# ---- axis_rr_arb ----
$ cat config.mk
export PLATFORM = sky130hd
export DESIGN_NAME = axis_rr_arb
export DESIGN_NICKNAME = d
export VERILOG_FILES = /design/src/rtl/axis_rr_arb.sv
export SDC_FILE = /design/constraint.sdc
export NUM_CORES = 1
export LEC_CHECK = 0
export ABC_CLOCK_PERIOD_IN_PS = 1800
export CELL_PAD_IN_SITES_DETAIL_PLACEMENT = 2
export CELL_PAD_IN_SITES_GLOBAL_PLACEMENT = 2
export CORE_MARGIN = 2
export CORE_UTILIZATION = 14
export DETAILED_ROUTE_END_ITERATION = 8
export PLACE_DENSITY_LB_ADDON = 0.1
export REMOVE_ABC_BUFFERS = 1
export SLEW_MARGIN = 20
export SYNTH_ARGS = -nofsm -noshare
export SYNTH_HDL_FRONTEND = slang
export SYNTH_SLANG_ARGS = --single-unit
$ cat constraint.sdc
create_clock -name clk -period 1.8 [get_ports clk]
set_input_delay 0.45 -clock clk [delete_from_list [all_inputs] [get_ports clk]]
set_output_delay 0.45 -clock clk [all_outputs]
set_load 0.01 [all_outputs]
$ cat src/rtl/axis_rr_arb.sv
// axis_rr_arb: round-robin AXI-Stream arbiter; define AXIS_RR_ARB_PACKET_LOCK_EN to hold grant until tlast.
module axis_rr_arb #(
  parameter int P_DATA_WIDTH = 8,
  parameter int P_NUM_SRC    = 4,
  parameter int P_ID_WIDTH   = 2
) (
  input  logic                              clk,
  input  logic                              rst,
  input  logic [P_NUM_SRC-1:0]              s_axis_tvalid,
  output logic [P_NUM_SRC-1:0]              s_axis_tready,
  input  logic [P_NUM_SRC*P_DATA_WIDTH-1:0] s_axis_tdata,
  input  logic [P_NUM_SRC-1:0]              s_axis_tlast,
  output logic                              m_axis_tvalid,
  input  logic                              m_axis_tready,
  output logic [P_DATA_WIDTH-1:0]           m_axis_tdata,
  output logic                              m_axis_tlast,
  output logic [P_ID_WIDTH-1:0]             m_axis_tid
);
  typedef enum logic {IDLE, GRANT} state_t;
  state_t state, state_nxt;
  logic [P_ID_WIDTH-1:0] grant_idx, last_idx, grant_nxt, last_nxt, pick, idx;
  logic gnt, xfer, rel;
  // Walk downwards so the nearest valid source after last_idx wins.
  always_comb begin
    pick = last_idx;
    idx = '0;
    for (int k = P_NUM_SRC; k >= 1; k--) begin
      idx = P_ID_WIDTH'((int'(last_idx) + k) % P_NUM_SRC);
      if (s_axis_tvalid[idx]) pick = idx;
    end
  end
  always_comb begin
    state_nxt = state;
    grant_nxt = grant_idx;
    last_nxt = last_idx;
    gnt = state == GRANT && !rst;
    m_axis_tvalid = gnt && s_axis_tvalid[grant_idx];
    m_axis_tdata = s_axis_tdata[grant_idx*P_DATA_WIDTH +: P_DATA_WIDTH];
    m_axis_tlast = s_axis_tlast[grant_idx];
    m_axis_tid = gnt ? grant_idx : '0;
    s_axis_tready = gnt && m_axis_tready ? P_NUM_SRC'(1) << grant_idx : '0;
    xfer = m_axis_tvalid && m_axis_tready;
`ifdef AXIS_RR_ARB_PACKET_LOCK_EN
    rel = xfer && m_axis_tlast;
`else
    rel = xfer;
`endif
    if (state == IDLE && |s_axis_tvalid) begin
      state_nxt = GRANT;
      grant_nxt = pick;
    end
    if (state == GRANT && rel) begin
      state_nxt = IDLE;
      last_nxt = grant_idx;
    end
  end
  always_ff @(posedge clk) begin
    if (rst) begin
      state <= IDLE;
      grant_idx <= '0;
      last_idx <= P_ID_WIDTH'(P_NUM_SRC - 1);
    end else begin
      state <= state_nxt;
      grant_idx <= grant_nxt;
      last_idx <= last_nxt;
    end
  end
endmodule

==> axis_rr_arb/floorplan.png <==
Scale bar: 20 µm. Pins as bars on the die edge.
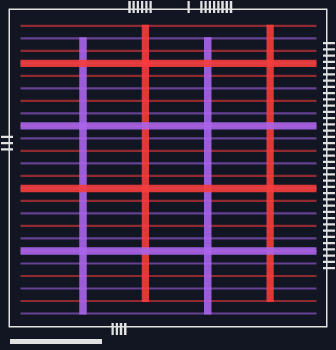
| colour | net |
|---|---|
| red | VDD |
| purple | VSS |
met4 straps: 4
met1 rails: 24
met5 straps: 4
signal pins: 59
Die Y: 68.7 µm
worst vdd ir: 0.439 mV
CORE AREA: 4030 µm²
DIE WIDTH: 68.7 µm

==> axis_rr_arb/class_map.png <==
Fill, decap, tap and diode cells in grey.
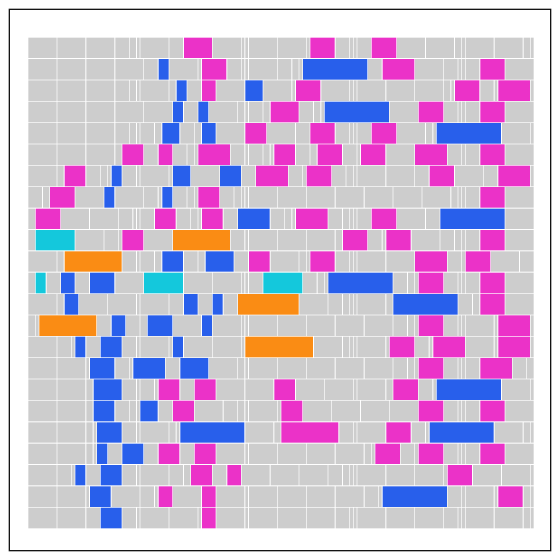
| colour | class | cells |
|---|---|---|
| cyan | clock drivers and dummy loads | 4 |
| magenta | remaining buffers and delay cells | 77 |
| orange | sequential cells | 5 |
| blue | remaining logic cells | 49 |
fraction of standard cell area that is sequential: 7.73%
Util after Layout: 33.7%
cell row count: 23

==> notes.md <==
flow finished, numbers: outcome finished with violations, failing checks setup timing, delay-heaviest family, CP multiplexers, grt total ovfl 0, Layout area overhead 132%, Top Registers grant_idx: 2 flops, last_idx: 2 flops, state: 1 flops, Tmin final 1830 ps, R2R setup slack approximately 460 ps, critical path launch point grant_idx[1], R2R depth 5, Slew @ Worst Pin 347 ps, worst setup path endpoint m_axis_tvalid, # clock sinks 5, post_cts resized between 100 and 150, AND-OR/OR-AND Cells, Area Fraction ~17%, setup repair after global routing missed its margin true, Worst-path clk slew roughly 40 ps, tapcell count around 50, Worst Setup Slack, final -29.6 ps, CP bufs+invs 1, Clock buffer cells 4, Distinct cells, synth 29, LEAKAGE ~0.00062 µW, max_cap viols 0, flop count 5, Inst Count DP roughly 180, Post-synth EDFFs 0, Data arrival, critical path around 1400 ps, combinational power share 51.6%, Synth warnings 0, DRC Markers 0, WL met3 373 µm, Yosys Instances just under 60, Comb area approximately 460 µm², setup violators final 8, mux share a little over two fifths, hold_ws ~590 ps, combinational cell power roughly 360 µW, P_sw 199 µW, largest net degree at the start of global routing 13, DRT iter0 DRCs 6, fin cells about 190, IO Count between 50 and 60, M1 GR Usage a little under an eighth, maximum buffer depth of the clock tree 2

# ---- timing_sequencer_flat ----
$ cat config.mk
export PLATFORM = sky130hd
export DESIGN_NAME = timing_sequencer_flat
export DESIGN_NICKNAME = d
export VERILOG_FILES = /design/src/rtl/timing_sequencer_pkg.sv /design/src/rtl/timing_sequencer_if.sv /design/src/rtl/timing_sequencer_phase_divider.sv /design/src/rtl/timing_sequencer.sv /design/src/flat_wrapper.sv
export SDC_FILE = /design/constraint.sdc
export NUM_CORES = 1
export LEC_CHECK = 0
export CAP_MARGIN = 20
export CORE_UTILIZATION = 35
export DETAILED_ROUTE_END_ITERATION = 10
export GPL_TIMING_DRIVEN = 0
export PLACE_DENSITY_LB_ADDON = 0.25
export SLEW_MARGIN = 5
export SYNTH_ARGS = -nofsm -noshare
export SYNTH_HDL_FRONTEND = slang
export SYNTH_SLANG_ARGS = --single-unit
$ cat constraint.sdc
create_clock -name i_sim_clk -period 1.65 [get_ports i_sim_clk]
set_input_delay 0.33 -clock i_sim_clk [delete_from_list [all_inputs] [get_ports i_sim_clk]]
set_output_delay 0.33 -clock i_sim_clk [all_outputs]
set_load 0.02 [all_outputs]
$ cat src/rtl/timing_sequencer_pkg.sv
// Shared types and phase-code constants for the W/X/Y/Z timing sequencer.
package timing_sequencer_pkg;

    typedef enum logic [1:0] {
        ST_HALT  = 2'd0,
        ST_RUN   = 2'd1,
        ST_STEP  = 2'd2,
        ST_DRAIN = 2'd3
    } state_e;

    typedef enum logic [1:0] {
        PH_W = 2'd0,
        PH_X = 2'd1,
        PH_Y = 2'd2,
        PH_Z = 2'd3
    } phase_e;

    // Phase code bits are ordered {P, Q, R}.
    localparam logic [2:0] CODE_W = 3'b101;
    localparam logic [2:0] CODE_X = 3'b011;
    localparam logic [2:0] CODE_Y = 3'b110;
    localparam logic [2:0] CODE_Z = 3'b000;

    localparam int CNT_W = 4;

    function automatic logic [2:0] phase_code(input phase_e ph);
        case (ph)
            PH_W:    return CODE_W;
            PH_X:    return CODE_X;
            PH_Y:    return CODE_Y;
            default: return CODE_Z;
        endcase
    endfunction

endpackage

$ cat src/rtl/timing_sequencer_if.sv
// Request inputs and phase/status outputs of the timing sequencer.
interface timing_sequencer_if;
    logic       run_req;
    logic       halt_req;
    logic       step_req;
    logic       cgpp;
    logic       cgppn;
    logic       cgqp;
    logic       cgqpn;
    logic       cgrp;
    logic       cgrpn;
    logic       bop;
    logic [1:0] phase;
    logic [3:0] bt;
    logic       word_end;
    logic       halted;

    modport master (
        output run_req, halt_req, step_req,
        input  cgpp, cgppn, cgqp, cgqpn, cgrp, cgrpn,
        input  bop, phase, bt, word_end, halted
    );

    modport slave (
        input  run_req, halt_req, step_req,
        output cgpp, cgppn, cgqp, cgqpn, cgrp, cgrpn,
        output bop, phase, bt, word_end, halted
    );
endinterface

$ cat src/rtl/timing_sequencer_phase_divider.sv
// Divider, phase and bit-time counters; they advance only while i_adv is high
// and return to 0/W/0 whenever advancing stops.
module phase_divider
    import timing_sequencer_pkg::*;
#(
    parameter int DIV       = 4,
    parameter int BIT_TIMES = 14
) (
    input  logic             i_clk,
    input  logic             i_rst,
    input  logic             i_adv,
    output phase_e           o_phase,
    output phase_e           o_phase_next,
    output logic [CNT_W-1:0] o_bt,
    output logic             o_word_end
);

    localparam logic [CNT_W-1:0] DIV_LAST = CNT_W'(DIV - 1);
    localparam logic [CNT_W-1:0] BT_LAST  = CNT_W'(BIT_TIMES - 1);

    logic [CNT_W-1:0] r_div;
    logic [CNT_W-1:0] w_div_next;
    logic [CNT_W-1:0] r_bt;
    logic [CNT_W-1:0] w_bt_next;
    phase_e           r_phase;
    phase_e           w_phase_next;
    logic             w_div_wrap;

    assign w_div_wrap = (r_div == DIV_LAST);

    always_comb begin
        w_div_next   = r_div;
        w_phase_next = r_phase;
        w_bt_next    = r_bt;
        if (!i_adv) begin
            w_div_next   = '0;
            w_phase_next = PH_W;
            w_bt_next    = '0;
        end else if (w_div_wrap) begin
            w_div_next   = '0;
            w_phase_next = phase_e'(r_phase + 2'd1);
            if (r_phase == PH_Z) begin
                w_bt_next = (r_bt == BT_LAST) ? '0 : r_bt + 1'b1;
            end
        end else begin
            w_div_next = r_div + 1'b1;
        end
    end

    always_ff @(posedge i_clk or posedge i_rst) begin
        if (i_rst) begin
            r_div   <= '0;
            r_phase <= PH_W;
            r_bt    <= '0;
        end else begin
            r_div   <= w_div_next;
            r_phase <= w_phase_next;
            r_bt    <= w_bt_next;
        end
    end

    assign o_phase      = r_phase;
    assign o_phase_next = w_phase_next;
    assign o_bt         = r_bt;
    assign o_word_end   = i_adv && w_div_wrap && (r_phase == PH_Z) && (r_bt == BT_LAST);

endmodule

$ cat src/rtl/timing_sequencer.sv
// Run/step/halt control for the W/X/Y/Z phase sequencer; halting is only ever
// taken at a word boundary so the next start is always W, BT 0.
module timing_sequencer
    import timing_sequencer_pkg::*;
#(
    parameter int DIV       = 4,
    parameter int BIT_TIMES = 14
) (
    input  logic              i_sim_clk,
    input  logic              i_sim_rst,
    timing_sequencer_if.slave bus
);

    state_e           r_state;
    logic             r_bop;
    logic             r_halted;
    logic [2:0]       r_code_p;
    logic [2:0]       r_code_n;
    phase_e           w_phase;
    phase_e           w_phase_next;
    logic [CNT_W-1:0] w_bt;
    logic             w_word_end;
    logic             w_exit;

    phase_divider #(
        .DIV       (DIV),
        .BIT_TIMES (BIT_TIMES)
    ) u_phase_divider (
        .i_clk        (i_sim_clk),
        .i_rst        (i_sim_rst),
        .i_adv        (r_bop),
        .o_phase      (w_phase),
        .o_phase_next (w_phase_next),
        .o_bt         (w_bt),
        .o_word_end   (w_word_end)
    );

    // Halt wins when both HALT_REQ and RUN_REQ are high.
    assign w_exit = bus.halt_req || !bus.run_req;

    always_ff @(posedge i_sim_clk or posedge i_sim_rst) begin
        if (i_sim_rst) begin
            r_state  <= ST_HALT;
            r_bop    <= 1'b0;
            r_halted <= 1'b1;
            r_code_p <= CODE_W;
            r_code_n <= ~CODE_W;
        end else begin
            // Complement lines get their own flops so neither rail sits behind an inverter.
            r_code_p <= phase_code(w_phase_next);
            r_code_n <= ~phase_code(w_phase_next);
            case (r_state)
                ST_HALT: begin
                    if (bus.run_req) begin
                        r_state  <= ST_RUN;
                        r_bop    <= 1'b1;
                        r_halted <= 1'b0;
                    end else if (bus.step_req) begin
                        r_state  <= ST_STEP;
                        r_bop    <= 1'b1;
                        r_halted <= 1'b0;
                    end
                end
                ST_RUN: begin
                    if (w_exit && w_word_end) begin
                        r_state  <= ST_HALT;
                        r_bop    <= 1'b0;
                        r_halted <= 1'b1;
                    end else if (w_exit) begin
                        r_state <= ST_DRAIN;
                    end
                end
                ST_STEP, ST_DRAIN: begin
                    if (w_word_end) begin
                        r_state  <= ST_HALT;
                        r_bop    <= 1'b0;
                        r_halted <= 1'b1;
                    end
                end
                default: begin
                    r_state  <= ST_HALT;
                    r_bop    <= 1'b0;
                    r_halted <= 1'b1;
                end
            endcase
        end
    end

    assign bus.cgpp     = r_code_p[2];
    assign bus.cgqp     = r_code_p[1];
    assign bus.cgrp     = r_code_p[0];
    assign bus.cgppn    = r_code_n[2];
    assign bus.cgqpn    = r_code_n[1];
    assign bus.cgrpn    = r_code_n[0];
    assign bus.bop      = r_bop;
    assign bus.halted   = r_halted;
    assign bus.phase    = w_phase;
    assign bus.bt       = w_bt;
    assign bus.word_end = w_word_end;

endmodule

$ cat src/flat_wrapper.sv
// flat-port wrapper written by rule: the top's interface ports become plain ports
module timing_sequencer_flat import timing_sequencer_pkg::*;
#(
    parameter int DIV       = 4,
    parameter int BIT_TIMES = 14
)
  (i_sim_clk, i_sim_rst, bus_run_req, bus_halt_req, bus_step_req, bus_cgpp, bus_cgppn, bus_cgqp, bus_cgqpn, bus_cgrp, bus_cgrpn, bus_bop, bus_phase, bus_bt, bus_word_end, bus_halted);
  timing_sequencer_if bus_i ();
  input  logic i_sim_clk;
  input  logic i_sim_rst;
  input wire logic [$bits(bus_i.run_req)-1:0] bus_run_req;
  input wire logic [$bits(bus_i.halt_req)-1:0] bus_halt_req;
  input wire logic [$bits(bus_i.step_req)-1:0] bus_step_req;
  output wire logic [$bits(bus_i.cgpp)-1:0] bus_cgpp;
  output wire logic [$bits(bus_i.cgppn)-1:0] bus_cgppn;
  output wire logic [$bits(bus_i.cgqp)-1:0] bus_cgqp;
  output wire logic [$bits(bus_i.cgqpn)-1:0] bus_cgqpn;
  output wire logic [$bits(bus_i.cgrp)-1:0] bus_cgrp;
  output wire logic [$bits(bus_i.cgrpn)-1:0] bus_cgrpn;
  output wire logic [$bits(bus_i.bop)-1:0] bus_bop;
  output wire logic [$bits(bus_i.phase)-1:0] bus_phase;
  output wire logic [$bits(bus_i.bt)-1:0] bus_bt;
  output wire logic [$bits(bus_i.word_end)-1:0] bus_word_end;
  output wire logic [$bits(bus_i.halted)-1:0] bus_halted;
  assign bus_i.run_req = bus_run_req;
  assign bus_i.halt_req = bus_halt_req;
  assign bus_i.step_req = bus_step_req;
  assign bus_cgpp = bus_i.cgpp;
  assign bus_cgppn = bus_i.cgppn;
  assign bus_cgqp = bus_i.cgqp;
  assign bus_cgqpn = bus_i.cgqpn;
  assign bus_cgrp = bus_i.cgrp;
  assign bus_cgrpn = bus_i.cgrpn;
  assign bus_bop = bus_i.bop;
  assign bus_phase = bus_i.phase;
  assign bus_bt = bus_i.bt;
  assign bus_word_end = bus_i.word_end;
  assign bus_halted = bus_i.halted;
  timing_sequencer #(.DIV(DIV), .BIT_TIMES(BIT_TIMES)) u_core (.i_sim_clk(i_sim_clk), .i_sim_rst(i_sim_rst), .bus(bus_i));
endmodule
==> notes.md <==
flow finished, numbers: outcome finished with violations, failing checks setup timing, Dominant cell area share about two fifths, vias in the first global route about 750, Worst path max stage delay roughly 400 ps, Synth warnings 0, Mapped Area 953 µm², fraction of standard cell area that is sequential 37.8%, setup violators final 3, hold_ws roughly 440 ps, top power group registers, critical path class flip-flop to flip-flop, post-synth net total just over 100, top cells by count dfrtp_1, nor2_1, ha_1, nand3_1, asr flop ratio synth 100%, Worst Setup Slack, final -155 ps, Layout area overhead 41.6%, top layer in use met4, gr usage total 15.8%, Synth Register Bits 20, DIE AREA a little under 3000 µm², CTS buffer count 3
==> timing_sequencer_flat/floorplan.png <==
Scale bar: 20 µm. Pins as bars on the die edge.
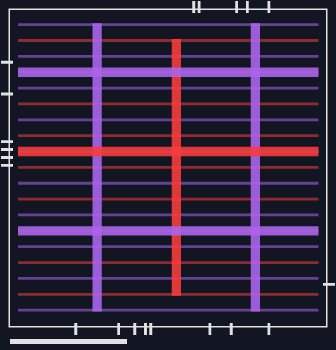
| colour | net |
|---|---|
| purple | VSS |
| red | VDD |
met4 straps: 3
signal pins: 20
rows: 18
Die Y: 54.2 µm
worst vdd ir: 0.427 mV
DIE WIDTH: 54.2 µm

==> timing_sequencer_flat/class_map.png <==
Fill, decap, tap and diode cells in grey.
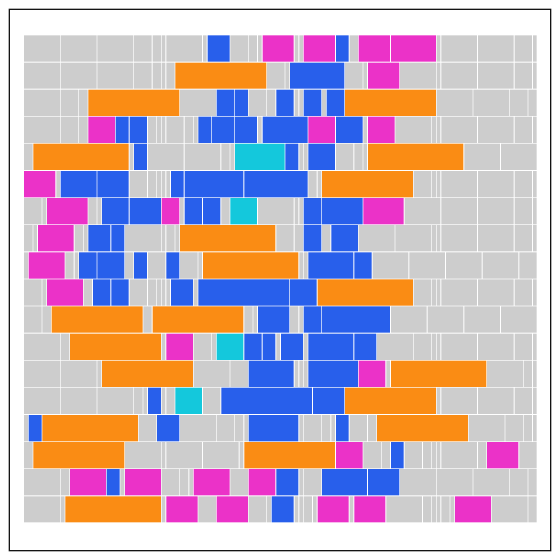
| colour | class | cells |
|---|---|---|
| cyan | clock drivers and dummy loads | 4 |
| orange | sequential cells | 20 |
| magenta | remaining buffers and delay cells | 28 |
| blue | remaining logic cells | 67 |
CORE AREA: 2520 µm²
post-route cell area: 1350 µm²
cell row count: 18

==> timing_sequencer_flat/clock_wires.png <==
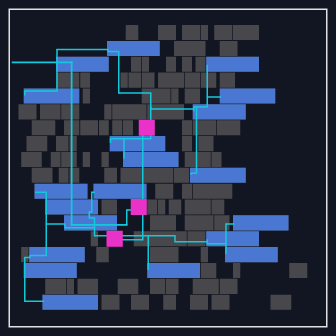
[cyan] clock wires | length: 247 µm
[blue] flip-flops | count: 20
[magenta] clock-net drivers | count: 3
routed clock nets: 4
Insertion Delay late pin: 290 ps
Clk network pwr share: 35.1%
Worst Skew: 5.51 ps
clk pwr: 277 µW


# ---- multi_digit_bcd_counter ----
[src/rtl/multi_digit_bcd_counter.sv]
// Parametrised N-digit BCD up/down counter.
// Loadable, enable-gated and cascadable through CI/CO, with an optional
// saturate mode at terminal count. Each loaded digit above 9 is clamped to 9
// and flagged. All outputs are registered.
module multi_digit_bcd_counter #(
  parameter int DIGITS   = 4,
  parameter bit SATURATE = 1'b0
) (
  input  logic                CLK,
  input  logic                CLR,
  input  logic                ENABLE,
  input  logic                CI,
  input  logic                LOAD,
  input  logic                UP,
  input  logic [4*DIGITS-1:0] D,
  output logic [4*DIGITS-1:0] Q,
  output logic                CO,
  output logic                ZERO,
  output logic                LOAD_ERR
);

  localparam int W = 4 * DIGITS;

  logic [W-1:0] q_q, q_d;
  logic         co_q, co_d;
  logic         zero_q, zero_d;
  logic         load_err_q, load_err_d;

  logic [W-1:0] load_val_s;
  logic         load_bad_s;
  logic [W-1:0] up_val_s;
  logic [W-1:0] dn_val_s;
  logic         term_up_s;
  logic         term_dn_s;

  // Replaces a non-decimal digit with 9 so Q never holds an invalid digit.
  function automatic logic [3:0] clamp_digit(input logic [3:0] dig);
    return (dig > 4'd9) ? 4'd9 : dig;
  endfunction

  // Clamp each load digit to 9 and note whether any digit had to be clamped.
  always_comb begin
    load_val_s = '0;
    load_bad_s = 1'b0;
    for (int k = 0; k < DIGITS; k++) begin
      load_val_s[4*k +: 4] = clamp_digit(D[4*k +: 4]);
      load_bad_s           = load_bad_s | (D[4*k +: 4] > 4'd9);
    end
  end

  // Per-digit compare chain: a digit steps only when every lower digit sits at its limit.
  always_comb begin
    logic [3:0] dig_s;
    logic       carry_s;
    logic       borrow_s;
    dig_s    = 4'd0;
    carry_s  = 1'b1;
    borrow_s = 1'b1;
    up_val_s = '0;
    dn_val_s = '0;
    for (int k = 0; k < DIGITS; k++) begin
      dig_s = q_q[4*k +: 4];
      if (carry_s) begin
        up_val_s[4*k +: 4] = (dig_s == 4'd9) ? 4'd0 : (dig_s + 4'd1);
      end else begin
        up_val_s[4*k +: 4] = dig_s;
      end
      if (borrow_s) begin
        dn_val_s[4*k +: 4] = (dig_s == 4'd0) ? 4'd9 : (dig_s - 4'd1);
      end else begin
        dn_val_s[4*k +: 4] = dig_s;
      end
      carry_s  = carry_s & (dig_s == 4'd9);
      borrow_s = borrow_s & (dig_s == 4'd0);
    end
    term_up_s = carry_s;
    term_dn_s = borrow_s;
  end

  // Next-state selection: load beats count, and nothing moves without ENABLE.
  always_comb begin
    q_d        = q_q;
    co_d       = 1'b0;
    load_err_d = 1'b0;
    if (!ENABLE) begin
      q_d = q_q;
    end else if (LOAD) begin
      q_d        = load_val_s;
      load_err_d = load_bad_s;
    end else if (!CI) begin
      q_d = q_q;
    end else if (UP) begin
      co_d = term_up_s;
      if (term_up_s && SATURATE) begin
        q_d = q_q;
      end else begin
        q_d = up_val_s;
      end
    end else begin
      co_d = term_dn_s;
      if (term_dn_s && SATURATE) begin
        q_d = q_q;
      end else begin
        q_d = dn_val_s;
      end
    end
    zero_d = (q_d == '0);
  end

  // State and flag registers; CLR clears everything asynchronously.
  always_ff @(posedge CLK or negedge CLR) begin
    if (!CLR) begin
      q_q        <= '0;
      co_q       <= 1'b0;
      zero_q     <= 1'b1;
      load_err_q <= 1'b0;
    end else begin
      q_q        <= q_d;
      co_q       <= co_d;
      zero_q     <= zero_d;
      load_err_q <= load_err_d;
    end
  end

  assign Q        = q_q;
  assign CO       = co_q;
  assign ZERO     = zero_q;
  assign LOAD_ERR = load_err_q;

endmodule

[config.mk]
export PLATFORM = sky130hd
export DESIGN_NAME = multi_digit_bcd_counter
export DESIGN_NICKNAME = d
export VERILOG_FILES = /design/src/rtl/multi_digit_bcd_counter.sv
export SDC_FILE = /design/constraint.sdc
export NUM_CORES = 1
export LEC_CHECK = 0
export CORE_MARGIN = 2
export CORE_UTILIZATION = 50
export DETAILED_ROUTE_END_ITERATION = 10
export MAX_ROUTING_LAYER = met4
export PLACE_DENSITY = 0.89
export RECOVER_POWER = 25
export SLEW_MARGIN = 20
export SYNTH_ARGS = -nofsm -noshare
export SYNTH_HDL_FRONTEND = slang
export SYNTH_SLANG_ARGS = --single-unit
[constraint.sdc]
create_clock -name CLK -period 2.94 [get_ports CLK]
set_clock_uncertainty 0.05 [all_clocks]
set_input_delay 0.441 -clock CLK [delete_from_list [all_inputs] [get_ports CLK]]
set_output_delay 0.441 -clock CLK [all_outputs]
set_load 0.01 [all_outputs]
==> multi_digit_bcd_counter/floorplan.png <==
Scale bar: 20 µm. Pins as bars on the die edge.
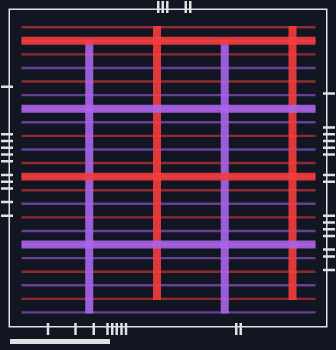
| colour | net |
|---|---|
| purple | VSS |
| red | VDD |
signal pins: 41
met4 straps: 4
DIE WIDTH: 63.3 µm
Die Y: 63.3 µm
CORE AREA: 3360 µm²

==> notes.md <==
flow finished, numbers: outcome finished clean, bufs w/o clock ~60, HPWL after detailed placement between 4 and 5 mm, CP required between 3000 and 4000 ps, Via density ~6.6, PortBufs 40, top power group combinational logic, Synth Seq Share a little over a quarter, LEAKAGE roughly 0.00092 µW, Data arrival, critical path 2890 ps, top cells by count nor2_1, o21ai_0, clkbuf_1, dfrtp_1, nand2_1, syn_area_per_cell between 7 and 8 µm², first-pass GRT wire length a little over 9 mm, Hold Crit Endpoint Q[13], Crit path depth 9, Worst path max stage delay ~480 ps, cell row count 21, reg-to-reg critical path endpoint ZERO, Layout area overhead 31.3%, P_sw approximately 380 µW, worst vdd ir 0.308 mV, critical path launch point Q[3], Sequential Power Share 38.9%, vias 2167, main flop type dfrtp_1, max_cap viols 0, area leader, netlist dfrtp_1, hold_ws ~620 ps, CTS tree built, Routed WL between 5 and 6 mm
==> multi_digit_bcd_counter/clock_wires.png <==
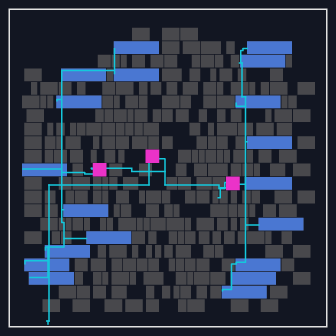
[cyan] clock wires | length: 254 µm
[magenta] clock-net drivers | count: 3
[blue] flip-flops | count: 19
flops lie: spread over the die
clk pwr: 136 µW
Clk network pwr share: 14.3%
Insertion Delay late pin: 300 ps


# ---- prog_loader ----
**config.mk**
```make
export PLATFORM = sky130hd
export DESIGN_NAME = prog_loader
export DESIGN_NICKNAME = d
export VERILOG_FILES = /design/src/rtl/prog_loader.sv
export SDC_FILE = /design/constraint.sdc
export NUM_CORES = 1
export LEC_CHECK = 0
export CAP_MARGIN = 20
export CELL_PAD_IN_SITES_DETAIL_PLACEMENT = 1
export CELL_PAD_IN_SITES_GLOBAL_PLACEMENT = 1
export CORE_MARGIN = 2
export CORE_UTILIZATION = 45
export DETAILED_ROUTE_END_ITERATION = 8
export PLACE_DENSITY_LB_ADDON = 0.1
export REMOVE_ABC_BUFFERS = 1
export SYNTH_ARGS = -nofsm -noshare
export SYNTH_HDL_FRONTEND = slang
export SYNTH_SLANG_ARGS = --single-unit
```
**constraint.sdc**
```tcl
create_clock -name CLK -period 2.9 [get_ports CLK]
set_clock_uncertainty 0.2 [all_clocks]
set_input_delay 0.29 -clock CLK [delete_from_list [all_inputs] [get_ports CLK]]
set_output_delay 0.29 -clock CLK [all_outputs]
set_load 0.03 [all_outputs]
```
**src/rtl/prog_loader.sv**
```systemverilog
// Program-memory loader: receives a framed byte stream, packs byte pairs into
// instruction words, writes them sequentially and releases the CPU only after
// the image checksum matches.
module prog_loader #(
    parameter int unsigned ADDR_W    = 9,
    parameter int unsigned DATA_W    = 12,
    parameter int unsigned BASE_ADDR = 0
) (
    input  logic              CLK,
    input  logic              CLR,
    input  logic              start,
    input  logic [7:0]        byte_in,
    input  logic              byte_valid,
    output logic              byte_ready,
    output logic [ADDR_W-1:0] pm_addr,
    output logic [DATA_W-1:0] pm_data,
    output logic              pm_we,
    output logic              cpu_hold,
    output logic              busy,
    output logic              done,
    output logic              err
);

    typedef enum logic [3:0] {
        StIdle,
        StLenLo,
        StLenHi,
        StDatLo,
        StDatHi,
        StWrite,
        StCsum,
        StDone,
        StErr
    } state_e;

    state_e            state_q, state_d;
    logic [7:0]        len_lo_q, len_lo_d;
    logic [7:0]        csum_q, csum_d;
    logic [ADDR_W-1:0] cnt_q, cnt_d;
    logic [ADDR_W-1:0] addr_q, addr_d;
    logic [DATA_W-1:0] data_q, data_d;
    logic              xfer;

    // byte_ready is decoded from state only, so xfer never feeds back into ready
    assign xfer = byte_valid & byte_ready;

    // State and datapath registers with synchronous active-low clear
    always_ff @(posedge CLK) begin
        if (!CLR) begin
            state_q  <= StIdle;
            len_lo_q <= '0;
            csum_q   <= '0;
            cnt_q    <= '0;
            addr_q   <= '0;
            data_q   <= '0;
        end else begin
            state_q  <= state_d;
            len_lo_q <= len_lo_d;
            csum_q   <= csum_d;
            cnt_q    <= cnt_d;
            addr_q   <= addr_d;
            data_q   <= data_d;
        end
    end

    // Next-state logic: frame parsing, word packing and checksum accumulation
    always_comb begin
        state_d  = state_q;
        len_lo_d = len_lo_q;
        csum_d   = csum_q;
        cnt_d    = cnt_q;
        addr_d   = addr_q;
        data_d   = data_q;
        unique case (state_q)
            StIdle, StDone, StErr: begin
                if (start) begin
                    csum_d  = '0;
                    state_d = StLenLo;
                end
            end
            StLenLo: begin
                if (xfer) begin
                    len_lo_d = byte_in;
                    csum_d   = csum_q ^ byte_in;
                    state_d  = StLenHi;
                end
            end
            StLenHi: begin
                if (xfer) begin
                    csum_d = csum_q ^ byte_in;
                    if (byte_in[7:1] != 7'd0) begin
                        state_d = StErr;
                    end else begin
                        // Counter holds remaining words minus one
                        cnt_d   = ADDR_W'({byte_in[0], len_lo_q});
                        addr_d  = ADDR_W'(BASE_ADDR);
                        state_d = StDatLo;
                    end
                end
            end
            StDatLo: begin
                if (xfer) begin
                    data_d[7:0] = byte_in;
                    csum_d      = csum_q ^ byte_in;
                    state_d     = StDatHi;
                end
            end
            StDatHi: begin
                if (xfer) begin
                    // Upper bits of the hi byte are ignored for data but still summed
                    data_d[DATA_W-1:8] = byte_in[DATA_W-9:0];
                    csum_d             = csum_q ^ byte_in;
                    state_d            = StWrite;
                end
            end
            StWrite: begin
                if (cnt_q == '0) begin
                    state_d = StCsum;
                end else begin
                    cnt_d   = cnt_q - ADDR_W'(1);
                    addr_d  = addr_q + ADDR_W'(1);
                    state_d = StDatLo;
                end
            end
            StCsum: begin
                if (xfer) begin
                    state_d = (byte_in == csum_q) ? StDone : StErr;
                end
            end
            default: state_d = StIdle;
        endcase
    end

    // Outputs decoded purely from state
    always_comb begin
        byte_ready = 1'b0;
        busy       = 1'b1;
        done       = 1'b0;
        err        = 1'b0;
        cpu_hold   = 1'b1;
        pm_we      = 1'b0;
        unique case (state_q)
            StIdle:  busy = 1'b0;
            StLenLo, StLenHi, StDatLo, StDatHi, StCsum: byte_ready = 1'b1;
            StWrite: pm_we = 1'b1;
            StDone: begin
                busy     = 1'b0;
                done     = 1'b1;
                cpu_hold = 1'b0;
            end
            StErr: begin
                busy = 1'b0;
                err  = 1'b1;
            end
            default: busy = 1'b0;
        endcase
    end

    assign pm_addr = addr_q;
    assign pm_data = data_q;

endmodule
```
==> prog_loader/floorplan.png <==
Scale bar: 20 µm. Pins as bars on the die edge.
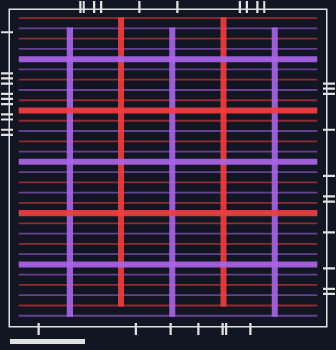
| colour | net |
|---|---|
| purple | VSS |
| red | VDD |
met1 rails: 30
met4 straps: 5
worst vdd ir: 0.409 mV
DIE WIDTH: 83.8 µm
Die Y: 83.8 µm
CORE AREA: 6240 µm²

==> notes.md <==
flow finished, numbers: outcome finished clean, bufs w/o clock ~51, CP bufs+invs 1, mux share approximately 7.7%, met2 WL 3.84 mm, FF-to-FF Start cnt_q[0], combinational power share about 29%, R2R depth 6, grt total ovfl 0, drt wl/cell roughly 18 µm, Rel. slew slack between 50 and 60%, final net count 369, WL met3 roughly 230 µm, Dominant cell area share between 30% and 40%, gr busiest metal met2
==> prog_loader/clock_wires.png <==
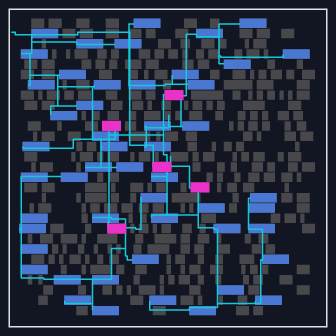
[cyan] clock wires | length: 678 µm
[magenta] clock-net drivers | count: 5
[blue] flip-flops | count: 50
flops lie: spread over the die
Clk network pwr share: 24.6%
clk pwr: 429 µW


# ---- echo_serializer ----
==> echo_serializer/clock_wires.png <==
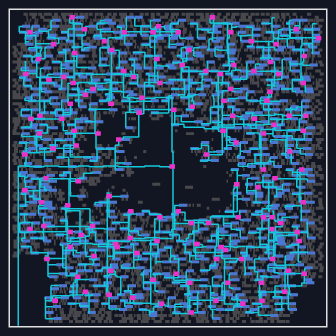
==> echo_serializer/class_map.png <==
Fill, decap, tap and diode cells in grey.
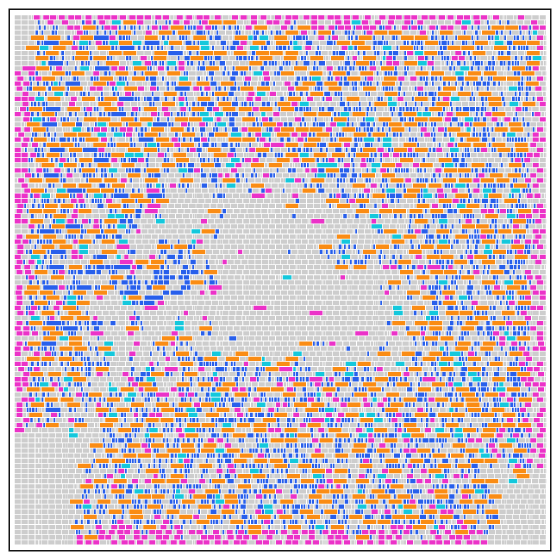
### config.mk
export PLATFORM = sky130hd
export DESIGN_NAME = echo_serializer
export DESIGN_NICKNAME = d
export VERILOG_FILES = /design/src/rtl/echo_serializer.sv
export SDC_FILE = /design/constraint.sdc
export NUM_CORES = 1
export LEC_CHECK = 0
export CORE_MARGIN = 2
export CORE_UTILIZATION = 39
export CTS_BUF_LIST = sky130_fd_sc_hd__clkbuf_4 sky130_fd_sc_hd__clkbuf_8
export DETAILED_ROUTE_END_ITERATION = 6
export PLACE_DENSITY = 0.65
export SLEW_MARGIN = 20
export SYNTH_ARGS = -nofsm -noshare
export SYNTH_HDL_FRONTEND = slang
export SYNTH_SLANG_ARGS = --single-unit
### constraint.sdc
create_clock -name CLK -period 4.56 [get_ports CLK]
set_input_delay 1.14 -clock CLK [delete_from_list [all_inputs] [get_ports CLK]]
set_output_delay 1.14 -clock CLK [all_outputs]
set_load 0.1 [all_outputs]
### src/rtl/echo_serializer.sv
// Serializes one 704-bit echo item (tag, length, 20 payload words) into 32-bit words,
// sending only header + min(N, DATA_WORDS) payload words, with no bubble between items.
module echo_serializer #(
   parameter int WIDTH      = 32,
   parameter int DATA_WORDS = 20
) (
   input  logic                               CLK,
   input  logic                               RST,
   input  logic [WIDTH*(DATA_WORDS+2)-1:0]    in_first,
   input  logic                               in_first_rdy,
   input  logic                               in_deq_rdy,
   output logic                               in_deq_ena,
   output logic                               out_enq_ena,
   output logic [WIDTH-1:0]                   out_enq_v,
   output logic                               out_enq_last,
   input  logic                               out_enq_rdy
);

   localparam int ITEM_WORDS = DATA_WORDS + 2;
   localparam int ITEM_W     = WIDTH * ITEM_WORDS;

   typedef enum logic {S_IDLE, S_SEND} state_t;

   state_t              r_state;
   state_t              r_state_next;
   logic [ITEM_W-1:0]   r_item;
   logic [ITEM_W-1:0]   r_item_next;
   logic [4:0]          r_cnt;
   logic [4:0]          r_cnt_next;
   logic [4:0]          r_limit;
   logic [4:0]          r_limit_next;
   logic                r_ena;
   logic                r_ena_next;
   logic [WIDTH-1:0]    r_v;
   logic [WIDTH-1:0]    r_v_next;
   logic                r_last;
   logic                r_last_next;

   logic [WIDTH-1:0]    w_words [ITEM_WORDS];
   logic [WIDTH-1:0]    w_len;
   logic [4:0]          w_new_limit;
   logic [4:0]          w_cnt_inc;
   logic                w_xfer;
   logic                w_load;

   genvar gi;
   generate
      for (gi = 0; gi < ITEM_WORDS; gi++) begin : g_words
         assign w_words[gi] = r_item[gi*WIDTH +: WIDTH];
      end
   endgenerate

   assign w_len       = in_first[2*WIDTH-1:WIDTH];
   // Clamp on the full 32-bit length so huge values (e.g. all ones) still send every slot.
   assign w_new_limit = (w_len >= WIDTH'(DATA_WORDS)) ? 5'(ITEM_WORDS) : (w_len[4:0] + 5'd2);
   assign w_cnt_inc   = r_cnt + 5'd1;
   assign w_xfer      = r_ena && out_enq_rdy;
   assign w_load      = in_first_rdy && in_deq_rdy &&
                        ((r_state == S_IDLE) || (w_xfer && r_last));

   assign in_deq_ena   = w_load && !RST;
   assign out_enq_ena  = r_ena;
   assign out_enq_v    = r_v;
   assign out_enq_last = r_last;

   always_ff @(posedge CLK) begin
      if (RST) begin
         r_state <= S_IDLE;
         r_item  <= '0;
         r_cnt   <= '0;
         r_limit <= '0;
         r_ena   <= 1'b0;
         r_v     <= '0;
         r_last  <= 1'b0;
      end else begin
         r_state <= r_state_next;
         r_item  <= r_item_next;
         r_cnt   <= r_cnt_next;
         r_limit <= r_limit_next;
         r_ena   <= r_ena_next;
         r_v     <= r_v_next;
         r_last  <= r_last_next;
      end
   end

   always_comb begin
      r_state_next = r_state;
      case (r_state)
         S_IDLE: if (w_load) r_state_next = S_SEND;
         S_SEND: if (w_xfer && r_last && !w_load) r_state_next = S_IDLE;
         default: r_state_next = S_IDLE;
      endcase
   end

   always_comb begin
      r_item_next  = r_item;
      r_cnt_next   = r_cnt;
      r_limit_next = r_limit;
      r_ena_next   = r_ena;
      r_v_next     = r_v;
      r_last_next  = r_last;
      if (w_load) begin
         r_item_next  = in_first;
         r_cnt_next   = 5'd0;
         r_limit_next = w_new_limit;
         r_ena_next   = 1'b1;
         r_v_next     = in_first[WIDTH-1:0];
         r_last_next  = (w_new_limit == 5'd1);
      end else if (w_xfer && !r_last) begin
         r_cnt_next   = w_cnt_inc;
         r_v_next     = w_words[w_cnt_inc];
         r_last_next  = (w_cnt_inc == r_limit - 5'd1);
      end else if (w_xfer) begin
         // Item finished with nothing queued: word value is left as-is.
         r_ena_next   = 1'b0;
         r_last_next  = 1'b0;
      end
   end

endmodule

==> notes.md <==
flow finished, numbers: outcome finished clean, mux share under 10%, Synth warnings 0, pre-CTS WS between 500 and 600 ps, Non-clock buffer share approximately a fifth, hold path start r_item[609], critical path launch point out_enq_rdy, maximum buffer depth of the clock tree 3, Slew @ Worst Pin 1240 ps, asr flop ratio synth 0%, Critical Path Source Type primary input, hold_ws approximately 450 ps, Hold Crit Endpoint r_item[609], vias in the first global route just under 30000, DIE WIDTH between 200 and 300 µm
About echo_serializer/clock_wires.png:
[cyan] clock wires | length: 10700 µm
[blue] flip-flops | count: 749
[magenta] clock-net drivers | count: 132
routed clock nets: 133
flops lie: spread over the die
Clk network pwr share: 42.3%
Worst Skew: 39.0 ps
clk pwr: 6800 µW
Insertion Delay late pin: 810 ps

About echo_serializer/class_map.png:
| colour | class | cells |
|---|---|---|
| orange | sequential cells | 749 |
| cyan | clock drivers and dummy loads | 235 |
| blue | remaining logic cells | 3133 |
| magenta | remaining buffers and delay cells | 818 |
cell row count: 104
Util after Layout: 53.2%


# ---- axi_read_arbiter ----
--- src/rtl/axi_read_arbiter.sv ---
// Read-channel controller for the 2-master / 2-slave AXI interconnect:
// round-robin AR arbitration, slave decode, phase sequencing and a DECERR default slave.
module axi_read_arbiter #(
    parameter logic [15:0] S0_HI = 16'h0000,
    parameter logic [15:0] S1_HI = 16'h0001
) (
    input  logic        ACLK,
    input  logic        ARESET,
    input  logic        ARVALID_M0,
    input  logic        ARVALID_M1,
    input  logic [31:0] ARADDR_M0,
    input  logic [31:0] ARADDR_M1,
    input  logic [3:0]  ARID_M0,
    input  logic [3:0]  ARID_M1,
    input  logic [3:0]  ARLEN_M0,
    input  logic [3:0]  ARLEN_M1,
    input  logic        RREADY_M0,
    input  logic        RREADY_M1,
    input  logic        ARREADY_S0,
    input  logic        ARREADY_S1,
    input  logic        RVALID_S0,
    input  logic        RVALID_S1,
    input  logic        RLAST_S0,
    input  logic        RLAST_S1,
    output logic [3:0]  CS_R,
    output logic [3:0]  NS_R,
    output logic [1:0]  AR_SEL,
    output logic        DS_ARREADY,
    output logic        DS_RVALID,
    output logic        DS_RLAST,
    output logic [1:0]  DS_RRESP,
    output logic [3:0]  DS_RID
);
    typedef enum logic [3:0] {
        IDLE    = 4'h0,
        RA_M1   = 4'h1,
        RD_M1S0 = 4'h2,
        RD_M1S1 = 4'h3,
        RA_M0   = 4'h4,
        RD_M0S0 = 4'h5,
        RD_M0S1 = 4'h6,
        DEF_SLV = 4'hD
    } state_t;

    state_t      cs_r;
    state_t      ns_s;
    logic        last_grant_r;   // 0: M0 granted last, 1: M1
    logic [4:0]  ds_cnt_r;
    logic [3:0]  ds_rid_r;
    logic        addr_m1_s;
    logic        ar_valid_s;
    logic        ar_ready_s;
    logic        ds_rready_s;
    logic [15:0] addr_hi_s;
    logic [3:0]  ar_len_s;
    logic [3:0]  ar_id_s;
    logic [1:0]  dec_sel_s;
    logic [1:0]  ar_sel_s;
    logic        ds_arready_s;
    logic        unused_addr_s;

    function automatic logic [1:0] decode_slave(input logic [15:0] hi);
        if (hi == S0_HI) begin
            return 2'b00;
        end else if (hi == S1_HI) begin
            return 2'b01;
        end else begin
            return 2'b10;
        end
    endfunction

    // Only the upper address half takes part in decoding
    assign unused_addr_s = ^{ARADDR_M0[15:0], ARADDR_M1[15:0]};

    assign addr_m1_s   = (cs_r == RA_M1);
    assign addr_hi_s   = addr_m1_s ? ARADDR_M1[31:16] : ARADDR_M0[31:16];
    assign ar_valid_s  = addr_m1_s ? ARVALID_M1 : ARVALID_M0;
    assign ar_len_s    = addr_m1_s ? ARLEN_M1 : ARLEN_M0;
    assign ar_id_s     = addr_m1_s ? ARID_M1 : ARID_M0;
    assign dec_sel_s   = decode_slave(addr_hi_s);
    assign ar_ready_s  = (dec_sel_s == 2'b01) ? ARREADY_S1 : ARREADY_S0;
    assign ds_rready_s = last_grant_r ? RREADY_M1 : RREADY_M0;

    // Next-state, AR mux select and default-slave address ready
    always_comb begin
        ns_s         = cs_r;
        ar_sel_s     = 2'b11;
        ds_arready_s = 1'b0;
        case (cs_r)
            IDLE: begin
                if (ARVALID_M0 && ARVALID_M1) begin
                    ns_s = last_grant_r ? RA_M0 : RA_M1;
                end else if (ARVALID_M0) begin
                    ns_s = RA_M0;
                end else if (ARVALID_M1) begin
                    ns_s = RA_M1;
                end else begin
                    ns_s = IDLE;
                end
            end
            RA_M0, RA_M1: begin
                ar_sel_s = dec_sel_s;
                if (dec_sel_s == 2'b10) begin
                    ds_arready_s = ar_valid_s;
                    ns_s         = ar_valid_s ? DEF_SLV : cs_r;
                end else if (ar_valid_s && ar_ready_s) begin
                    if (addr_m1_s) begin
                        ns_s = (dec_sel_s == 2'b01) ? RD_M1S1 : RD_M1S0;
                    end else begin
                        ns_s = (dec_sel_s == 2'b01) ? RD_M0S1 : RD_M0S0;
                    end
                end else begin
                    ns_s = cs_r;
                end
            end
            RD_M0S0: ns_s = (RVALID_S0 && RREADY_M0 && RLAST_S0) ? IDLE : cs_r;
            RD_M0S1: ns_s = (RVALID_S1 && RREADY_M0 && RLAST_S1) ? IDLE : cs_r;
            RD_M1S0: ns_s = (RVALID_S0 && RREADY_M1 && RLAST_S0) ? IDLE : cs_r;
            RD_M1S1: ns_s = (RVALID_S1 && RREADY_M1 && RLAST_S1) ? IDLE : cs_r;
            DEF_SLV: ns_s = (ds_rready_s && (ds_cnt_r == 5'd1)) ? IDLE : cs_r;
            default: ns_s = IDLE;
        endcase
    end

    // State, round-robin pointer and default-slave burst bookkeeping
    always_ff @(posedge ACLK or posedge ARESET) begin
        if (ARESET) begin
            cs_r         <= IDLE;
            last_grant_r <= 1'b1;
            ds_cnt_r     <= 5'd0;
            ds_rid_r     <= 4'd0;
        end else begin
            cs_r <= ns_s;
            if ((cs_r == IDLE) && (ns_s == RA_M0)) begin
                last_grant_r <= 1'b0;
            end else if ((cs_r == IDLE) && (ns_s == RA_M1)) begin
                last_grant_r <= 1'b1;
            end else begin
                last_grant_r <= last_grant_r;
            end
            if (ds_arready_s) begin
                ds_cnt_r <= {1'b0, ar_len_s} + 5'd1;
                ds_rid_r <= ar_id_s;
            end else if ((cs_r == DEF_SLV) && ds_rready_s) begin
                ds_cnt_r <= ds_cnt_r - 5'd1;
                ds_rid_r <= ds_rid_r;
            end else begin
                ds_cnt_r <= ds_cnt_r;
                ds_rid_r <= ds_rid_r;
            end
        end
    end

    assign CS_R       = cs_r;
    assign NS_R       = ns_s;
    assign AR_SEL     = ar_sel_s;
    assign DS_ARREADY = ds_arready_s;
    assign DS_RVALID  = (cs_r == DEF_SLV);
    assign DS_RLAST   = (cs_r == DEF_SLV) && (ds_cnt_r == 5'd1);
    assign DS_RRESP   = (cs_r == DEF_SLV) ? 2'b11 : 2'b00;
    assign DS_RID     = ds_rid_r;
endmodule

--- config.mk ---
export PLATFORM = sky130hd
export DESIGN_NAME = axi_read_arbiter
export DESIGN_NICKNAME = d
export VERILOG_FILES = /design/src/rtl/axi_read_arbiter.sv
export SDC_FILE = /design/constraint.sdc
export NUM_CORES = 1
export LEC_CHECK = 0
export ABC_CLOCK_PERIOD_IN_PS = 5000
export CAP_MARGIN = 20
export CORE_MARGIN = 2
export CORE_UTILIZATION = 34
export DETAILED_ROUTE_END_ITERATION = 8
export PLACE_DENSITY = 0.86
export SETUP_SLACK_MARGIN = 0.02
export SYNTH_ARGS = -nofsm -noshare
export SYNTH_HDL_FRONTEND = slang
export SYNTH_SLANG_ARGS = --single-unit
--- constraint.sdc ---
create_clock -name ACLK -period 5 [get_ports ACLK]
set_clock_uncertainty 0.15 [all_clocks]
set_input_delay 1 -clock ACLK [delete_from_list [all_inputs] [get_ports ACLK]]
set_output_delay 1 -clock ACLK [all_outputs]
set_load 0.01 [all_outputs]
==> axi_read_arbiter/floorplan.png <==
Scale bar: 20 µm. Pins as bars on the die edge.
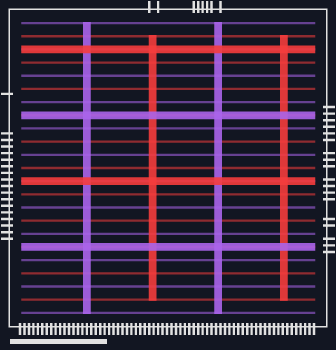
| colour | net |
|---|---|
| red | VDD |
| purple | VSS |
signal pins: 111
rows: 22
met1 rails: 23
met4 straps: 4
met5 straps: 4
Die Y: 65.3 µm
CORE AREA: 3630 µm²
DIE WIDTH: 65.3 µm
worst vdd ir: 0.200 mV

==> axi_read_arbiter/class_map.png <==
Fill, decap, tap and diode cells in grey.
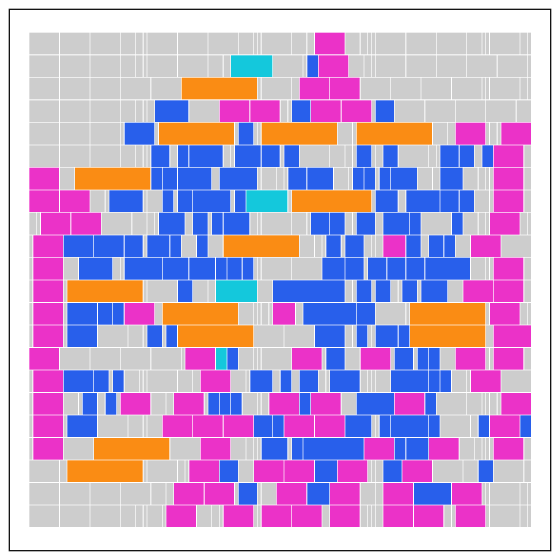
| colour | class | cells |
|---|---|---|
| cyan | clock drivers and dummy loads | 4 |
| orange | sequential cells | 14 |
| magenta | remaining buffers and delay cells | 80 |
| blue | remaining logic cells | 133 |
Util after Layout: 59.3%
fraction of standard cell area that is sequential: 16.3%

==> notes.md <==
flow finished, numbers: Sequential Power Share a little over a quarter, Yosys Instances ~150, LEAKAGE 0.000849 µW, Routed WL around 3.6 mm, Clk network pwr share a little under an eighth, CTS tree built, comb_multi_in ~130, Int Power about 530 µW, CP Max Fanout 3, Worst Setup Slack, final 188 ps, Reg area between 300 and 400 µm², Yosys chip area approximately 1300 µm², Worst-path clk slew 60 ps, maximum buffer depth of the clock tree 2, antenna violations before repair 0, fmax roughly 210 MHz, largest class multi-input combinational cells, CTS buffer count 3, DRC Markers 0, outcome finished clean

# ---- alarm_ring_ctrl ----
==> alarm_ring_ctrl/clock_nets.png <==
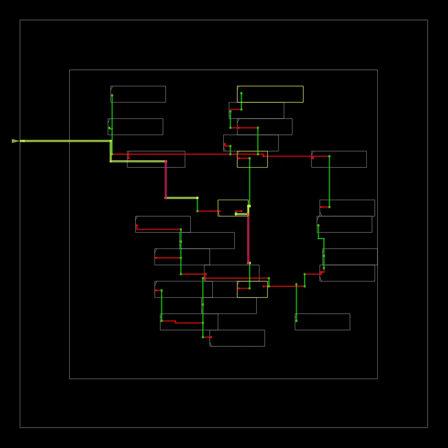
### src/rtl/alarm_ring_ctrl.sv
// Alarm-sounding controller: detects the alarm minute, then sequences ring,
// snooze and auto-off periods from the one_second timebase.
module alarm_ring_ctrl #(
    parameter int RING_SECONDS   = 60,
    parameter int SNOOZE_SECONDS = 300,
    parameter int MAX_SNOOZE     = 3
) (
    input  logic        clock,
    input  logic        reset,
    input  logic        one_second,
    input  logic        alarm_enable,
    input  logic        snooze_button,
    input  logic        stop_button,
    input  logic [15:0] current_time,
    input  logic [15:0] alarm_time,
    output logic        sound_alarm,
    output logic        snooze_led,
    output logic [1:0]  alarm_state,
    output logic [2:0]  snooze_count
);

    typedef enum logic [1:0] {
        IDLE    = 2'b00,
        RINGING = 2'b01,
        SNOOZE  = 2'b10
    } state_t;

    localparam logic [9:0] RING_LAST   = 10'(RING_SECONDS - 1);
    localparam logic [9:0] SNOOZE_LAST = 10'(SNOOZE_SECONDS - 1);
    localparam logic [2:0] SNOOZE_MAX  = 3'(MAX_SNOOZE);

    state_t     state;
    state_t     state_nxt;
    logic [9:0] sec_cnt;
    logic [9:0] sec_nxt;
    logic [2:0] count_nxt;
    logic       match;
    logic       match_d;
    logic       snooze_d;
    logic       stop_d;
    logic       trigger;
    logic       snooze_press;
    logic       stop_press;

    assign match        = alarm_enable && (current_time == alarm_time);
    assign trigger      = match && !match_d;
    assign snooze_press = snooze_button && !snooze_d;
    assign stop_press   = stop_button && !stop_d;

    // Any button press in a cycle suppresses counting of a coincident second.
    always_comb begin
        state_nxt = state;
        sec_nxt   = sec_cnt;
        count_nxt = snooze_count;
        case (state)
            IDLE: begin
                if (trigger) state_nxt = RINGING;
            end
            RINGING: begin
                if (stop_press) begin
                    state_nxt = IDLE;
                end else if (snooze_press) begin
                    if (snooze_count < SNOOZE_MAX) begin
                        state_nxt = SNOOZE;
                        count_nxt = snooze_count + 3'd1;
                    end
                end else if (one_second) begin
                    if (sec_cnt == RING_LAST) state_nxt = IDLE;
                    else                      sec_nxt   = sec_cnt + 10'd1;
                end
            end
            SNOOZE: begin
                if (stop_press) begin
                    state_nxt = IDLE;
                end else if (!snooze_press && one_second) begin
                    if (sec_cnt == SNOOZE_LAST) state_nxt = RINGING;
                    else                        sec_nxt   = sec_cnt + 10'd1;
                end
            end
            default: state_nxt = IDLE;
        endcase
        if (!alarm_enable)      state_nxt = IDLE;
        if (state_nxt == IDLE)  count_nxt = 3'd0;
        if (state_nxt != state) sec_nxt   = 10'd0;
    end

    // match_d and button history reset high so levels already present at
    // reset release are not mistaken for fresh events.
    always_ff @(posedge clock or negedge reset) begin
        if (!reset) begin
            state        <= IDLE;
            sec_cnt      <= 10'd0;
            snooze_count <= 3'd0;
            sound_alarm  <= 1'b0;
            snooze_led   <= 1'b0;
            alarm_state  <= 2'b00;
            match_d      <= 1'b1;
            snooze_d     <= 1'b1;
            stop_d       <= 1'b1;
        end else begin
            state        <= state_nxt;
            sec_cnt      <= sec_nxt;
            snooze_count <= count_nxt;
            sound_alarm  <= (state_nxt == RINGING);
            snooze_led   <= (state_nxt == SNOOZE);
            alarm_state  <= state_nxt;
            match_d      <= match;
            snooze_d     <= snooze_button;
            stop_d       <= stop_button;
        end
    end

endmodule

### config.mk
export PLATFORM = sky130hd
export DESIGN_NAME = alarm_ring_ctrl
export DESIGN_NICKNAME = d
export VERILOG_FILES = /design/src/rtl/alarm_ring_ctrl.sv
export SDC_FILE = /design/constraint.sdc
export NUM_CORES = 1
export LEC_CHECK = 0
export CAP_MARGIN = 20
export CORE_MARGIN = 8
export CORE_UTILIZATION = 45
export CTS_BUF_LIST = sky130_fd_sc_hd__clkbuf_8
export DETAILED_ROUTE_END_ITERATION = 10
export PLACE_DENSITY = 0.87
export SETUP_SLACK_MARGIN = 0.15
export SLEW_MARGIN = 20
export SYNTH_ARGS = -nofsm -noshare
export SYNTH_HDL_FRONTEND = slang
export SYNTH_SLANG_ARGS = --single-unit
### constraint.sdc
create_clock -name clock -period 2.9 [get_ports clock]
set_input_delay 0.29 -clock clock [delete_from_list [all_inputs] [get_ports clock]]
set_output_delay 0.29 -clock clock [all_outputs]
set_load 0.02 [all_outputs]
==> notes.md <==
flow finished, numbers: Crit path depth 7, Clock-cell share about 4%, placed cell areas 1700 µm², Overall Power roughly 650 µW, tapcell count 31, Die Y between 60 and 70 µm, syn_area_per_cell around 10 µm², Yosys Instances between 100 and 150, yosys xor share between 15 and 20%, vias 1106, simple-gate share of the synthesized area 28.6%, WL met3 between 300 and 400 µm, most numerous logic cells after layout clkdlybuf4s50_1, dfrtp_1, xor2_1, fill count 211, multi-input gate share of total cell area 39.7%, Layout area overhead 44.9%, final net count roughly 210, Clk network pwr share 42.9%, Yosys chip area around 1200 µm², drt wl/cell 14.8 µm, final hold viol count 0, most frequent cell after synthesis dfrtp_1, final RePlAce weighted congestion 0.721, outcome finished clean, post-route cell area ~1800 µm², Distinct cells, synth 39, FF-to-FF Start sec_cnt[0], nonclk inv count 4, Slew @ Worst Pin a little under 900 ps, area leader, netlist dfrtp_1, HPWL after detailed placement between 2 and 2.5 mm, Routed WL 2.98 mm
Notes on alarm_ring_ctrl/clock_nets.png above:
CTS buffer count: 3
Clock buffer cells: 3
# clock sinks: 20


# ---- dcp_run_ctrl_flat ----
==> dcp_run_ctrl_flat/floorplan.png <==
Scale bar: 50 µm. Pins as bars on the die edge.
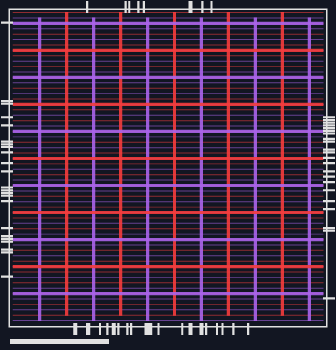
==> dcp_run_ctrl_flat/class_map.png <==
Fill, decap, tap and diode cells in grey.
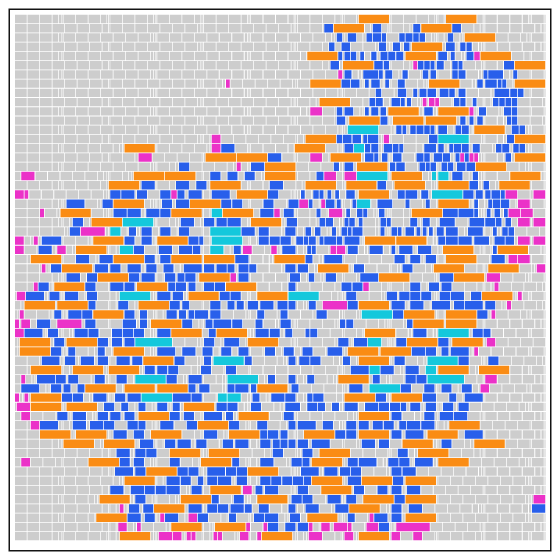
===== config.mk =====
export PLATFORM = sky130hd
export DESIGN_NAME = dcp_run_ctrl_flat
export DESIGN_NICKNAME = d
export VERILOG_FILES = /design/src/rtl/dcp_run_ctrl_if.sv /design/src/rtl/dcp_run_ctrl.sv /design/src/flat_wrapper.sv
export SDC_FILE = /design/constraint.sdc
export NUM_CORES = 1
export LEC_CHECK = 0
export CAP_MARGIN = 10
export CORE_UTILIZATION = 43
export CTS_BUF_LIST = sky130_fd_sc_hd__clkbuf_16
export CTS_CLUSTER_DIAMETER = 150
export DETAILED_ROUTE_END_ITERATION = 12
export GPL_TIMING_DRIVEN = 0
export PLACE_DENSITY = 0.7
export SLEW_MARGIN = 10
export SYNTH_ARGS = -nofsm -noshare
export SYNTH_HDL_FRONTEND = slang
export SYNTH_SLANG_ARGS = --single-unit

===== constraint.sdc =====
create_clock -name clk -period 6 [get_ports clk]
set_input_delay 0.9 -clock clk [delete_from_list [all_inputs] [get_ports clk]]
set_output_delay 0.9 -clock clk [all_outputs]
set_load 0.05 [all_outputs]

===== src/rtl/dcp_run_ctrl_if.sv =====
`default_nettype none
// +--------------------------------------------------------------------+
// | Module : dcp_run_ctrl_if                                           |
// | Brief  : Command/CPU-control bundle between debug decoder and DCP. |
// | Rev    : 1.0                                                       |
// +--------------------------------------------------------------------+
interface dcp_run_ctrl_if #(
    parameter int NUM_BP = 4
);
    logic              start;
    logic [2:0]        op;
    logic [31:0]       arg;
    logic              abort;
    logic [31:0]       PC;
    logic              cpu_en;
    logic              busy;
    logic              done;
    logic [1:0]        status;
    logic [NUM_BP-1:0] bp_valid;

    modport master (
        output start, op, arg, abort, PC,
        input  cpu_en, busy, done, status, bp_valid
    );

    modport slave (
        input  start, op, arg, abort, PC,
        output cpu_en, busy, done, status, bp_valid
    );
endinterface
`default_nettype wire


===== src/rtl/dcp_run_ctrl.sv =====
`default_nettype none
// +--------------------------------------------------------------------+
// | Module : dcp_run_ctrl                                              |
// | Brief  : Debug run control: single-step, free-run with PC          |
// |          breakpoints, abort and timeout, breakpoint table upkeep.  |
// | Rev    : 1.0                                                       |
// +--------------------------------------------------------------------+
module dcp_run_ctrl #(
    parameter int          NUM_BP  = 4,
    parameter logic [31:0] TIMEOUT = 32'd1_000_000
) (
    input  wire logic         clk,
    input  wire logic         rst,
    dcp_run_ctrl_if.slave     bus
);
    localparam int IDX_W = (NUM_BP > 1) ? $clog2(NUM_BP) : 1;

    localparam logic [2:0] c_op_step   = 3'd0;
    localparam logic [2:0] c_op_go     = 3'd1;
    localparam logic [2:0] c_op_setbp  = 3'd2;
    localparam logic [2:0] c_op_clrbp  = 3'd3;
    localparam logic [2:0] c_op_clrall = 3'd4;

    localparam logic [1:0] c_st_ok    = 2'd0;
    localparam logic [1:0] c_st_bp    = 2'd1;
    localparam logic [1:0] c_st_abort = 2'd2;
    localparam logic [1:0] c_st_err   = 2'd3;

    typedef enum logic [1:0] {
        S_IDLE = 2'd0,
        S_STEP = 2'd1,
        S_RUN  = 2'd2,
        S_DONE = 2'd3
    } state_t;

    state_t            r_state;
    state_t            w_next;
    logic              r_first;
    logic [31:0]       r_cnt;
    logic [1:0]        r_status;
    logic [1:0]        w_status_nxt;
    logic [NUM_BP-1:0] r_bp_valid;
    logic [NUM_BP-1:0] w_bp_valid_nxt;
    logic [31:0]       r_bp_addr [NUM_BP];

    logic              w_hit;
    logic [NUM_BP-1:0] w_arg_match;
    logic              w_free_found;
    logic [IDX_W-1:0]  w_free_idx;
    logic              w_wr_en;
    logic              w_cpu_en;
    logic              w_go_accept;
    logic              w_timeout;

    always_comb begin
        w_hit        = 1'b0;
        w_arg_match  = '0;
        w_free_found = 1'b0;
        w_free_idx   = '0;
        for (int i = 0; i < NUM_BP; i++) begin
            if (r_bp_valid[i] && (r_bp_addr[i] == bus.PC)) begin
                w_hit = 1'b1;
            end
            w_arg_match[i] = r_bp_valid[i] && (r_bp_addr[i] == bus.arg);
        end
        // Walk downward so the last assignment is the lowest free index.
        for (int i = NUM_BP - 1; i >= 0; i--) begin
            if (!r_bp_valid[i]) begin
                w_free_found = 1'b1;
                w_free_idx   = IDX_W'(i);
            end
        end
    end

    assign w_timeout   = (r_cnt >= TIMEOUT);
    assign w_go_accept = (r_state == S_IDLE) && bus.start && (bus.op == c_op_go);

    always_comb begin
        w_next         = r_state;
        w_cpu_en       = 1'b0;
        w_status_nxt   = r_status;
        w_bp_valid_nxt = r_bp_valid;
        w_wr_en        = 1'b0;
        case (r_state)
            S_IDLE: begin
                if (bus.start) begin
                    w_next = S_DONE;
                    case (bus.op)
                        c_op_step: w_next = S_STEP;
                        c_op_go:   w_next = S_RUN;
                        c_op_setbp: begin
                            if (|w_arg_match) begin
                                w_status_nxt = c_st_ok;
                            end else if (w_free_found) begin
                                w_wr_en                    = 1'b1;
                                w_bp_valid_nxt[w_free_idx] = 1'b1;
                                w_status_nxt               = c_st_ok;
                            end else begin
                                w_status_nxt = c_st_err;
                            end
                        end
                        c_op_clrbp: begin
                            w_bp_valid_nxt = r_bp_valid & ~w_arg_match;
                            w_status_nxt   = c_st_ok;
                        end
                        c_op_clrall: begin
                            w_bp_valid_nxt = '0;
                            w_status_nxt   = c_st_ok;
                        end
                        default: w_status_nxt = c_st_err;
                    endcase
                end
            end
            S_STEP: begin
                w_next = S_DONE;
                if (bus.abort) begin
                    w_status_nxt = c_st_abort;
                end else begin
                    w_cpu_en     = 1'b1;
                    w_status_nxt = c_st_ok;
                end
            end
            S_RUN: begin
                // First cycle always executes so GO can resume from a breakpoint.
                if (r_first) begin
                    w_cpu_en = 1'b1;
                end else if (bus.abort) begin
                    w_next       = S_DONE;
                    w_status_nxt = c_st_abort;
                end else if (w_hit) begin
                    w_next       = S_DONE;
                    w_status_nxt = c_st_bp;
                end else if (w_timeout) begin
                    w_next       = S_DONE;
                    w_status_nxt = c_st_abort;
                end else begin
                    w_cpu_en = 1'b1;
                end
            end
            S_DONE:  w_next = S_IDLE;
            default: w_next = S_IDLE;
        endcase
    end

    always_ff @(posedge clk or posedge rst) begin
        if (rst) begin
            r_state    <= S_IDLE;
            r_first    <= 1'b0;
            r_cnt      <= '0;
            r_status   <= c_st_ok;
            r_bp_valid <= '0;
            for (int i = 0; i < NUM_BP; i++) begin
                r_bp_addr[i] <= '0;
            end
        end else begin
            r_state    <= w_next;
            r_first    <= w_go_accept;
            r_status   <= w_status_nxt;
            r_bp_valid <= w_bp_valid_nxt;
            if (w_go_accept) begin
                r_cnt <= '0;
            end else if ((r_state == S_RUN) && w_cpu_en) begin
                r_cnt <= r_cnt + 32'd1;
            end
            if (w_wr_en) begin
                r_bp_addr[w_free_idx] <= bus.arg;
            end
        end
    end

    assign bus.cpu_en   = w_cpu_en;
    assign bus.busy     = (r_state != S_IDLE);
    assign bus.done     = (r_state == S_DONE);
    assign bus.status   = r_status;
    assign bus.bp_valid = r_bp_valid;

endmodule
`default_nettype wire


===== src/flat_wrapper.sv =====
// flat-port wrapper written by rule: the top's interface ports become plain ports
module dcp_run_ctrl_flat 
#(
    parameter int          NUM_BP  = 4,
    parameter logic [31:0] TIMEOUT = 32'd1_000_000
)
  (clk, rst, bus_start, bus_op, bus_arg, bus_abort, bus_PC, bus_cpu_en, bus_busy, bus_done, bus_status, bus_bp_valid);
  dcp_run_ctrl_if #(.NUM_BP(NUM_BP)) bus_i ();
  input  wire logic clk;
  input  wire logic rst;
  input wire logic [$bits(bus_i.start)-1:0] bus_start;
  input wire logic [$bits(bus_i.op)-1:0] bus_op;
  input wire logic [$bits(bus_i.arg)-1:0] bus_arg;
  input wire logic [$bits(bus_i.abort)-1:0] bus_abort;
  input wire logic [$bits(bus_i.PC)-1:0] bus_PC;
  output wire logic [$bits(bus_i.cpu_en)-1:0] bus_cpu_en;
  output wire logic [$bits(bus_i.busy)-1:0] bus_busy;
  output wire logic [$bits(bus_i.done)-1:0] bus_done;
  output wire logic [$bits(bus_i.status)-1:0] bus_status;
  output wire logic [$bits(bus_i.bp_valid)-1:0] bus_bp_valid;
  assign bus_i.start = bus_start;
  assign bus_i.op = bus_op;
  assign bus_i.arg = bus_arg;
  assign bus_i.abort = bus_abort;
  assign bus_i.PC = bus_PC;
  assign bus_cpu_en = bus_i.cpu_en;
  assign bus_busy = bus_i.busy;
  assign bus_done = bus_i.done;
  assign bus_status = bus_i.status;
  assign bus_bp_valid = bus_i.bp_valid;
  dcp_run_ctrl #(.NUM_BP(NUM_BP), .TIMEOUT(TIMEOUT)) u_core (.clk(clk), .rst(rst), .bus(bus_i));
endmodule

==> notes.md <==
flow finished, numbers: flop count 169, placed cell areas 11200 µm², yosys xor share between 20% and 30%, Dominant cell area share approximately 40%, combinational power share 28.7%, Yosys Instances slightly below 1000, setup TNS 0 ps, max_cap viols 0, Slew Viols, Final 0, DIE AREA 25300 µm², DIE WIDTH 159 µm, Sequential Power Share between 40% and 50%, Critical Path Source Type primary input, diodes inserted 0, pre-CTS WS between 1000 and 1500 ps, CP required around 5100 ps, fp util 43.7%, CP max-delay cell clkdlybuf4s50_1, final RePlAce weighted congestion between 0.9 and 1, drt wl/cell 22.8 µm, Tmin final between 5000 and 6000 ps, IO Count around 80, P_sw 1490 µW, vias in the first global route ~7600, Critical Path End Type output pin, worst min path class flip-flop to flip-flop, R2R setup slack about 2500 ps, M1 WL ~15 mm, hold path start u_core.bus.status[0], LEAKAGE about 0.0052 µW, cts-stage hold buffer count 0, Slew @ Worst Pin roughly 860 ps, setup repair after global routing missed its margin false, tool warnings 33, # clock sinks roughly 170, antenna violations before repair 0, Routed WL about 31 mm, Clock-cell share 5.12%, Layout area overhead 11.5%, pwr dens ~340 nW/µm², delay-heaviest family, CP buffers and inverters, FF-to-FF Start u_core.r_bp_addr[58], outcome finished clean
## Picture notes: dcp_run_ctrl_flat/floorplan.png
| colour | net |
|---|---|
| purple | VSS |
| red | VDD |
rows: 57
met4 straps: 11
signal pins: 80
met5 straps: 11
CORE AREA: 24200 µm²
worst vdd ir: 0.177 mV
Die Y: 159 µm

## Picture notes: dcp_run_ctrl_flat/class_map.png
| colour | class | cells |
|---|---|---|
| magenta | remaining buffers and delay cells | 105 |
| blue | remaining logic cells | 722 |
| cyan | clock drivers and dummy loads | 32 |
| orange | sequential cells | 169 |
fraction of standard cell area that is sequential: 35.8%
cell row count: 57
Util after Layout: 48.8%
post-route cell area: 11800 µm²


# ---- time_set_ctrl ----
==> time_set_ctrl/floorplan.png <==
Scale bar: 50 µm. Pins as bars on the die edge.
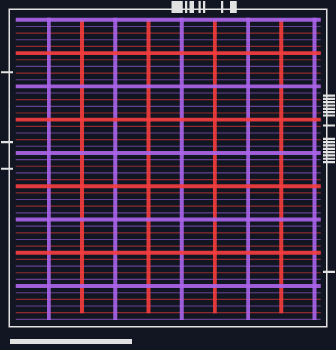
## src/rtl/time_set_ctrl.sv

```systemverilog
// Time-setting controller: debounced mode/inc buttons drive a RUN -> SET_MIN -> SET_HR edit loop,
// loading edited time back into the timekeeper with a one-cycle strobe and blinking the edited digits.
module time_set_ctrl #(
   parameter int unsigned DEB_CYC   = 1_000_000,
   parameter int unsigned BLINK_CYC = 25_000_000
) (
   input  logic       clk,
   input  logic       rst,
   input  logic       btn_mode,
   input  logic       btn_inc,
   input  logic [5:0] cur_min,
   input  logic [4:0] cur_hour,
   output logic       run_en,
   output logic       ld,
   output logic [5:0] ld_min,
   output logic [4:0] ld_hour,
   output logic [1:0] mode,
   output logic [3:0] blank
);

   localparam int unsigned DW = $clog2(DEB_CYC + 1);
   localparam int unsigned BW = $clog2(BLINK_CYC + 1);
   localparam logic [DW-1:0] DEB_LAST   = DW'(DEB_CYC - 1);
   localparam logic [BW-1:0] BLINK_LAST = BW'(BLINK_CYC - 1);

   typedef enum logic [1:0] {
      StRun    = 2'b00,
      StSetMin = 2'b01,
      StSetHr  = 2'b10
   } state_t;

   // Index 0 is the mode button, index 1 the increment button.
   logic [1:0]    btn_raw;
   logic [1:0]    sync1;
   logic [1:0]    sync2;
   logic [1:0]    stable;
   logic [1:0]    press;
   logic [DW-1:0] deb_cnt [2];

   assign btn_raw = {btn_inc, btn_mode};

   always_ff @(posedge clk or negedge rst) begin
      if (!rst) begin
         sync1  <= '0;
         sync2  <= '0;
         stable <= '0;
         press  <= '0;
         for (int i = 0; i < 2; i++) begin
            deb_cnt[i] <= '0;
         end
      end else begin
         sync1 <= btn_raw;
         sync2 <= sync1;
         for (int i = 0; i < 2; i++) begin
            press[i] <= 1'b0;
            if (sync2[i] == stable[i]) begin
               deb_cnt[i] <= '0;
            end else if (deb_cnt[i] == DEB_LAST) begin
               deb_cnt[i] <= '0;
               stable[i]  <= sync2[i];
               // Only a rising stable level produces a press.
               press[i]   <= sync2[i];
            end else begin
               deb_cnt[i] <= deb_cnt[i] + 1'b1;
            end
         end
      end
   end

   logic press_mode;
   logic press_inc;

   assign press_mode = press[0];
   assign press_inc  = press[1];

   function automatic logic [3:0] blank_of(input state_t s, input logic ph);
      logic [3:0] b;
      b = 4'b0000;
      if (ph) begin
         case (s)
            StSetMin: b = 4'b0011;
            StSetHr:  b = 4'b1100;
            default:  b = 4'b0000;
         endcase
      end
      return b;
   endfunction

   state_t        state;
   logic [5:0]    edit_min;
   logic [4:0]    edit_hour;
   logic          phase;
   logic [BW-1:0] blink_cnt;

   always_ff @(posedge clk or negedge rst) begin
      if (!rst) begin
         state     <= StRun;
         run_en    <= 1'b1;
         ld        <= 1'b0;
         edit_min  <= '0;
         edit_hour <= '0;
         phase     <= 1'b0;
         blink_cnt <= '0;
         blank     <= '0;
      end else begin
         ld <= 1'b0;
         if (press_mode) begin
            // Mode wins over a simultaneous inc; every state entry restarts the blink visible.
            phase     <= 1'b0;
            blink_cnt <= '0;
            blank     <= '0;
            case (state)
               StRun: begin
                  state     <= StSetMin;
                  run_en    <= 1'b0;
                  edit_min  <= (cur_min > 6'd59) ? 6'd0 : cur_min;
                  edit_hour <= (cur_hour > 5'd23) ? 5'd0 : cur_hour;
               end
               StSetMin: begin
                  state <= StSetHr;
               end
               default: begin
                  state  <= StRun;
                  run_en <= 1'b1;
                  ld     <= 1'b1;
               end
            endcase
         end else if (press_inc && (state != StRun)) begin
            phase     <= 1'b0;
            blink_cnt <= '0;
            blank     <= '0;
            if (state == StSetMin) begin
               edit_min <= (edit_min == 6'd59) ? 6'd0 : edit_min + 6'd1;
            end else begin
               edit_hour <= (edit_hour == 5'd23) ? 5'd0 : edit_hour + 5'd1;
            end
         end else if (blink_cnt == BLINK_LAST) begin
            blink_cnt <= '0;
            phase     <= ~phase;
            blank     <= blank_of(state, ~phase);
         end else begin
            blink_cnt <= blink_cnt + 1'b1;
            blank     <= blank_of(state, phase);
         end
      end
   end

   assign mode    = state;
   assign ld_min  = edit_min;
   assign ld_hour = edit_hour;

endmodule

```

## config.mk

```make
export PLATFORM = sky130hd
export DESIGN_NAME = time_set_ctrl
export DESIGN_NICKNAME = d
export VERILOG_FILES = /design/src/rtl/time_set_ctrl.sv
export SDC_FILE = /design/constraint.sdc
export NUM_CORES = 1
export LEC_CHECK = 0
export CAP_MARGIN = 0
export CORE_MARGIN = 2
export CORE_UTILIZATION = 29
export DETAILED_ROUTE_END_ITERATION = 6
export SLEW_MARGIN = 20
export SYNTH_ARGS = -nofsm -noshare
export SYNTH_HDL_FRONTEND = slang
export SYNTH_SLANG_ARGS = --single-unit
```

## constraint.sdc

```tcl
create_clock -name clk -period 5.7 [get_ports clk]
set_input_delay 0.57 -clock clk [delete_from_list [all_inputs] [get_ports clk]]
set_output_delay 0.57 -clock clk [all_outputs]
set_load 0.005 [all_outputs]
```

==> notes.md <==
flow finished, numbers: outcome finished clean, post_cts resized 0, yosys xor share 7.52%, final hold viol count 0, Tmin final 2620 ps, layout cell share with drive strength beyond 1 5.99%, max_cap viols 0, reg-to-reg critical path endpoint blink_cnt[10], Tcrit/Tclk final 46.0%, DRT Pass-1 Iters 4, setup TNS 0 ps, multi-input gate share of total cell area between 30% and 40%, Largest Register deb_cnt, Yosys chip area around 4500 µm², CP required between 5000 and 6000 ps, Slew @ Worst Pin approximately 970 ps, fp util about 30%, Post-synth EDFFs 0, Overall Power about 1300 µW
Notes on time_set_ctrl/floorplan.png above:
| colour | net |
|---|---|
| red | VDD |
| purple | VSS |
rows: 45
signal pins: 34
met5 straps: 9
worst vdd ir: 0.146 mV
CORE AREA: 15300 µm²
DIE WIDTH: 129 µm
Die Y: 129 µm


# ---- crc_mem_loader ----
==> crc_mem_loader/floorplan.png <==
Scale bar: 20 µm. Pins as bars on the die edge.
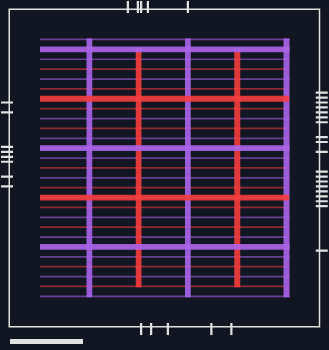
==> crc_mem_loader/class_map.png <==
Fill, decap, tap and diode cells in grey.
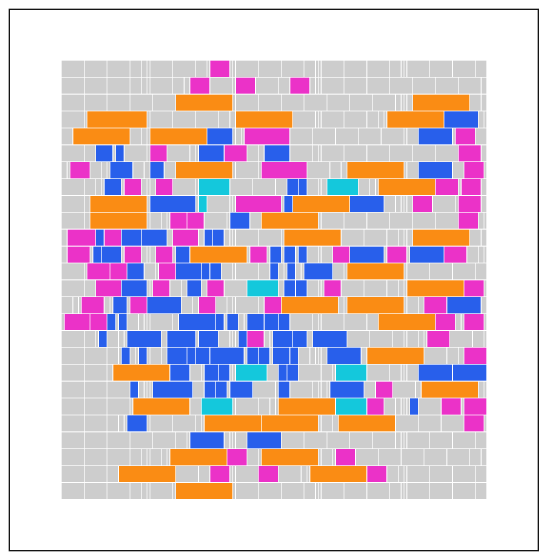
==> crc_mem_loader/clock_wires.png <==
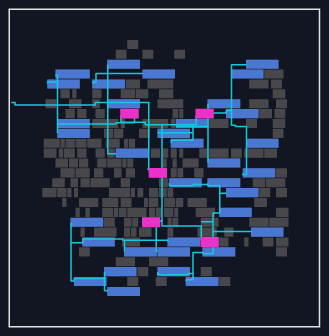
**config.mk**
```make
export PLATFORM = sky130hd
export DESIGN_NAME = crc_mem_loader
export DESIGN_NICKNAME = d
export VERILOG_FILES = /design/src/rtl/crc_mem_loader.sv
export SDC_FILE = /design/constraint.sdc
export NUM_CORES = 1
export LEC_CHECK = 0
export CAP_MARGIN = 30
export CORE_AREA = 8 8 77 79
export DETAILED_ROUTE_END_ITERATION = 10
export DIE_AREA = 0 0 85 87
export MAX_ROUTING_LAYER = met4
export PLACE_DENSITY_LB_ADDON = 0.25
export SLEW_MARGIN = 5
export SYNTH_ARGS = -nofsm -noshare
export SYNTH_HDL_FRONTEND = slang
export SYNTH_SLANG_ARGS = --single-unit
export TNS_END_PERCENT = 5
```
**constraint.sdc**
```tcl
create_clock -name clk50m -period 1.77 [get_ports clk50m]
set_clock_uncertainty 0.1 [all_clocks]
set_input_delay 0.4425 -clock clk50m [delete_from_list [all_inputs] [get_ports clk50m]]
set_output_delay 0.4425 -clock clk50m [all_outputs]
set_load 0.03 [all_outputs]
```
**src/rtl/crc_mem_loader.sv**
```systemverilog
// Fills the CRC source memory from a valid/ready byte stream, then kicks crc_fsm
// and waits for its ready flag before reporting completion.
module crc_mem_loader #(
  parameter int ADDR_W = 10,
  parameter int DATA_W = 8
) (
  input  logic              clk50m,
  input  logic              rst,
  input  logic              load_start,
  input  logic              load_abort,
  input  logic [DATA_W-1:0] din,
  input  logic              din_valid,
  output logic              din_ready,
  output logic [ADDR_W-1:0] mem_addr_out,
  output logic [DATA_W-1:0] mem_data_out,
  output logic              mem_we,
  output logic              crc_start,
  input  logic              crc_rdy,
  output logic              load_busy,
  output logic              load_done
);

  // state    | meaning
  // IDLE     | waiting for load_start
  // LOAD     | accepting stream words into memory
  // KICK     | final write in flight, crc_start high
  // WAIT_CRC | waiting for crc_fsm to report ready
  // DONE     | one-cycle completion pulse
  typedef enum logic [2:0] {
    IDLE     = 3'd0,
    LOAD     = 3'd1,
    KICK     = 3'd2,
    WAIT_CRC = 3'd3,
    DONE     = 3'd4
  } state_t;

  localparam logic [ADDR_W:0] LAST_WORD = {1'b0, {ADDR_W{1'b1}}};
  localparam logic [ADDR_W:0] CNT_ONE   = {{ADDR_W{1'b0}}, 1'b1};

  state_t              state_q, state_d;
  logic [ADDR_W:0]     cnt_q, cnt_d;
  logic [ADDR_W-1:0]   addr_q, addr_d;
  logic [DATA_W-1:0]   data_q, data_d;
  logic                we_q, we_d;
  logic                start_q, start_d;
  logic                done_q, done_d;

  always_ff @(posedge clk50m or posedge rst) begin
    if (rst) begin
      state_q <= IDLE;
      cnt_q   <= '0;
      addr_q  <= '0;
      data_q  <= '0;
      we_q    <= 1'b0;
      start_q <= 1'b0;
      done_q  <= 1'b0;
    end else begin
      state_q <= state_d;
      cnt_q   <= cnt_d;
      addr_q  <= addr_d;
      data_q  <= data_d;
      we_q    <= we_d;
      start_q <= start_d;
      done_q  <= done_d;
    end
  end

  always_comb begin
    state_d = state_q;
    cnt_d   = cnt_q;
    addr_d  = addr_q;
    data_d  = data_q;
    we_d    = 1'b0;
    start_d = 1'b0;
    done_d  = 1'b0;
    case (state_q)
      IDLE: begin
        if (load_start) begin
          state_d = LOAD;
          cnt_d   = '0;
        end
      end
      LOAD: begin
        // abort wins over a same-cycle transfer: that word is dropped
        if (load_abort) begin
          state_d = IDLE;
        end else if (din_valid) begin
          we_d   = 1'b1;
          addr_d = cnt_q[ADDR_W-1:0];
          data_d = din;
          cnt_d  = cnt_q + CNT_ONE;
          if (cnt_q == LAST_WORD) begin
            state_d = KICK;
            start_d = 1'b1;
          end
        end
      end
      // crc_rdy on the edge leaving KICK may be stale, so it is not looked at
      KICK: state_d = WAIT_CRC;
      WAIT_CRC: begin
        if (crc_rdy) begin
          state_d = DONE;
          done_d  = 1'b1;
        end
      end
      DONE:    state_d = IDLE;
      default: state_d = IDLE;
    endcase
  end

  assign din_ready    = (state_q == LOAD);
  assign load_busy    = (state_q != IDLE);
  assign mem_addr_out = addr_q;
  assign mem_data_out = data_q;
  assign mem_we       = we_q;
  assign crc_start    = start_q;
  assign load_done    = done_q;

endmodule
```
==> notes.md <==
flow finished, numbers: failing checks setup timing, top cells by count dfrtp_1, mux2_4, nand2_1, nor2_1, o21ai_0, Mapped Area 1600 µm², Critical Path Source Type flip-flop, Overall Power about 2200 µW, M1 WL between 1.5 and 2 mm, Non-clock buffer share between 20% and 30%, CTS buffer count 5, Reg area roughly 880 µm², combinational power share 29.6%, CP required about 1200 ps, Post-synth EDFFs 0, cts-stage hold buffer count 0, Slew Viols, Final 0, Worst Setup Slack, final -159 ps, pwr dens between 900 and 1000 nW/µm², antenna violations before repair 0, top power group registers, cells after synthesis about 130, final RePlAce weighted congestion around 0.84, IO Count 37, PortBufs 36, vias approximately 1200, Synth Seq Share a little over half, Top cells by area dfrtp_1, mux2_4, mux2_1, most frequent logic cell in the layout dfrtp_1, Tcrit/Tclk final 109%, post_cts resized 38, fmax between 500 and 600 MHz, outcome finished with violations, R2R setup slack -110 ps, gr busiest metal met2, Worst-path clk slew ~70 ps, setup violators final 22, simple-gate share of the synthesized area between 10% and 20%, delay-heaviest family, CP flip-flops, tapcell count 56
Notes on crc_mem_loader/floorplan.png above:
| colour | net |
|---|---|
| purple | VSS |
| red | VDD |
signal pins: 37
rows: 26
Die Y: 87 µm
CORE AREA: 4850 µm²
worst vdd ir: 0.321 mV
DIE WIDTH: 85 µm

Notes on crc_mem_loader/class_map.png above:
| colour | class | cells |
|---|---|---|
| cyan | clock drivers and dummy loads | 8 |
| blue | remaining logic cells | 89 |
| orange | sequential cells | 35 |
| magenta | remaining buffers and delay cells | 62 |
Util after Layout: 48.8%
post-route cell area: 2360 µm²
cell row count: 26
fraction of standard cell area that is sequential: 37.1%

Notes on crc_mem_loader/clock_wires.png above:
[cyan] clock wires | length: 463 µm
[blue] flip-flops | count: 35
[magenta] clock-net drivers | count: 5
routed clock nets: 6
Clk network pwr share: 28.1%
Insertion Delay late pin: 280 ps
clk pwr: 622 µW


# ---- axi_llc_desc_arb_flat ----
==> axi_llc_desc_arb_flat/floorplan.png <==
Scale bar: 20 µm. Pins as bars on the die edge.
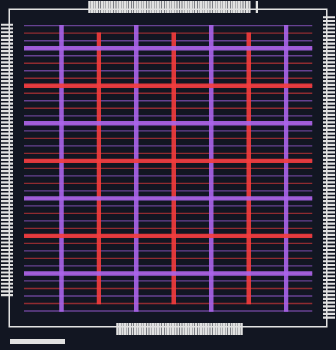
==> axi_llc_desc_arb_flat/class_map.png <==
Fill, decap, tap and diode cells in grey.
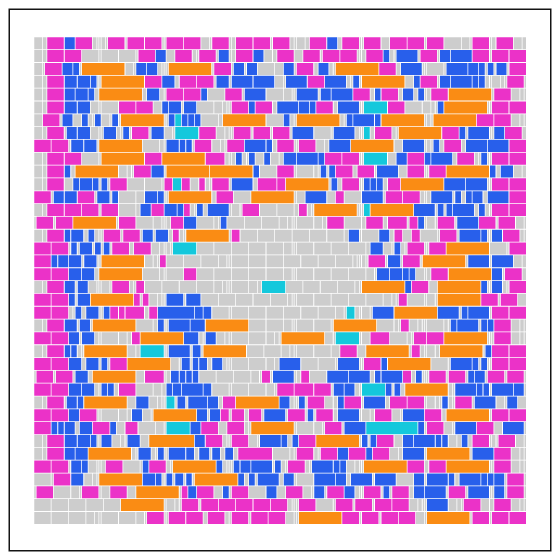
==> axi_llc_desc_arb_flat/clock_wires.png <==
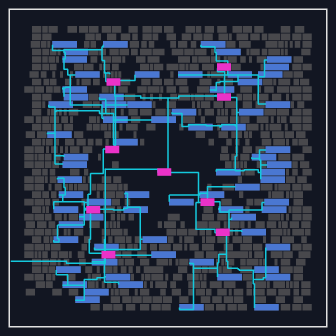
## src/rtl/axi_llc_desc_arb_if.sv

```systemverilog
// Descriptor bundle between the three LLC descriptor sources and the hit/miss unit.
// The slave modport is the arbiter's view and the master modport is the environment's view.
interface axi_llc_desc_arb_if #(
    parameter int DescWidth = 64
);
    logic [DescWidth-1:0] flush_desc_i;
    logic                 flush_valid_i;
    logic                 flush_ready_o;
    logic [DescWidth-1:0] w_desc_i;
    logic                 w_valid_i;
    logic                 w_ready_o;
    logic [DescWidth-1:0] r_desc_i;
    logic                 r_valid_i;
    logic                 r_ready_o;
    logic [DescWidth-1:0] desc_o;
    logic                 valid_o;
    logic                 ready_i;
    logic [1:0]           src_o;
    logic                 idle_o;

    modport slave (
        input  flush_desc_i, flush_valid_i, w_desc_i, w_valid_i,
               r_desc_i, r_valid_i, ready_i,
        output flush_ready_o, w_ready_o, r_ready_o, desc_o, valid_o,
               src_o, idle_o
    );

    modport master (
        output flush_desc_i, flush_valid_i, w_desc_i, w_valid_i,
               r_desc_i, r_valid_i, ready_i,
        input  flush_ready_o, w_ready_o, r_ready_o, desc_o, valid_o,
               src_o, idle_o
    );
endinterface

```

## src/rtl/axi_llc_desc_arb.sv

```systemverilog
// Three-way descriptor arbiter: the flush source has priority, bounded by a starvation counter; read and write alternate round-robin.
// A grant reaches valid_o after 1 cycle; one output register stalls all inputs while valid_o && !ready_i.
module axi_llc_desc_arb #(
    parameter int DescWidth = 64,
    parameter int FlushMax  = 8
) (
    input logic              clk_i,
    input logic              rst_i,
    axi_llc_desc_arb_if.slave bus
);
    localparam int CntW = $clog2(FlushMax + 1);

    logic [DescWidth-1:0] desc_q;
    logic [1:0]           src_q;
    logic                 valid_q;
    logic [CntW-1:0]      starve_cnt;
    logic                 last_w;

    logic load_en, any_rw, starved, gnt_f, gnt_r, gnt_w, gnt_any;

    always_comb begin
        load_en = !valid_q || bus.ready_i;
        any_rw  = bus.r_valid_i || bus.w_valid_i;
        starved = (starve_cnt == CntW'(FlushMax)) && any_rw;
        gnt_f   = bus.flush_valid_i && !starved;
        // last_w set means write went last, so read wins the next tie.
        gnt_r   = !gnt_f && bus.r_valid_i && (!bus.w_valid_i || last_w);
        gnt_w   = !gnt_f && bus.w_valid_i && !gnt_r;
        gnt_any = gnt_f || gnt_r || gnt_w;
    end

    assign bus.flush_ready_o = gnt_f && load_en && !rst_i;
    assign bus.w_ready_o     = gnt_w && load_en && !rst_i;
    assign bus.r_ready_o     = gnt_r && load_en && !rst_i;
    assign bus.desc_o        = desc_q;
    assign bus.src_o         = src_q;
    assign bus.valid_o       = valid_q;
    assign bus.idle_o        = !valid_q && !bus.flush_valid_i
                               && !bus.w_valid_i && !bus.r_valid_i;

    always_ff @(posedge clk_i or posedge rst_i) begin
        if (rst_i) begin
            desc_q     <= '0;
            src_q      <= 2'd0;
            valid_q    <= 1'b0;
            starve_cnt <= '0;
            last_w     <= 1'b1;
        end else begin
            if (!any_rw) begin
                starve_cnt <= '0;
            end else if (load_en && (gnt_r || gnt_w)) begin
                starve_cnt <= '0;
            end else if (load_en && gnt_f && (starve_cnt != CntW'(FlushMax))) begin
                starve_cnt <= starve_cnt + CntW'(1);
            end

            if (load_en && (gnt_r || gnt_w)) begin
                last_w <= gnt_w;
            end

            if (load_en) begin
                valid_q <= gnt_any;
                if (gnt_any) begin
                    desc_q <= gnt_f ? bus.flush_desc_i :
                              gnt_w ? bus.w_desc_i : bus.r_desc_i;
                    src_q  <= gnt_f ? 2'd2 : gnt_w ? 2'd1 : 2'd0;
                end
            end
        end
    end
endmodule

```

## src/flat_wrapper.sv

```systemverilog
// flat-port wrapper written by rule: the top's interface ports become plain ports
module axi_llc_desc_arb_flat 
#(
    parameter int DescWidth = 64,
    parameter int FlushMax  = 8
)
  (clk_i, rst_i, bus_flush_desc_i, bus_flush_valid_i, bus_w_desc_i, bus_w_valid_i, bus_r_desc_i, bus_r_valid_i, bus_ready_i, bus_flush_ready_o, bus_w_ready_o, bus_r_ready_o, bus_desc_o, bus_valid_o, bus_src_o, bus_idle_o);
  axi_llc_desc_arb_if #(.DescWidth(DescWidth)) bus_i ();
  input logic clk_i;
  input logic rst_i;
  input wire logic [$bits(bus_i.flush_desc_i)-1:0] bus_flush_desc_i;
  input wire logic [$bits(bus_i.flush_valid_i)-1:0] bus_flush_valid_i;
  input wire logic [$bits(bus_i.w_desc_i)-1:0] bus_w_desc_i;
  input wire logic [$bits(bus_i.w_valid_i)-1:0] bus_w_valid_i;
  input wire logic [$bits(bus_i.r_desc_i)-1:0] bus_r_desc_i;
  input wire logic [$bits(bus_i.r_valid_i)-1:0] bus_r_valid_i;
  input wire logic [$bits(bus_i.ready_i)-1:0] bus_ready_i;
  output wire logic [$bits(bus_i.flush_ready_o)-1:0] bus_flush_ready_o;
  output wire logic [$bits(bus_i.w_ready_o)-1:0] bus_w_ready_o;
  output wire logic [$bits(bus_i.r_ready_o)-1:0] bus_r_ready_o;
  output wire logic [$bits(bus_i.desc_o)-1:0] bus_desc_o;
  output wire logic [$bits(bus_i.valid_o)-1:0] bus_valid_o;
  output wire logic [$bits(bus_i.src_o)-1:0] bus_src_o;
  output wire logic [$bits(bus_i.idle_o)-1:0] bus_idle_o;
  assign bus_i.flush_desc_i = bus_flush_desc_i;
  assign bus_i.flush_valid_i = bus_flush_valid_i;
  assign bus_i.w_desc_i = bus_w_desc_i;
  assign bus_i.w_valid_i = bus_w_valid_i;
  assign bus_i.r_desc_i = bus_r_desc_i;
  assign bus_i.r_valid_i = bus_r_valid_i;
  assign bus_i.ready_i = bus_ready_i;
  assign bus_flush_ready_o = bus_i.flush_ready_o;
  assign bus_w_ready_o = bus_i.w_ready_o;
  assign bus_r_ready_o = bus_i.r_ready_o;
  assign bus_desc_o = bus_i.desc_o;
  assign bus_valid_o = bus_i.valid_o;
  assign bus_src_o = bus_i.src_o;
  assign bus_idle_o = bus_i.idle_o;
  axi_llc_desc_arb #(.DescWidth(DescWidth), .FlushMax(FlushMax)) u_core (.clk_i(clk_i), .rst_i(rst_i), .bus(bus_i));
endmodule
```

## config.mk

```make
export PLATFORM = sky130hd
export DESIGN_NAME = axi_llc_desc_arb_flat
export DESIGN_NICKNAME = d
export VERILOG_FILES = /design/src/rtl/axi_llc_desc_arb_if.sv /design/src/rtl/axi_llc_desc_arb.sv /design/src/flat_wrapper.sv
export SDC_FILE = /design/constraint.sdc
export NUM_CORES = 1
export LEC_CHECK = 0
export CAP_MARGIN = 20
export CORE_MARGIN = 5
export CORE_UTILIZATION = 42
export CTS_CLUSTER_DIAMETER = 60
export DETAILED_ROUTE_END_ITERATION = 10
export GPL_ROUTABILITY_DRIVEN = 0
export GPL_TIMING_DRIVEN = 0
export PLACE_DENSITY = 0.88
export SLEW_MARGIN = 25
export SYNTH_ARGS = -nofsm -noshare
export SYNTH_HDL_FRONTEND = slang
export SYNTH_SLANG_ARGS = --single-unit
```

## constraint.sdc

```tcl
create_clock -name clk_i -period 5.2 [get_ports clk_i]
set_input_delay 0.52 -clock clk_i [delete_from_list [all_inputs] [get_ports clk_i]]
set_output_delay 0.52 -clock clk_i [all_outputs]
set_load 0.005 [all_outputs]
```

==> notes.md <==
flow finished, numbers: pre-CTS WS approximately 1800 ps, antenna violations before repair 0, Top cells by area dfrtp_1, o31ai_2, a211oi_2, max FFs per register 64, vias in the first global route between 5000 and 6000, drt wl/cell between 15 and 20 µm, outcome finished clean, Critical Path End Type output pin, post-route cell area roughly 7600 µm², Clock-cell share between 2 and 2.5%, most frequent logic cell in the layout clkdlybuf4s50_1, Via density roughly 5.3, total setup buffers inserted after CTS 0, tapcell count approximately 140, M1 GR Usage around 28%, simple-gate share of the synthesized area 22.2%, R2R depth 8, cells after synthesis ~480, HPWL after detailed placement between 10 and 15 mm, vias 4822, critical path class primary input to output pin, CP required around 4700 ps, Post-synth EDFFs 0, global-route met3 utilization 6.98%, gr busiest metal met2, CP bufs+invs 4, Routed WL roughly 17 mm, most numerous logic cells after layout clkdlybuf4s50_1, dfrtp_1, nand2_1, Tcrit/Tclk final a little under two thirds, reg-to-reg critical path endpoint u_core.bus.desc_o[17], largest net degree at the start of global routing 38, setup repair after global routing missed its margin false
## Picture notes: axi_llc_desc_arb_flat/floorplan.png
| colour | net |
|---|---|
| red | VDD |
| purple | VSS |
met5 straps: 7
met4 straps: 7
rows: 38
signal pins: 269
met1 rails: 39
DIE WIDTH: 114 µm
CORE AREA: 10800 µm²
worst vdd ir: 0.133 mV
Die Y: 114 µm

## Picture notes: axi_llc_desc_arb_flat/class_map.png
| colour | class | cells |
|---|---|---|
| blue | remaining logic cells | 364 |
| magenta | remaining buffers and delay cells | 312 |
| cyan | clock drivers and dummy loads | 16 |
| orange | sequential cells | 72 |
Util after Layout: 70.8%
fraction of standard cell area that is sequential: 23.6%
cell row count: 38

## Picture notes: axi_llc_desc_arb_flat/clock_wires.png
[magenta] clock-net drivers | count: 9
[blue] flip-flops | count: 72
[cyan] clock wires | length: 1050 µm
flops lie: spread over the die
clk pwr: 433 µW
Worst Skew: 12.1 ps
Insertion Delay late pin: 350 ps


# ---- io_ctrl ----
==> io_ctrl/layers.png <==
Scale bar: 20 µm. Two of the layers only.
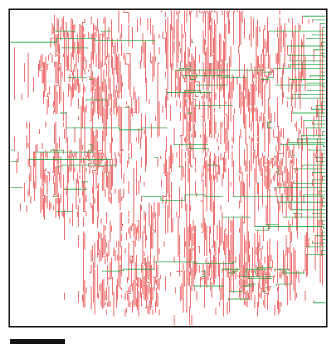
<file path="config.mk">
export PLATFORM = sky130hd
export DESIGN_NAME = io_ctrl
export DESIGN_NICKNAME = d
export VERILOG_FILES = /design/src/rtl/io_ctrl.sv
export SDC_FILE = /design/constraint.sdc
export NUM_CORES = 1
export LEC_CHECK = 0
export CORE_MARGIN = 1
export CORE_UTILIZATION = 54
export DETAILED_ROUTE_END_ITERATION = 10
export PLACE_DENSITY = 0.76
export SLEW_MARGIN = 20
export SYNTH_ARGS = -nofsm -noshare
export SYNTH_HDL_FRONTEND = slang
export SYNTH_SLANG_ARGS = --single-unit
</file>
<file path="constraint.sdc">
create_clock -name clk -period 2.4 [get_ports clk]
set_input_delay 0.24 -clock clk [delete_from_list [all_inputs] [get_ports clk]]
set_output_delay 0.24 -clock clk [all_outputs]
set_load 0.01 [all_outputs]
</file>
<file path="src/rtl/io_ctrl.sv">
// io_ctrl: memory-mapped KEY/SW/HEX/LED controller decoding the FFF0-FFFF window.
// Defining IO_TIMER_EN adds a prescaled 16-bit timer at FFF6; otherwise FFF6 reads zero.
module io_ctrl #(
    parameter int DBITS       = 16,
    parameter int DEB_CYCLES  = 500000,
    parameter int DEB_BITS    = 19,
    parameter int TICK_CYCLES = 50000
) (
    input  logic             clk,
    input  logic             rst_n,
    input  logic [DBITS-1:0] addr,
    input  logic [DBITS-1:0] wdata,
    input  logic             we,
    input  logic             rd,
    output logic             sel,
    output logic [DBITS-1:0] rdata,
    input  logic [3:0]       key_in,
    input  logic [9:0]       sw_in,
    output logic [15:0]      hex_out,
    output logic [9:0]       ledr,
    output logic [7:0]       ledg
);

    typedef enum logic {STABLE, COUNTING} deb_state_t;

    localparam logic [DEB_BITS-1:0] DEB_LAST = DEB_BITS'(DEB_CYCLES - 1);

    logic [3:0]          reg_off;
    logic                store;
    logic [7:0]          kctrl_clr;
    logic [3:0]          key_meta, key_sync;
    logic [9:0]          sw_meta, sw_sync;
    logic [3:0]          kstable, kstable_nxt, kstable_d;
    deb_state_t          deb_state [4];
    deb_state_t          deb_state_nxt [4];
    logic [DEB_BITS-1:0] deb_cnt [4];
    logic [DEB_BITS-1:0] deb_cnt_nxt [4];
    logic [3:0]          kedge, rise;
    logic                rdy, ovr, key_evt;
    logic [DBITS-1:0]    tcnt_rd;
    logic                unused_rd;

    // rd is reserved for a future read-to-clear register and has no effect today
    assign unused_rd = rd;

    assign sel       = (addr[DBITS-1:4] == {(DBITS-4){1'b1}});
    assign reg_off   = addr[3:0];
    assign store     = we && sel;
    assign kctrl_clr = (store && reg_off == 4'h4) ? wdata[7:0] : 8'h00;

    always_ff @(posedge clk or negedge rst_n) begin
        if (!rst_n) begin
            key_meta <= '0;
            key_sync <= '0;
            sw_meta  <= '0;
            sw_sync  <= '0;
        end else begin
            key_meta <= ~key_in;
            key_sync <= key_meta;
            sw_meta  <= sw_in;
            sw_sync  <= sw_meta;
        end
    end

    always_ff @(posedge clk or negedge rst_n) begin
        if (!rst_n) begin
            kstable   <= '0;
            kstable_d <= '0;
            for (int i = 0; i < 4; i++) begin
                deb_state[i] <= STABLE;
                deb_cnt[i]   <= '0;
            end
        end else begin
            kstable   <= kstable_nxt;
            kstable_d <= kstable;
            for (int i = 0; i < 4; i++) begin
                deb_state[i] <= deb_state_nxt[i];
                deb_cnt[i]   <= deb_cnt_nxt[i];
            end
        end
    end

    // Any cycle where the synced pin agrees with kstable restarts the count,
    // so only an unbroken run of DEB_CYCLES disagreeing samples is accepted.
    always_comb begin
        kstable_nxt = kstable;
        for (int i = 0; i < 4; i++) begin
            deb_state_nxt[i] = deb_state[i];
            deb_cnt_nxt[i]   = deb_cnt[i];
            if (key_sync[i] == kstable[i]) begin
                deb_state_nxt[i] = STABLE;
                deb_cnt_nxt[i]   = '0;
            end else if (deb_cnt[i] == DEB_LAST) begin
                kstable_nxt[i]   = key_sync[i];
                deb_state_nxt[i] = STABLE;
                deb_cnt_nxt[i]   = '0;
            end else begin
                deb_state_nxt[i] = COUNTING;
                deb_cnt_nxt[i]   = (deb_state[i] == STABLE) ? DEB_BITS'(1) : deb_cnt[i] + 1'b1;
            end
        end
    end

    assign rise    = kstable & ~kstable_d;
    assign key_evt = |rise;

    // A new press in the same cycle as a write-1-to-clear keeps its bit set
    always_ff @(posedge clk or negedge rst_n) begin
        if (!rst_n) begin
            kedge <= '0;
            rdy   <= 1'b0;
            ovr   <= 1'b0;
        end else begin
            kedge <= (kedge & ~kctrl_clr[7:4]) | rise;
            rdy   <= (rdy & ~kctrl_clr[0]) | key_evt;
            ovr   <= (ovr & ~kctrl_clr[1]) | (key_evt & rdy);
        end
    end

    always_ff @(posedge clk or negedge rst_n) begin
        if (!rst_n) begin
            hex_out <= '0;
            ledr    <= '0;
            ledg    <= '0;
        end else if (store) begin
            if (reg_off == 4'h8) hex_out <= wdata[15:0];
            if (reg_off == 4'hA) ledr    <= wdata[9:0];
            if (reg_off == 4'hC) ledg    <= wdata[7:0];
        end
    end

`ifdef IO_TIMER_EN
    localparam int TICK_BITS = (TICK_CYCLES > 1) ? $clog2(TICK_CYCLES) : 1;

    logic [TICK_BITS-1:0] presc;
    logic [15:0]          tcnt;

    always_ff @(posedge clk or negedge rst_n) begin
        if (!rst_n) begin
            presc <= '0;
            tcnt  <= '0;
        end else if (store && reg_off == 4'h6) begin
            presc <= '0;
            tcnt  <= wdata[15:0];
        end else if (presc == TICK_BITS'(TICK_CYCLES - 1)) begin
            presc <= '0;
            tcnt  <= tcnt + 16'd1;
        end else begin
            presc <= presc + 1'b1;
        end
    end

    assign tcnt_rd = DBITS'(tcnt);
`else
    localparam int unused_tick_cycles = TICK_CYCLES;

    assign tcnt_rd = '0;
`endif

    always_comb begin
        rdata = DBITS'(16'hDEAD);
        if (sel) begin
            case (reg_off)
                4'h0:    rdata = DBITS'(kstable);
                4'h2:    rdata = DBITS'(sw_sync);
                4'h4:    rdata = DBITS'({kedge, 2'b00, ovr, rdy});
                4'h6:    rdata = tcnt_rd;
                4'h8:    rdata = DBITS'(hex_out);
                4'hA:    rdata = DBITS'(ledr);
                4'hC:    rdata = DBITS'(ledg);
                default: rdata = DBITS'(16'hDEAD);
            endcase
        end
    end

endmodule

</file>
==> notes.md <==
flow finished, numbers: fmax 448 MHz, top power group clock, Sw Share between 20% and 30%, Largest Register deb_cnt, Clock-cell share just over 7%, P_sw ~1200 µW, clk pwr between 2000 and 3000 µW, gr busiest metal met2, setup TNS 0 ps, hold path start sw_in[1], critical path class flip-flop to flip-flop, H-tree levels 4, CTS buffer count 17, max FFs per register ~76, layout cell share with drive strength beyond 1 between 10% and 20%, Top Registers deb_cnt: 76 flops, hex_out: 16 flops, Crit path depth 4, Reg area a little under 4000 µm², tool warnings 27, Slew @ Worst Pin around 680 ps, Util after Layout between 70% and 80%, DIE AREA approximately 13000 µm², CP Max Fanout 4, AND-OR/OR-AND Cells, Area Fraction 7.70%, DRT iter0 DRCs between 400 and 500, fin cells between 900 and 1000, R2R depth 4, Tcrit/Tclk final ~93%, Via density just under 6, syn_area_per_cell around 11 µm², Synth warnings 0, post-synth net total a little under 700, IO Count roughly 100, global-route met3 utilization under 10%, most frequent cell after synthesis dfrtp_1, # clock sinks roughly 160, yosys xor share roughly 7%, bufs w/o clock approximately 140, Sequential Power Share roughly 46%, outcome finished clean, Clk network pwr share between 40% and 50%
Notes on io_ctrl/layers.png above:
| colour | layer | wire length |
|---|---|---|
| red | M2 | 8550 µm |
| green | M3 | 1110 µm |
Routed WL: 16.9 mm
gr usage total: 26.5%


# ---- div_bcd_formatter ----
==> config.mk <==
export PLATFORM = sky130hd
export DESIGN_NAME = div_bcd_formatter
export DESIGN_NICKNAME = d
export VERILOG_FILES = /design/src/rtl/div_bcd_formatter.sv
export SDC_FILE = /design/constraint.sdc
export NUM_CORES = 1
export LEC_CHECK = 0
export CORE_AREA = 2 2 96 98
export CTS_BUF_LIST = sky130_fd_sc_hd__clkbuf_8
export DETAILED_ROUTE_END_ITERATION = 10
export DIE_AREA = 0 0 98 100
export GPL_TIMING_DRIVEN = 0
export SYNTH_ARGS = -nofsm -noshare
export SYNTH_HDL_FRONTEND = slang
export SYNTH_SLANG_ARGS = --single-unit
==> constraint.sdc <==
create_clock -name clk -period 1.5 [get_ports clk]
set_input_delay 0.15 -clock clk [delete_from_list [all_inputs] [get_ports clk]]
set_output_delay 0.15 -clock clk [all_outputs]
set_load 0.01 [all_outputs]
==> src/rtl/div_bcd_formatter.sv <==
// ============================================================================
// div_bcd_formatter
// ----------------------------------------------------------------------------
// Sequential binary-to-BCD formatter that sits directly after the 8-bit
// divider. When the divider signals completion (wired to start), the block
// captures the quotient and remainder. It then converts both to 3-digit
// packed BCD for the calculator display path. Both operands are converted in
// parallel by shift-and-add-3 (double dabble) under a single controller.
//
// Ports:
//   clk        in   1   system clock, all state changes on the rising edge
//   rst_n      in   1   asynchronous active-low reset
//   start      in   1   level-sampled request, accepted only while idle
//   quotient   in   8   unsigned binary quotient, captured when accepted
//   remainder  in   8   unsigned binary remainder, captured when accepted
//   divzero    in   1   divisor-was-zero flag, captured when accepted
//   q_bcd      out  12  packed BCD quotient  {hundreds, tens, ones}
//   r_bcd      out  12  packed BCD remainder {hundreds, tens, ones}
//   error      out  1   last completed request was a divide-by-zero
//   busy       out  1   conversion in progress
//   done       out  1   one-cycle completion pulse
//
// Timing: the accepting edge is E0. Edges E1..E8 perform the eight shifts.
// Results and done appear at E8. The block is already idle during the done
// cycle, so back-to-back requests complete every 9 cycles.
// ============================================================================
module div_bcd_formatter (
    input  logic        clk,
    input  logic        rst_n,
    input  logic        start,
    input  logic [7:0]  quotient,
    input  logic [7:0]  remainder,
    input  logic        divzero,
    output logic [11:0] q_bcd,
    output logic [11:0] r_bcd,
    output logic        error,
    output logic        busy,
    output logic        done
);

    typedef enum logic {
        IDLE  = 1'b0,
        SHIFT = 1'b1
    } state_t;

    state_t      state;
    logic [2:0]  shift_cnt;
    logic [7:0]  src_q;
    logic [7:0]  src_r;
    logic [11:0] acc_q;
    logic [11:0] acc_r;
    logic        err_flag;

    logic [11:0] adj_q;
    logic [11:0] adj_r;
    logic [11:0] next_q;
    logic [11:0] next_r;

    // With 8-bit inputs the accumulator never carries out of the hundreds
    // nibble. The top corrected bit is therefore always zero and is dropped.
    logic        unused_top_bits;

    // Add 3 to a single BCD digit when it is 5 or more. After the
    // following doubling, the digit then carries correctly into the next one.
    function automatic logic [3:0] dabble_digit(input logic [3:0] digit);
        logic [3:0] result;
        result = digit;
        if (digit >= 4'd5) begin
            result = digit + 4'd3;
        end
        return result;
    endfunction

    // Apply the add-3 correction to all three digits of an accumulator.
    function automatic logic [11:0] dabble_correct(input logic [11:0] acc);
        return {dabble_digit(acc[11:8]),
                dabble_digit(acc[7:4]),
                dabble_digit(acc[3:0])};
    endfunction

    // Combinational half of one double-dabble step for both operands:
    // correct the digits, then shift left with the source MSB entering the
    // ones digit LSB. The register stage below commits this on each SHIFT edge.
    always_comb begin
        adj_q           = dabble_correct(acc_q);
        adj_r           = dabble_correct(acc_r);
        next_q          = {adj_q[10:0], src_q[7]};
        next_r          = {adj_r[10:0], src_r[7]};
        unused_top_bits = adj_q[11] | adj_r[11];
    end

    // Controller and datapath registers. done is a single-cycle pulse, so it
    // defaults low on every edge. On the final (8th) shift the outputs are
    // written straight from the combinational step, not from the
    // accumulator, so the result appears on the same edge that completes it.
    // A divide-by-zero still runs the full eight shifts to keep latency fixed.
    // Only the published value is replaced by the all-ones error pattern.
    always_ff @(posedge clk or negedge rst_n) begin
        if (!rst_n) begin
            state     <= IDLE;
            shift_cnt <= 3'd0;
            src_q     <= 8'd0;
            src_r     <= 8'd0;
            acc_q     <= 12'd0;
            acc_r     <= 12'd0;
            err_flag  <= 1'b0;
            q_bcd     <= 12'd0;
            r_bcd     <= 12'd0;
            error     <= 1'b0;
            busy      <= 1'b0;
            done      <= 1'b0;
        end else begin
            done <= 1'b0;
            case (state)
                IDLE: begin
                    if (start) begin
                        src_q     <= quotient;
                        src_r     <= remainder;
                        acc_q     <= 12'd0;
                        acc_r     <= 12'd0;
                        err_flag  <= divzero;
                        shift_cnt <= 3'd0;
                        busy      <= 1'b1;
                        state     <= SHIFT;
                    end
                end

                SHIFT: begin
                    acc_q     <= next_q;
                    acc_r     <= next_r;
                    src_q     <= {src_q[6:0], 1'b0};
                    src_r     <= {src_r[6:0], 1'b0};
                    shift_cnt <= shift_cnt + 3'd1;
                    if (shift_cnt == 3'd7) begin
                        if (err_flag) begin
                            q_bcd <= 12'hFFF;
                            r_bcd <= 12'hFFF;
                        end else begin
                            q_bcd <= next_q;
                            r_bcd <= next_r;
                        end
                        error <= err_flag;
                        done  <= 1'b1;
                        busy  <= 1'b0;
                        state <= IDLE;
                    end
                end

                default: begin
                    state <= IDLE;
                    busy  <= 1'b0;
                end
            endcase
        end
    end

endmodule

==> notes.md <==
flow finished, numbers: M1 WL 3.72 mm, asr flop ratio synth 100%, clk pwr 1440 µW, worst vdd ir between 0.8 and 0.9 mV, P_sw ~3700 µW, flop count slightly above 70, Synth Seq Share between 50% and 60%, Slew @ Worst Pin 589 ps, largest net degree at the start of global routing between 40 and 50, maximum buffer depth of the clock tree 2, most frequent logic cell in the layout dfrtp_1, outcome finished clean, most frequent cell after synthesis dfrtp_1, top cells by count dfrtp_1, mux2i_1, nand2_1, total setup buffers inserted after CTS 2, Top non-seq family AND-OR/OR-AND gates, Non-clock buffer share approximately 15%, Sw Share between 30% and 40%, combinational power share between 40 and 50%, Slew Viols, Final 0, critical path launch point acc_q[0], Insertion Delay late pin around 350 ps, final RePlAce weighted congestion a little over 0.8, Tmin final 1480 ps, Tcrit/Tclk final between 90% and 100%, fill count around 800, main flop type dfrtp_1, worst setup path endpoint q_bcd[2], setup violators final 0, R2R depth 5, fp util between 30% and 40%, Critical Path Source Type flip-flop, clk root buf clkbuf_8, Hold Crit Endpoint shift_cnt[0], comb_multi_in roughly 210, Worst path max stage delay 400 ps, worst min path class primary input to flip-flop, Adder Share, Synth 5.09%
==> div_bcd_formatter/class_map.png <==
Fill, decap, tap and diode cells in grey.
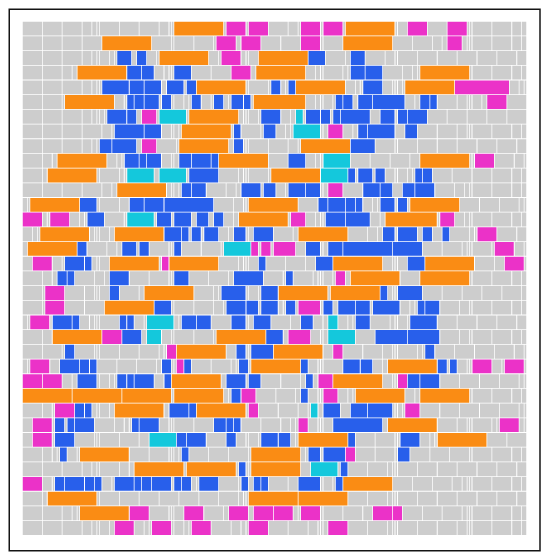
| colour | class | cells |
|---|---|---|
| magenta | remaining buffers and delay cells | 72 |
| cyan | clock drivers and dummy loads | 16 |
| orange | sequential cells | 72 |
| blue | remaining logic cells | 226 |
CORE AREA: 8890 µm²
fraction of standard cell area that is sequential: 40.6%
post-route cell area: 4440 µm²
cell row count: 35
Util after Layout: 49.9%


# ---- pin_verifier ----
$ cat src/rtl/pin_verifier_pkg.sv
// Shared definitions for the PIN verification session controller:
// FSM state encodings, failure codes and Authenticator status values.
package pin_verifier_pkg;

   // Session controller states
   typedef enum logic [2:0] {
      ST_IDLE      = 3'd0,
      ST_CHECK_ACC = 3'd1,
      ST_WAIT_PIN  = 3'd2,
      ST_COMPARE   = 3'd3,
      ST_GRANTED   = 3'd4,
      ST_FAIL      = 3'd5
   } state_t;

   // Reason reported on fail_code alongside auth_fail
   localparam logic [1:0] FAIL_NO_ACC  = 2'd0;
   localparam logic [1:0] FAIL_TIMEOUT = 2'd1;
   localparam logic [1:0] FAIL_LOCKED  = 2'd2;
   localparam logic [1:0] FAIL_CANCEL  = 2'd3;

   // Authenticator lookup status on acc_found_stat
   localparam logic ACCOUNT_FOUND     = 1'b1;
   localparam logic ACCOUNT_NOT_FOUND = 1'b0;

endpackage

$ cat src/rtl/pin_verifier_pin_table.sv
// Combinational PIN ROM: account index -> stored PIN.
// PINs are stored as plain binary integers (decimal 1234 etc.).
// Indices outside the table return all ones, which no session can reach
// because out-of-range accounts are rejected before PIN comparison.
module pin_table #(
   parameter int NUM_ACCOUNTS = 10,
   parameter int PIN_W        = 16,
   parameter int IDX_W        = 4
) (
   input  logic [IDX_W-1:0] idx,
   output logic [PIN_W-1:0] pin
);

   // ROM lookup with all-ones default for unmapped indices
   always_comb begin
      pin = '1;
      case (idx)
         IDX_W'(0): pin = PIN_W'(1234);
         IDX_W'(1): pin = PIN_W'(2345);
         IDX_W'(2): pin = PIN_W'(3456);
         IDX_W'(3): pin = PIN_W'(4567);
         IDX_W'(4): pin = PIN_W'(5678);
         IDX_W'(5): pin = PIN_W'(6789);
         IDX_W'(6): pin = PIN_W'(7890);
         IDX_W'(7): pin = PIN_W'(8901);
         IDX_W'(8): pin = PIN_W'(9012);
         IDX_W'(9): pin = PIN_W'(7123);
         default:   pin = '1;
      endcase
      if (32'(idx) >= NUM_ACCOUNTS) pin = '1;
   end

endmodule

$ cat src/rtl/pin_verifier.sv
// Login session controller. Latches the account reported by the
// Authenticator, collects PIN attempts, compares them against the PIN ROM,
// counts down remaining tries, locks accounts on exhaustion and times out
// idle PIN entry.
//
// Input strobes: start, pin_valid, logout, cancel and unlock_req are
// single-cycle level-sampled requests with no ready/backpressure; each is
// acted on at the rising edge where it is high, and only in the states that
// consume it (start in IDLE, pin_valid/cancel in WAIT_PIN, logout/cancel in
// GRANTED, unlock_req everywhere). Requests in other states are dropped.
//
// state_dbg exposes the current FSM state for observation.
module pin_verifier
   import pin_verifier_pkg::*;
#(
   parameter int NUM_ACCOUNTS   = 10,
   parameter int MAX_TRIES      = 3,
   parameter int TIMEOUT_CYCLES = 1000,
   parameter int PIN_W          = 16,
   parameter int IDX_W          = 4
) (
   input  logic             clk,
   input  logic             rst_n,
   input  logic             start,
   input  logic             acc_found_stat,
   input  logic [IDX_W-1:0] acc_index_in,
   input  logic [PIN_W-1:0] pin_in,
   input  logic             pin_valid,
   input  logic             cancel,
   input  logic             logout,
   input  logic             unlock_req,
   input  logic [IDX_W-1:0] unlock_index,
   output logic             session_active,
   output logic [IDX_W-1:0] acc_index,
   output logic             auth_ok,
   output logic             auth_fail,
   output logic [1:0]       fail_code,
   output logic [2:0]       attempts_left,
   output logic             busy,
   output state_t           state_dbg
);

   localparam int               TMR_W    = $clog2(TIMEOUT_CYCLES);
   localparam logic [TMR_W-1:0] TMR_LAST = TMR_W'(TIMEOUT_CYCLES - 1);

   state_t                  state_q, state_d;
   logic [IDX_W-1:0]        idx_q;
   logic                    found_q;
   logic [PIN_W-1:0]        pin_q;
   logic [2:0]              attempts_q;
   logic [TMR_W-1:0]        timer_q;
   logic [1:0]              fail_code_q, fail_code_d;
   logic                    auth_ok_q;
   logic [NUM_ACCOUNTS-1:0] lock_q;

   logic                    load_acc;
   logic                    load_pin;
   logic                    init_tries;
   logic                    dec_tries;
   logic                    set_lock;
   logic                    timer_clr;
   logic                    timer_inc;
   logic                    grant;

   logic [PIN_W-1:0]        table_pin;
   logic                    acc_ok;
   logic                    acc_locked;
   logic                    pin_match;

   pin_table #(
      .NUM_ACCOUNTS (NUM_ACCOUNTS),
      .PIN_W        (PIN_W),
      .IDX_W        (IDX_W)
   ) u_pin_table (
      .idx (idx_q),
      .pin (table_pin)
   );

   // A found account with an index outside the table is treated as unknown
   assign acc_ok    = (found_q == ACCOUNT_FOUND) && (32'(idx_q) < NUM_ACCOUNTS);
   assign pin_match = (pin_q == table_pin);

   // Lock bit of the latched account
   always_comb begin
      acc_locked = 1'b0;
      for (int i = 0; i < NUM_ACCOUNTS; i++) begin
         if (idx_q == IDX_W'(i)) acc_locked = lock_q[i];
      end
   end

   // FSM state register
   always_ff @(posedge clk or negedge rst_n) begin
      if (!rst_n) state_q <= ST_IDLE;
      else        state_q <= state_d;
   end

   // Next-state and datapath control decode
   always_comb begin
      state_d     = state_q;
      load_acc    = 1'b0;
      load_pin    = 1'b0;
      init_tries  = 1'b0;
      dec_tries   = 1'b0;
      set_lock    = 1'b0;
      timer_clr   = 1'b0;
      timer_inc   = 1'b0;
      grant       = 1'b0;
      fail_code_d = fail_code_q;
      case (state_q)
         ST_IDLE: begin
            if (start) begin
               load_acc = 1'b1;
               state_d  = ST_CHECK_ACC;
            end
         end
         ST_CHECK_ACC: begin
            if (!acc_ok) begin
               fail_code_d = FAIL_NO_ACC;
               state_d     = ST_FAIL;
            end else if (acc_locked) begin
               fail_code_d = FAIL_LOCKED;
               state_d     = ST_FAIL;
            end else begin
               init_tries = 1'b1;
               timer_clr  = 1'b1;
               state_d    = ST_WAIT_PIN;
            end
         end
         ST_WAIT_PIN: begin
            if (cancel) begin
               fail_code_d = FAIL_CANCEL;
               state_d     = ST_FAIL;
            end else if (pin_valid) begin
               load_pin  = 1'b1;
               timer_clr = 1'b1;
               state_d   = ST_COMPARE;
            end else if (timer_q == TMR_LAST) begin
               fail_code_d = FAIL_TIMEOUT;
               state_d     = ST_FAIL;
            end else begin
               timer_inc = 1'b1;
            end
         end
         ST_COMPARE: begin
            if (pin_match) begin
               grant   = 1'b1;
               state_d = ST_GRANTED;
            end else begin
               dec_tries = 1'b1;
               if (attempts_q == 3'd1) begin
                  set_lock    = 1'b1;
                  fail_code_d = FAIL_LOCKED;
                  state_d     = ST_FAIL;
               end else begin
                  timer_clr = 1'b1;
                  state_d   = ST_WAIT_PIN;
               end
            end
         end
         ST_GRANTED: begin
            if (logout || cancel) state_d = ST_IDLE;
         end
         ST_FAIL: begin
            state_d = ST_IDLE;
         end
         default: begin
            state_d = ST_IDLE;
         end
      endcase
   end

   // Session datapath: latched account, PIN, try counter, timer, result flags
   always_ff @(posedge clk or negedge rst_n) begin
      if (!rst_n) begin
         idx_q       <= '0;
         found_q     <= ACCOUNT_NOT_FOUND;
         pin_q       <= '0;
         attempts_q  <= '0;
         timer_q     <= '0;
         fail_code_q <= FAIL_NO_ACC;
         auth_ok_q   <= 1'b0;
      end else begin
         if (load_acc) begin
            idx_q   <= acc_index_in;
            found_q <= acc_found_stat;
         end
         if (load_pin) pin_q <= pin_in;
         if (init_tries)     attempts_q <= 3'(MAX_TRIES);
         else if (dec_tries) attempts_q <= attempts_q - 3'd1;
         if (timer_clr)      timer_q <= '0;
         else if (timer_inc) timer_q <= timer_q + TMR_W'(1);
         fail_code_q <= fail_code_d;
         auth_ok_q   <= grant;
      end
   end

   // Lock vector: a lock and an unlock of the same account in one cycle keeps the lock
   always_ff @(posedge clk or negedge rst_n) begin
      if (!rst_n) begin
         lock_q <= '0;
      end else begin
         for (int i = 0; i < NUM_ACCOUNTS; i++) begin
            if (set_lock && (idx_q == IDX_W'(i)))                 lock_q[i] <= 1'b1;
            else if (unlock_req && (unlock_index == IDX_W'(i)))  lock_q[i] <= 1'b0;
         end
      end
   end

   assign session_active = (state_q == ST_GRANTED);
   assign busy           = (state_q != ST_IDLE);
   assign auth_fail      = (state_q == ST_FAIL);
   assign auth_ok        = auth_ok_q;
   assign fail_code      = fail_code_q;
   assign acc_index      = idx_q;
   assign attempts_left  = attempts_q;
   assign state_dbg      = state_q;

endmodule
$ cat config.mk
export PLATFORM = sky130hd
export DESIGN_NAME = pin_verifier
export DESIGN_NICKNAME = d
export VERILOG_FILES = /design/src/rtl/pin_verifier_pkg.sv /design/src/rtl/pin_verifier_pin_table.sv /design/src/rtl/pin_verifier.sv
export SDC_FILE = /design/constraint.sdc
export NUM_CORES = 1
export LEC_CHECK = 0
export ABC_AREA = 1
export CAP_MARGIN = 0
export CORE_MARGIN = 3
export CORE_UTILIZATION = 35
export CTS_CLUSTER_DIAMETER = 150
export DETAILED_ROUTE_END_ITERATION = 12
export PLACE_DENSITY = 0.58
export SLEW_MARGIN = 15
export SYNTH_ARGS = -nofsm -noshare
export SYNTH_HDL_FRONTEND = slang
export SYNTH_SLANG_ARGS = --single-unit
$ cat constraint.sdc
create_clock -name clk -period 1.89 [get_ports clk]
set_input_delay 0.2835 -clock clk [delete_from_list [all_inputs] [get_ports clk]]
set_output_delay 0.2835 -clock clk [all_outputs]
set_load 0.05 [all_outputs]
==> pin_verifier/floorplan.png <==
Scale bar: 20 µm. Pins as bars on the die edge.
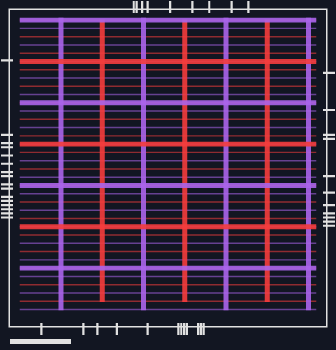
| colour | net |
|---|---|
| purple | VSS |
| red | VDD |
signal pins: 48
rows: 35
met5 straps: 7
met4 straps: 7
met1 rails: 36
CORE AREA: 9280 µm²
worst vdd ir: 1.04 mV
DIE WIDTH: 104 µm
Die Y: 104 µm

==> notes.md <==
flow finished, numbers: outcome finished with violations, failing checks setup timing, critical path launch point acc_index[1], setup violators final 29, Comb area ~2000 µm², Via density between 4 and 5, setup TNS -7430 ps, Inst Count DP around 670, final hold viol count 0, max FFs per register 16, Worst Setup Slack, final -302 ps, tool warnings 35, Tmin final ~2200 ps, combinational cell power ~4700 µW, gr usage total about 18%, flop count ~50, top power group combinational logic, fill count 964, DRT iter0 DRCs ~150, grt met2 use a little under a third
==> pin_verifier/class_map.png <==
Fill, decap, tap and diode cells in grey.
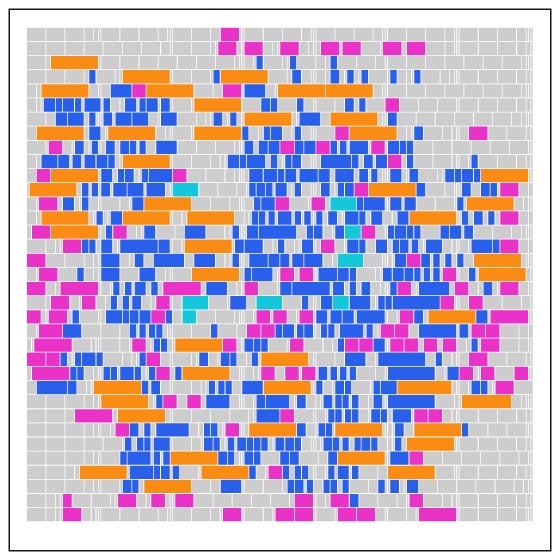
| colour | class | cells |
|---|---|---|
| blue | remaining logic cells | 396 |
| magenta | remaining buffers and delay cells | 113 |
| orange | sequential cells | 50 |
| cyan | clock drivers and dummy loads | 8 |
post-route cell area: 4840 µm²
Util after Layout: 52.2%
fraction of standard cell area that is sequential: 25.9%
cell row count: 35



==> notes/layouts.md <==
Pictures saved along the way, in no particular order.

Clock wires, drivers and flops.
Plate I
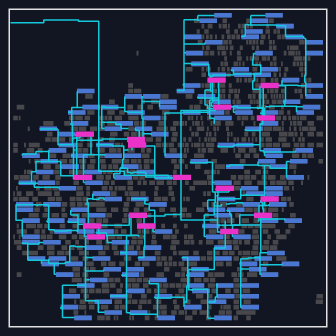
Plate II
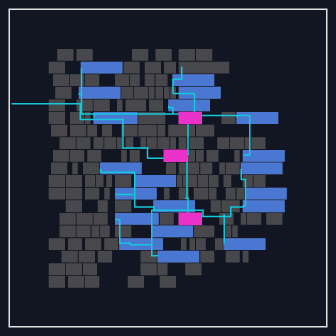
Plate III
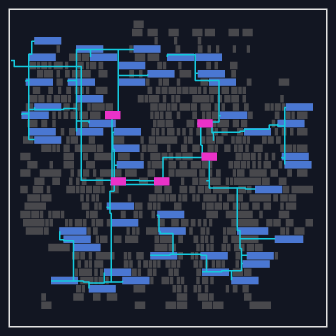
Plate IV
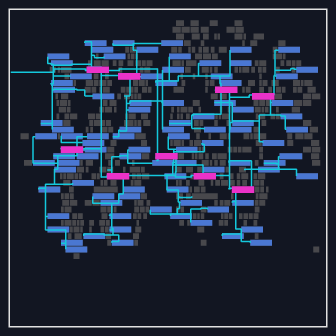
Plate V
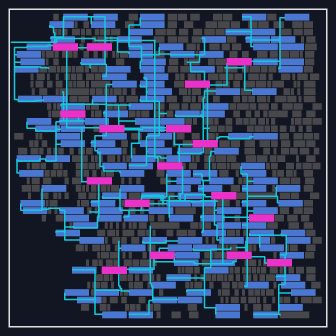
Plate VI
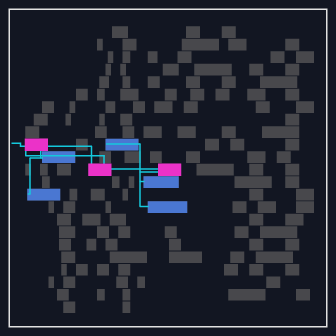
For alarm_ring_ctrl, see Plate II.
For pin_verifier, see Plate III.
For dcp_run_ctrl_flat, see Plate I.
For time_set_ctrl, see Plate IV.
For axis_rr_arb, see Plate VI.
For io_ctrl, see Plate V.
- fewest sequential cells: Plate VI


==> screenshots <==
Clock wiring as the flow saved it.
(a)
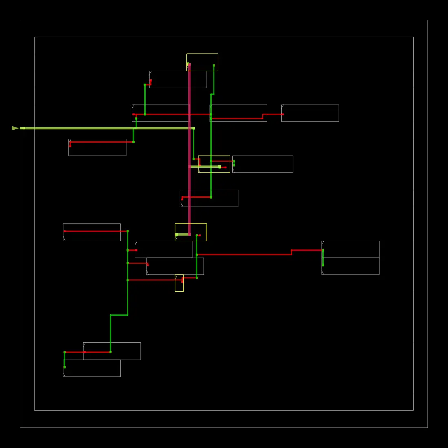
(b)
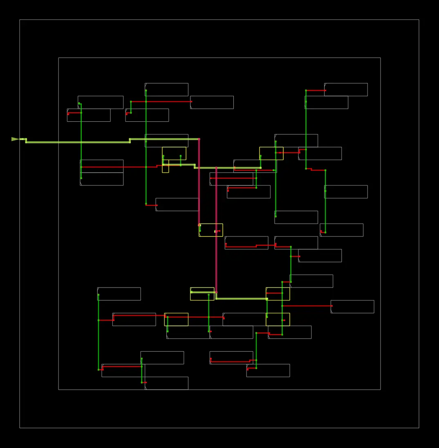
(c)
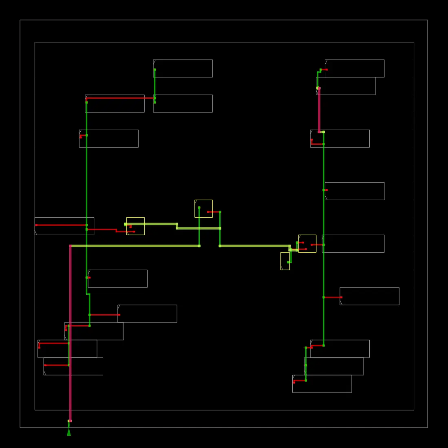
(d)
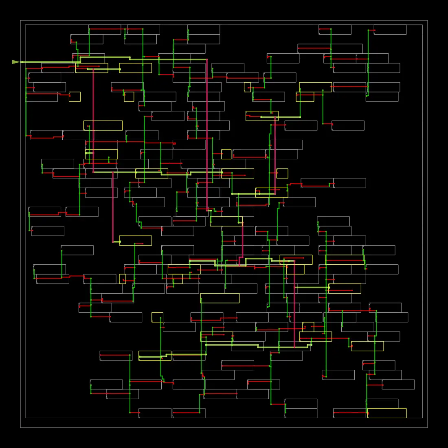
(e)
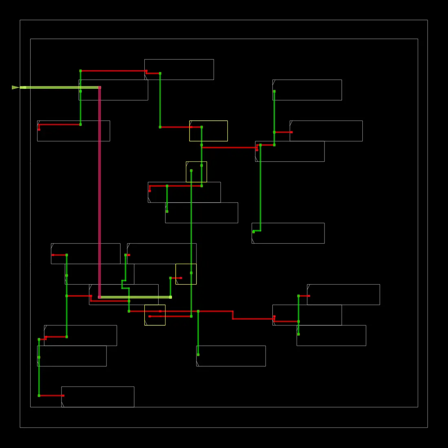
(f)
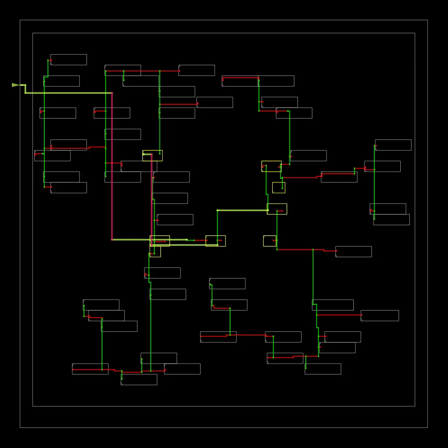
timing_sequencer_flat is (e).
axi_read_arbiter is (a).
crc_mem_loader is (b).
multi_digit_bcd_counter is (c).
io_ctrl is (d).
pin_verifier is (f).

No activity file was given, so power comes from the tool's default toggle rates.
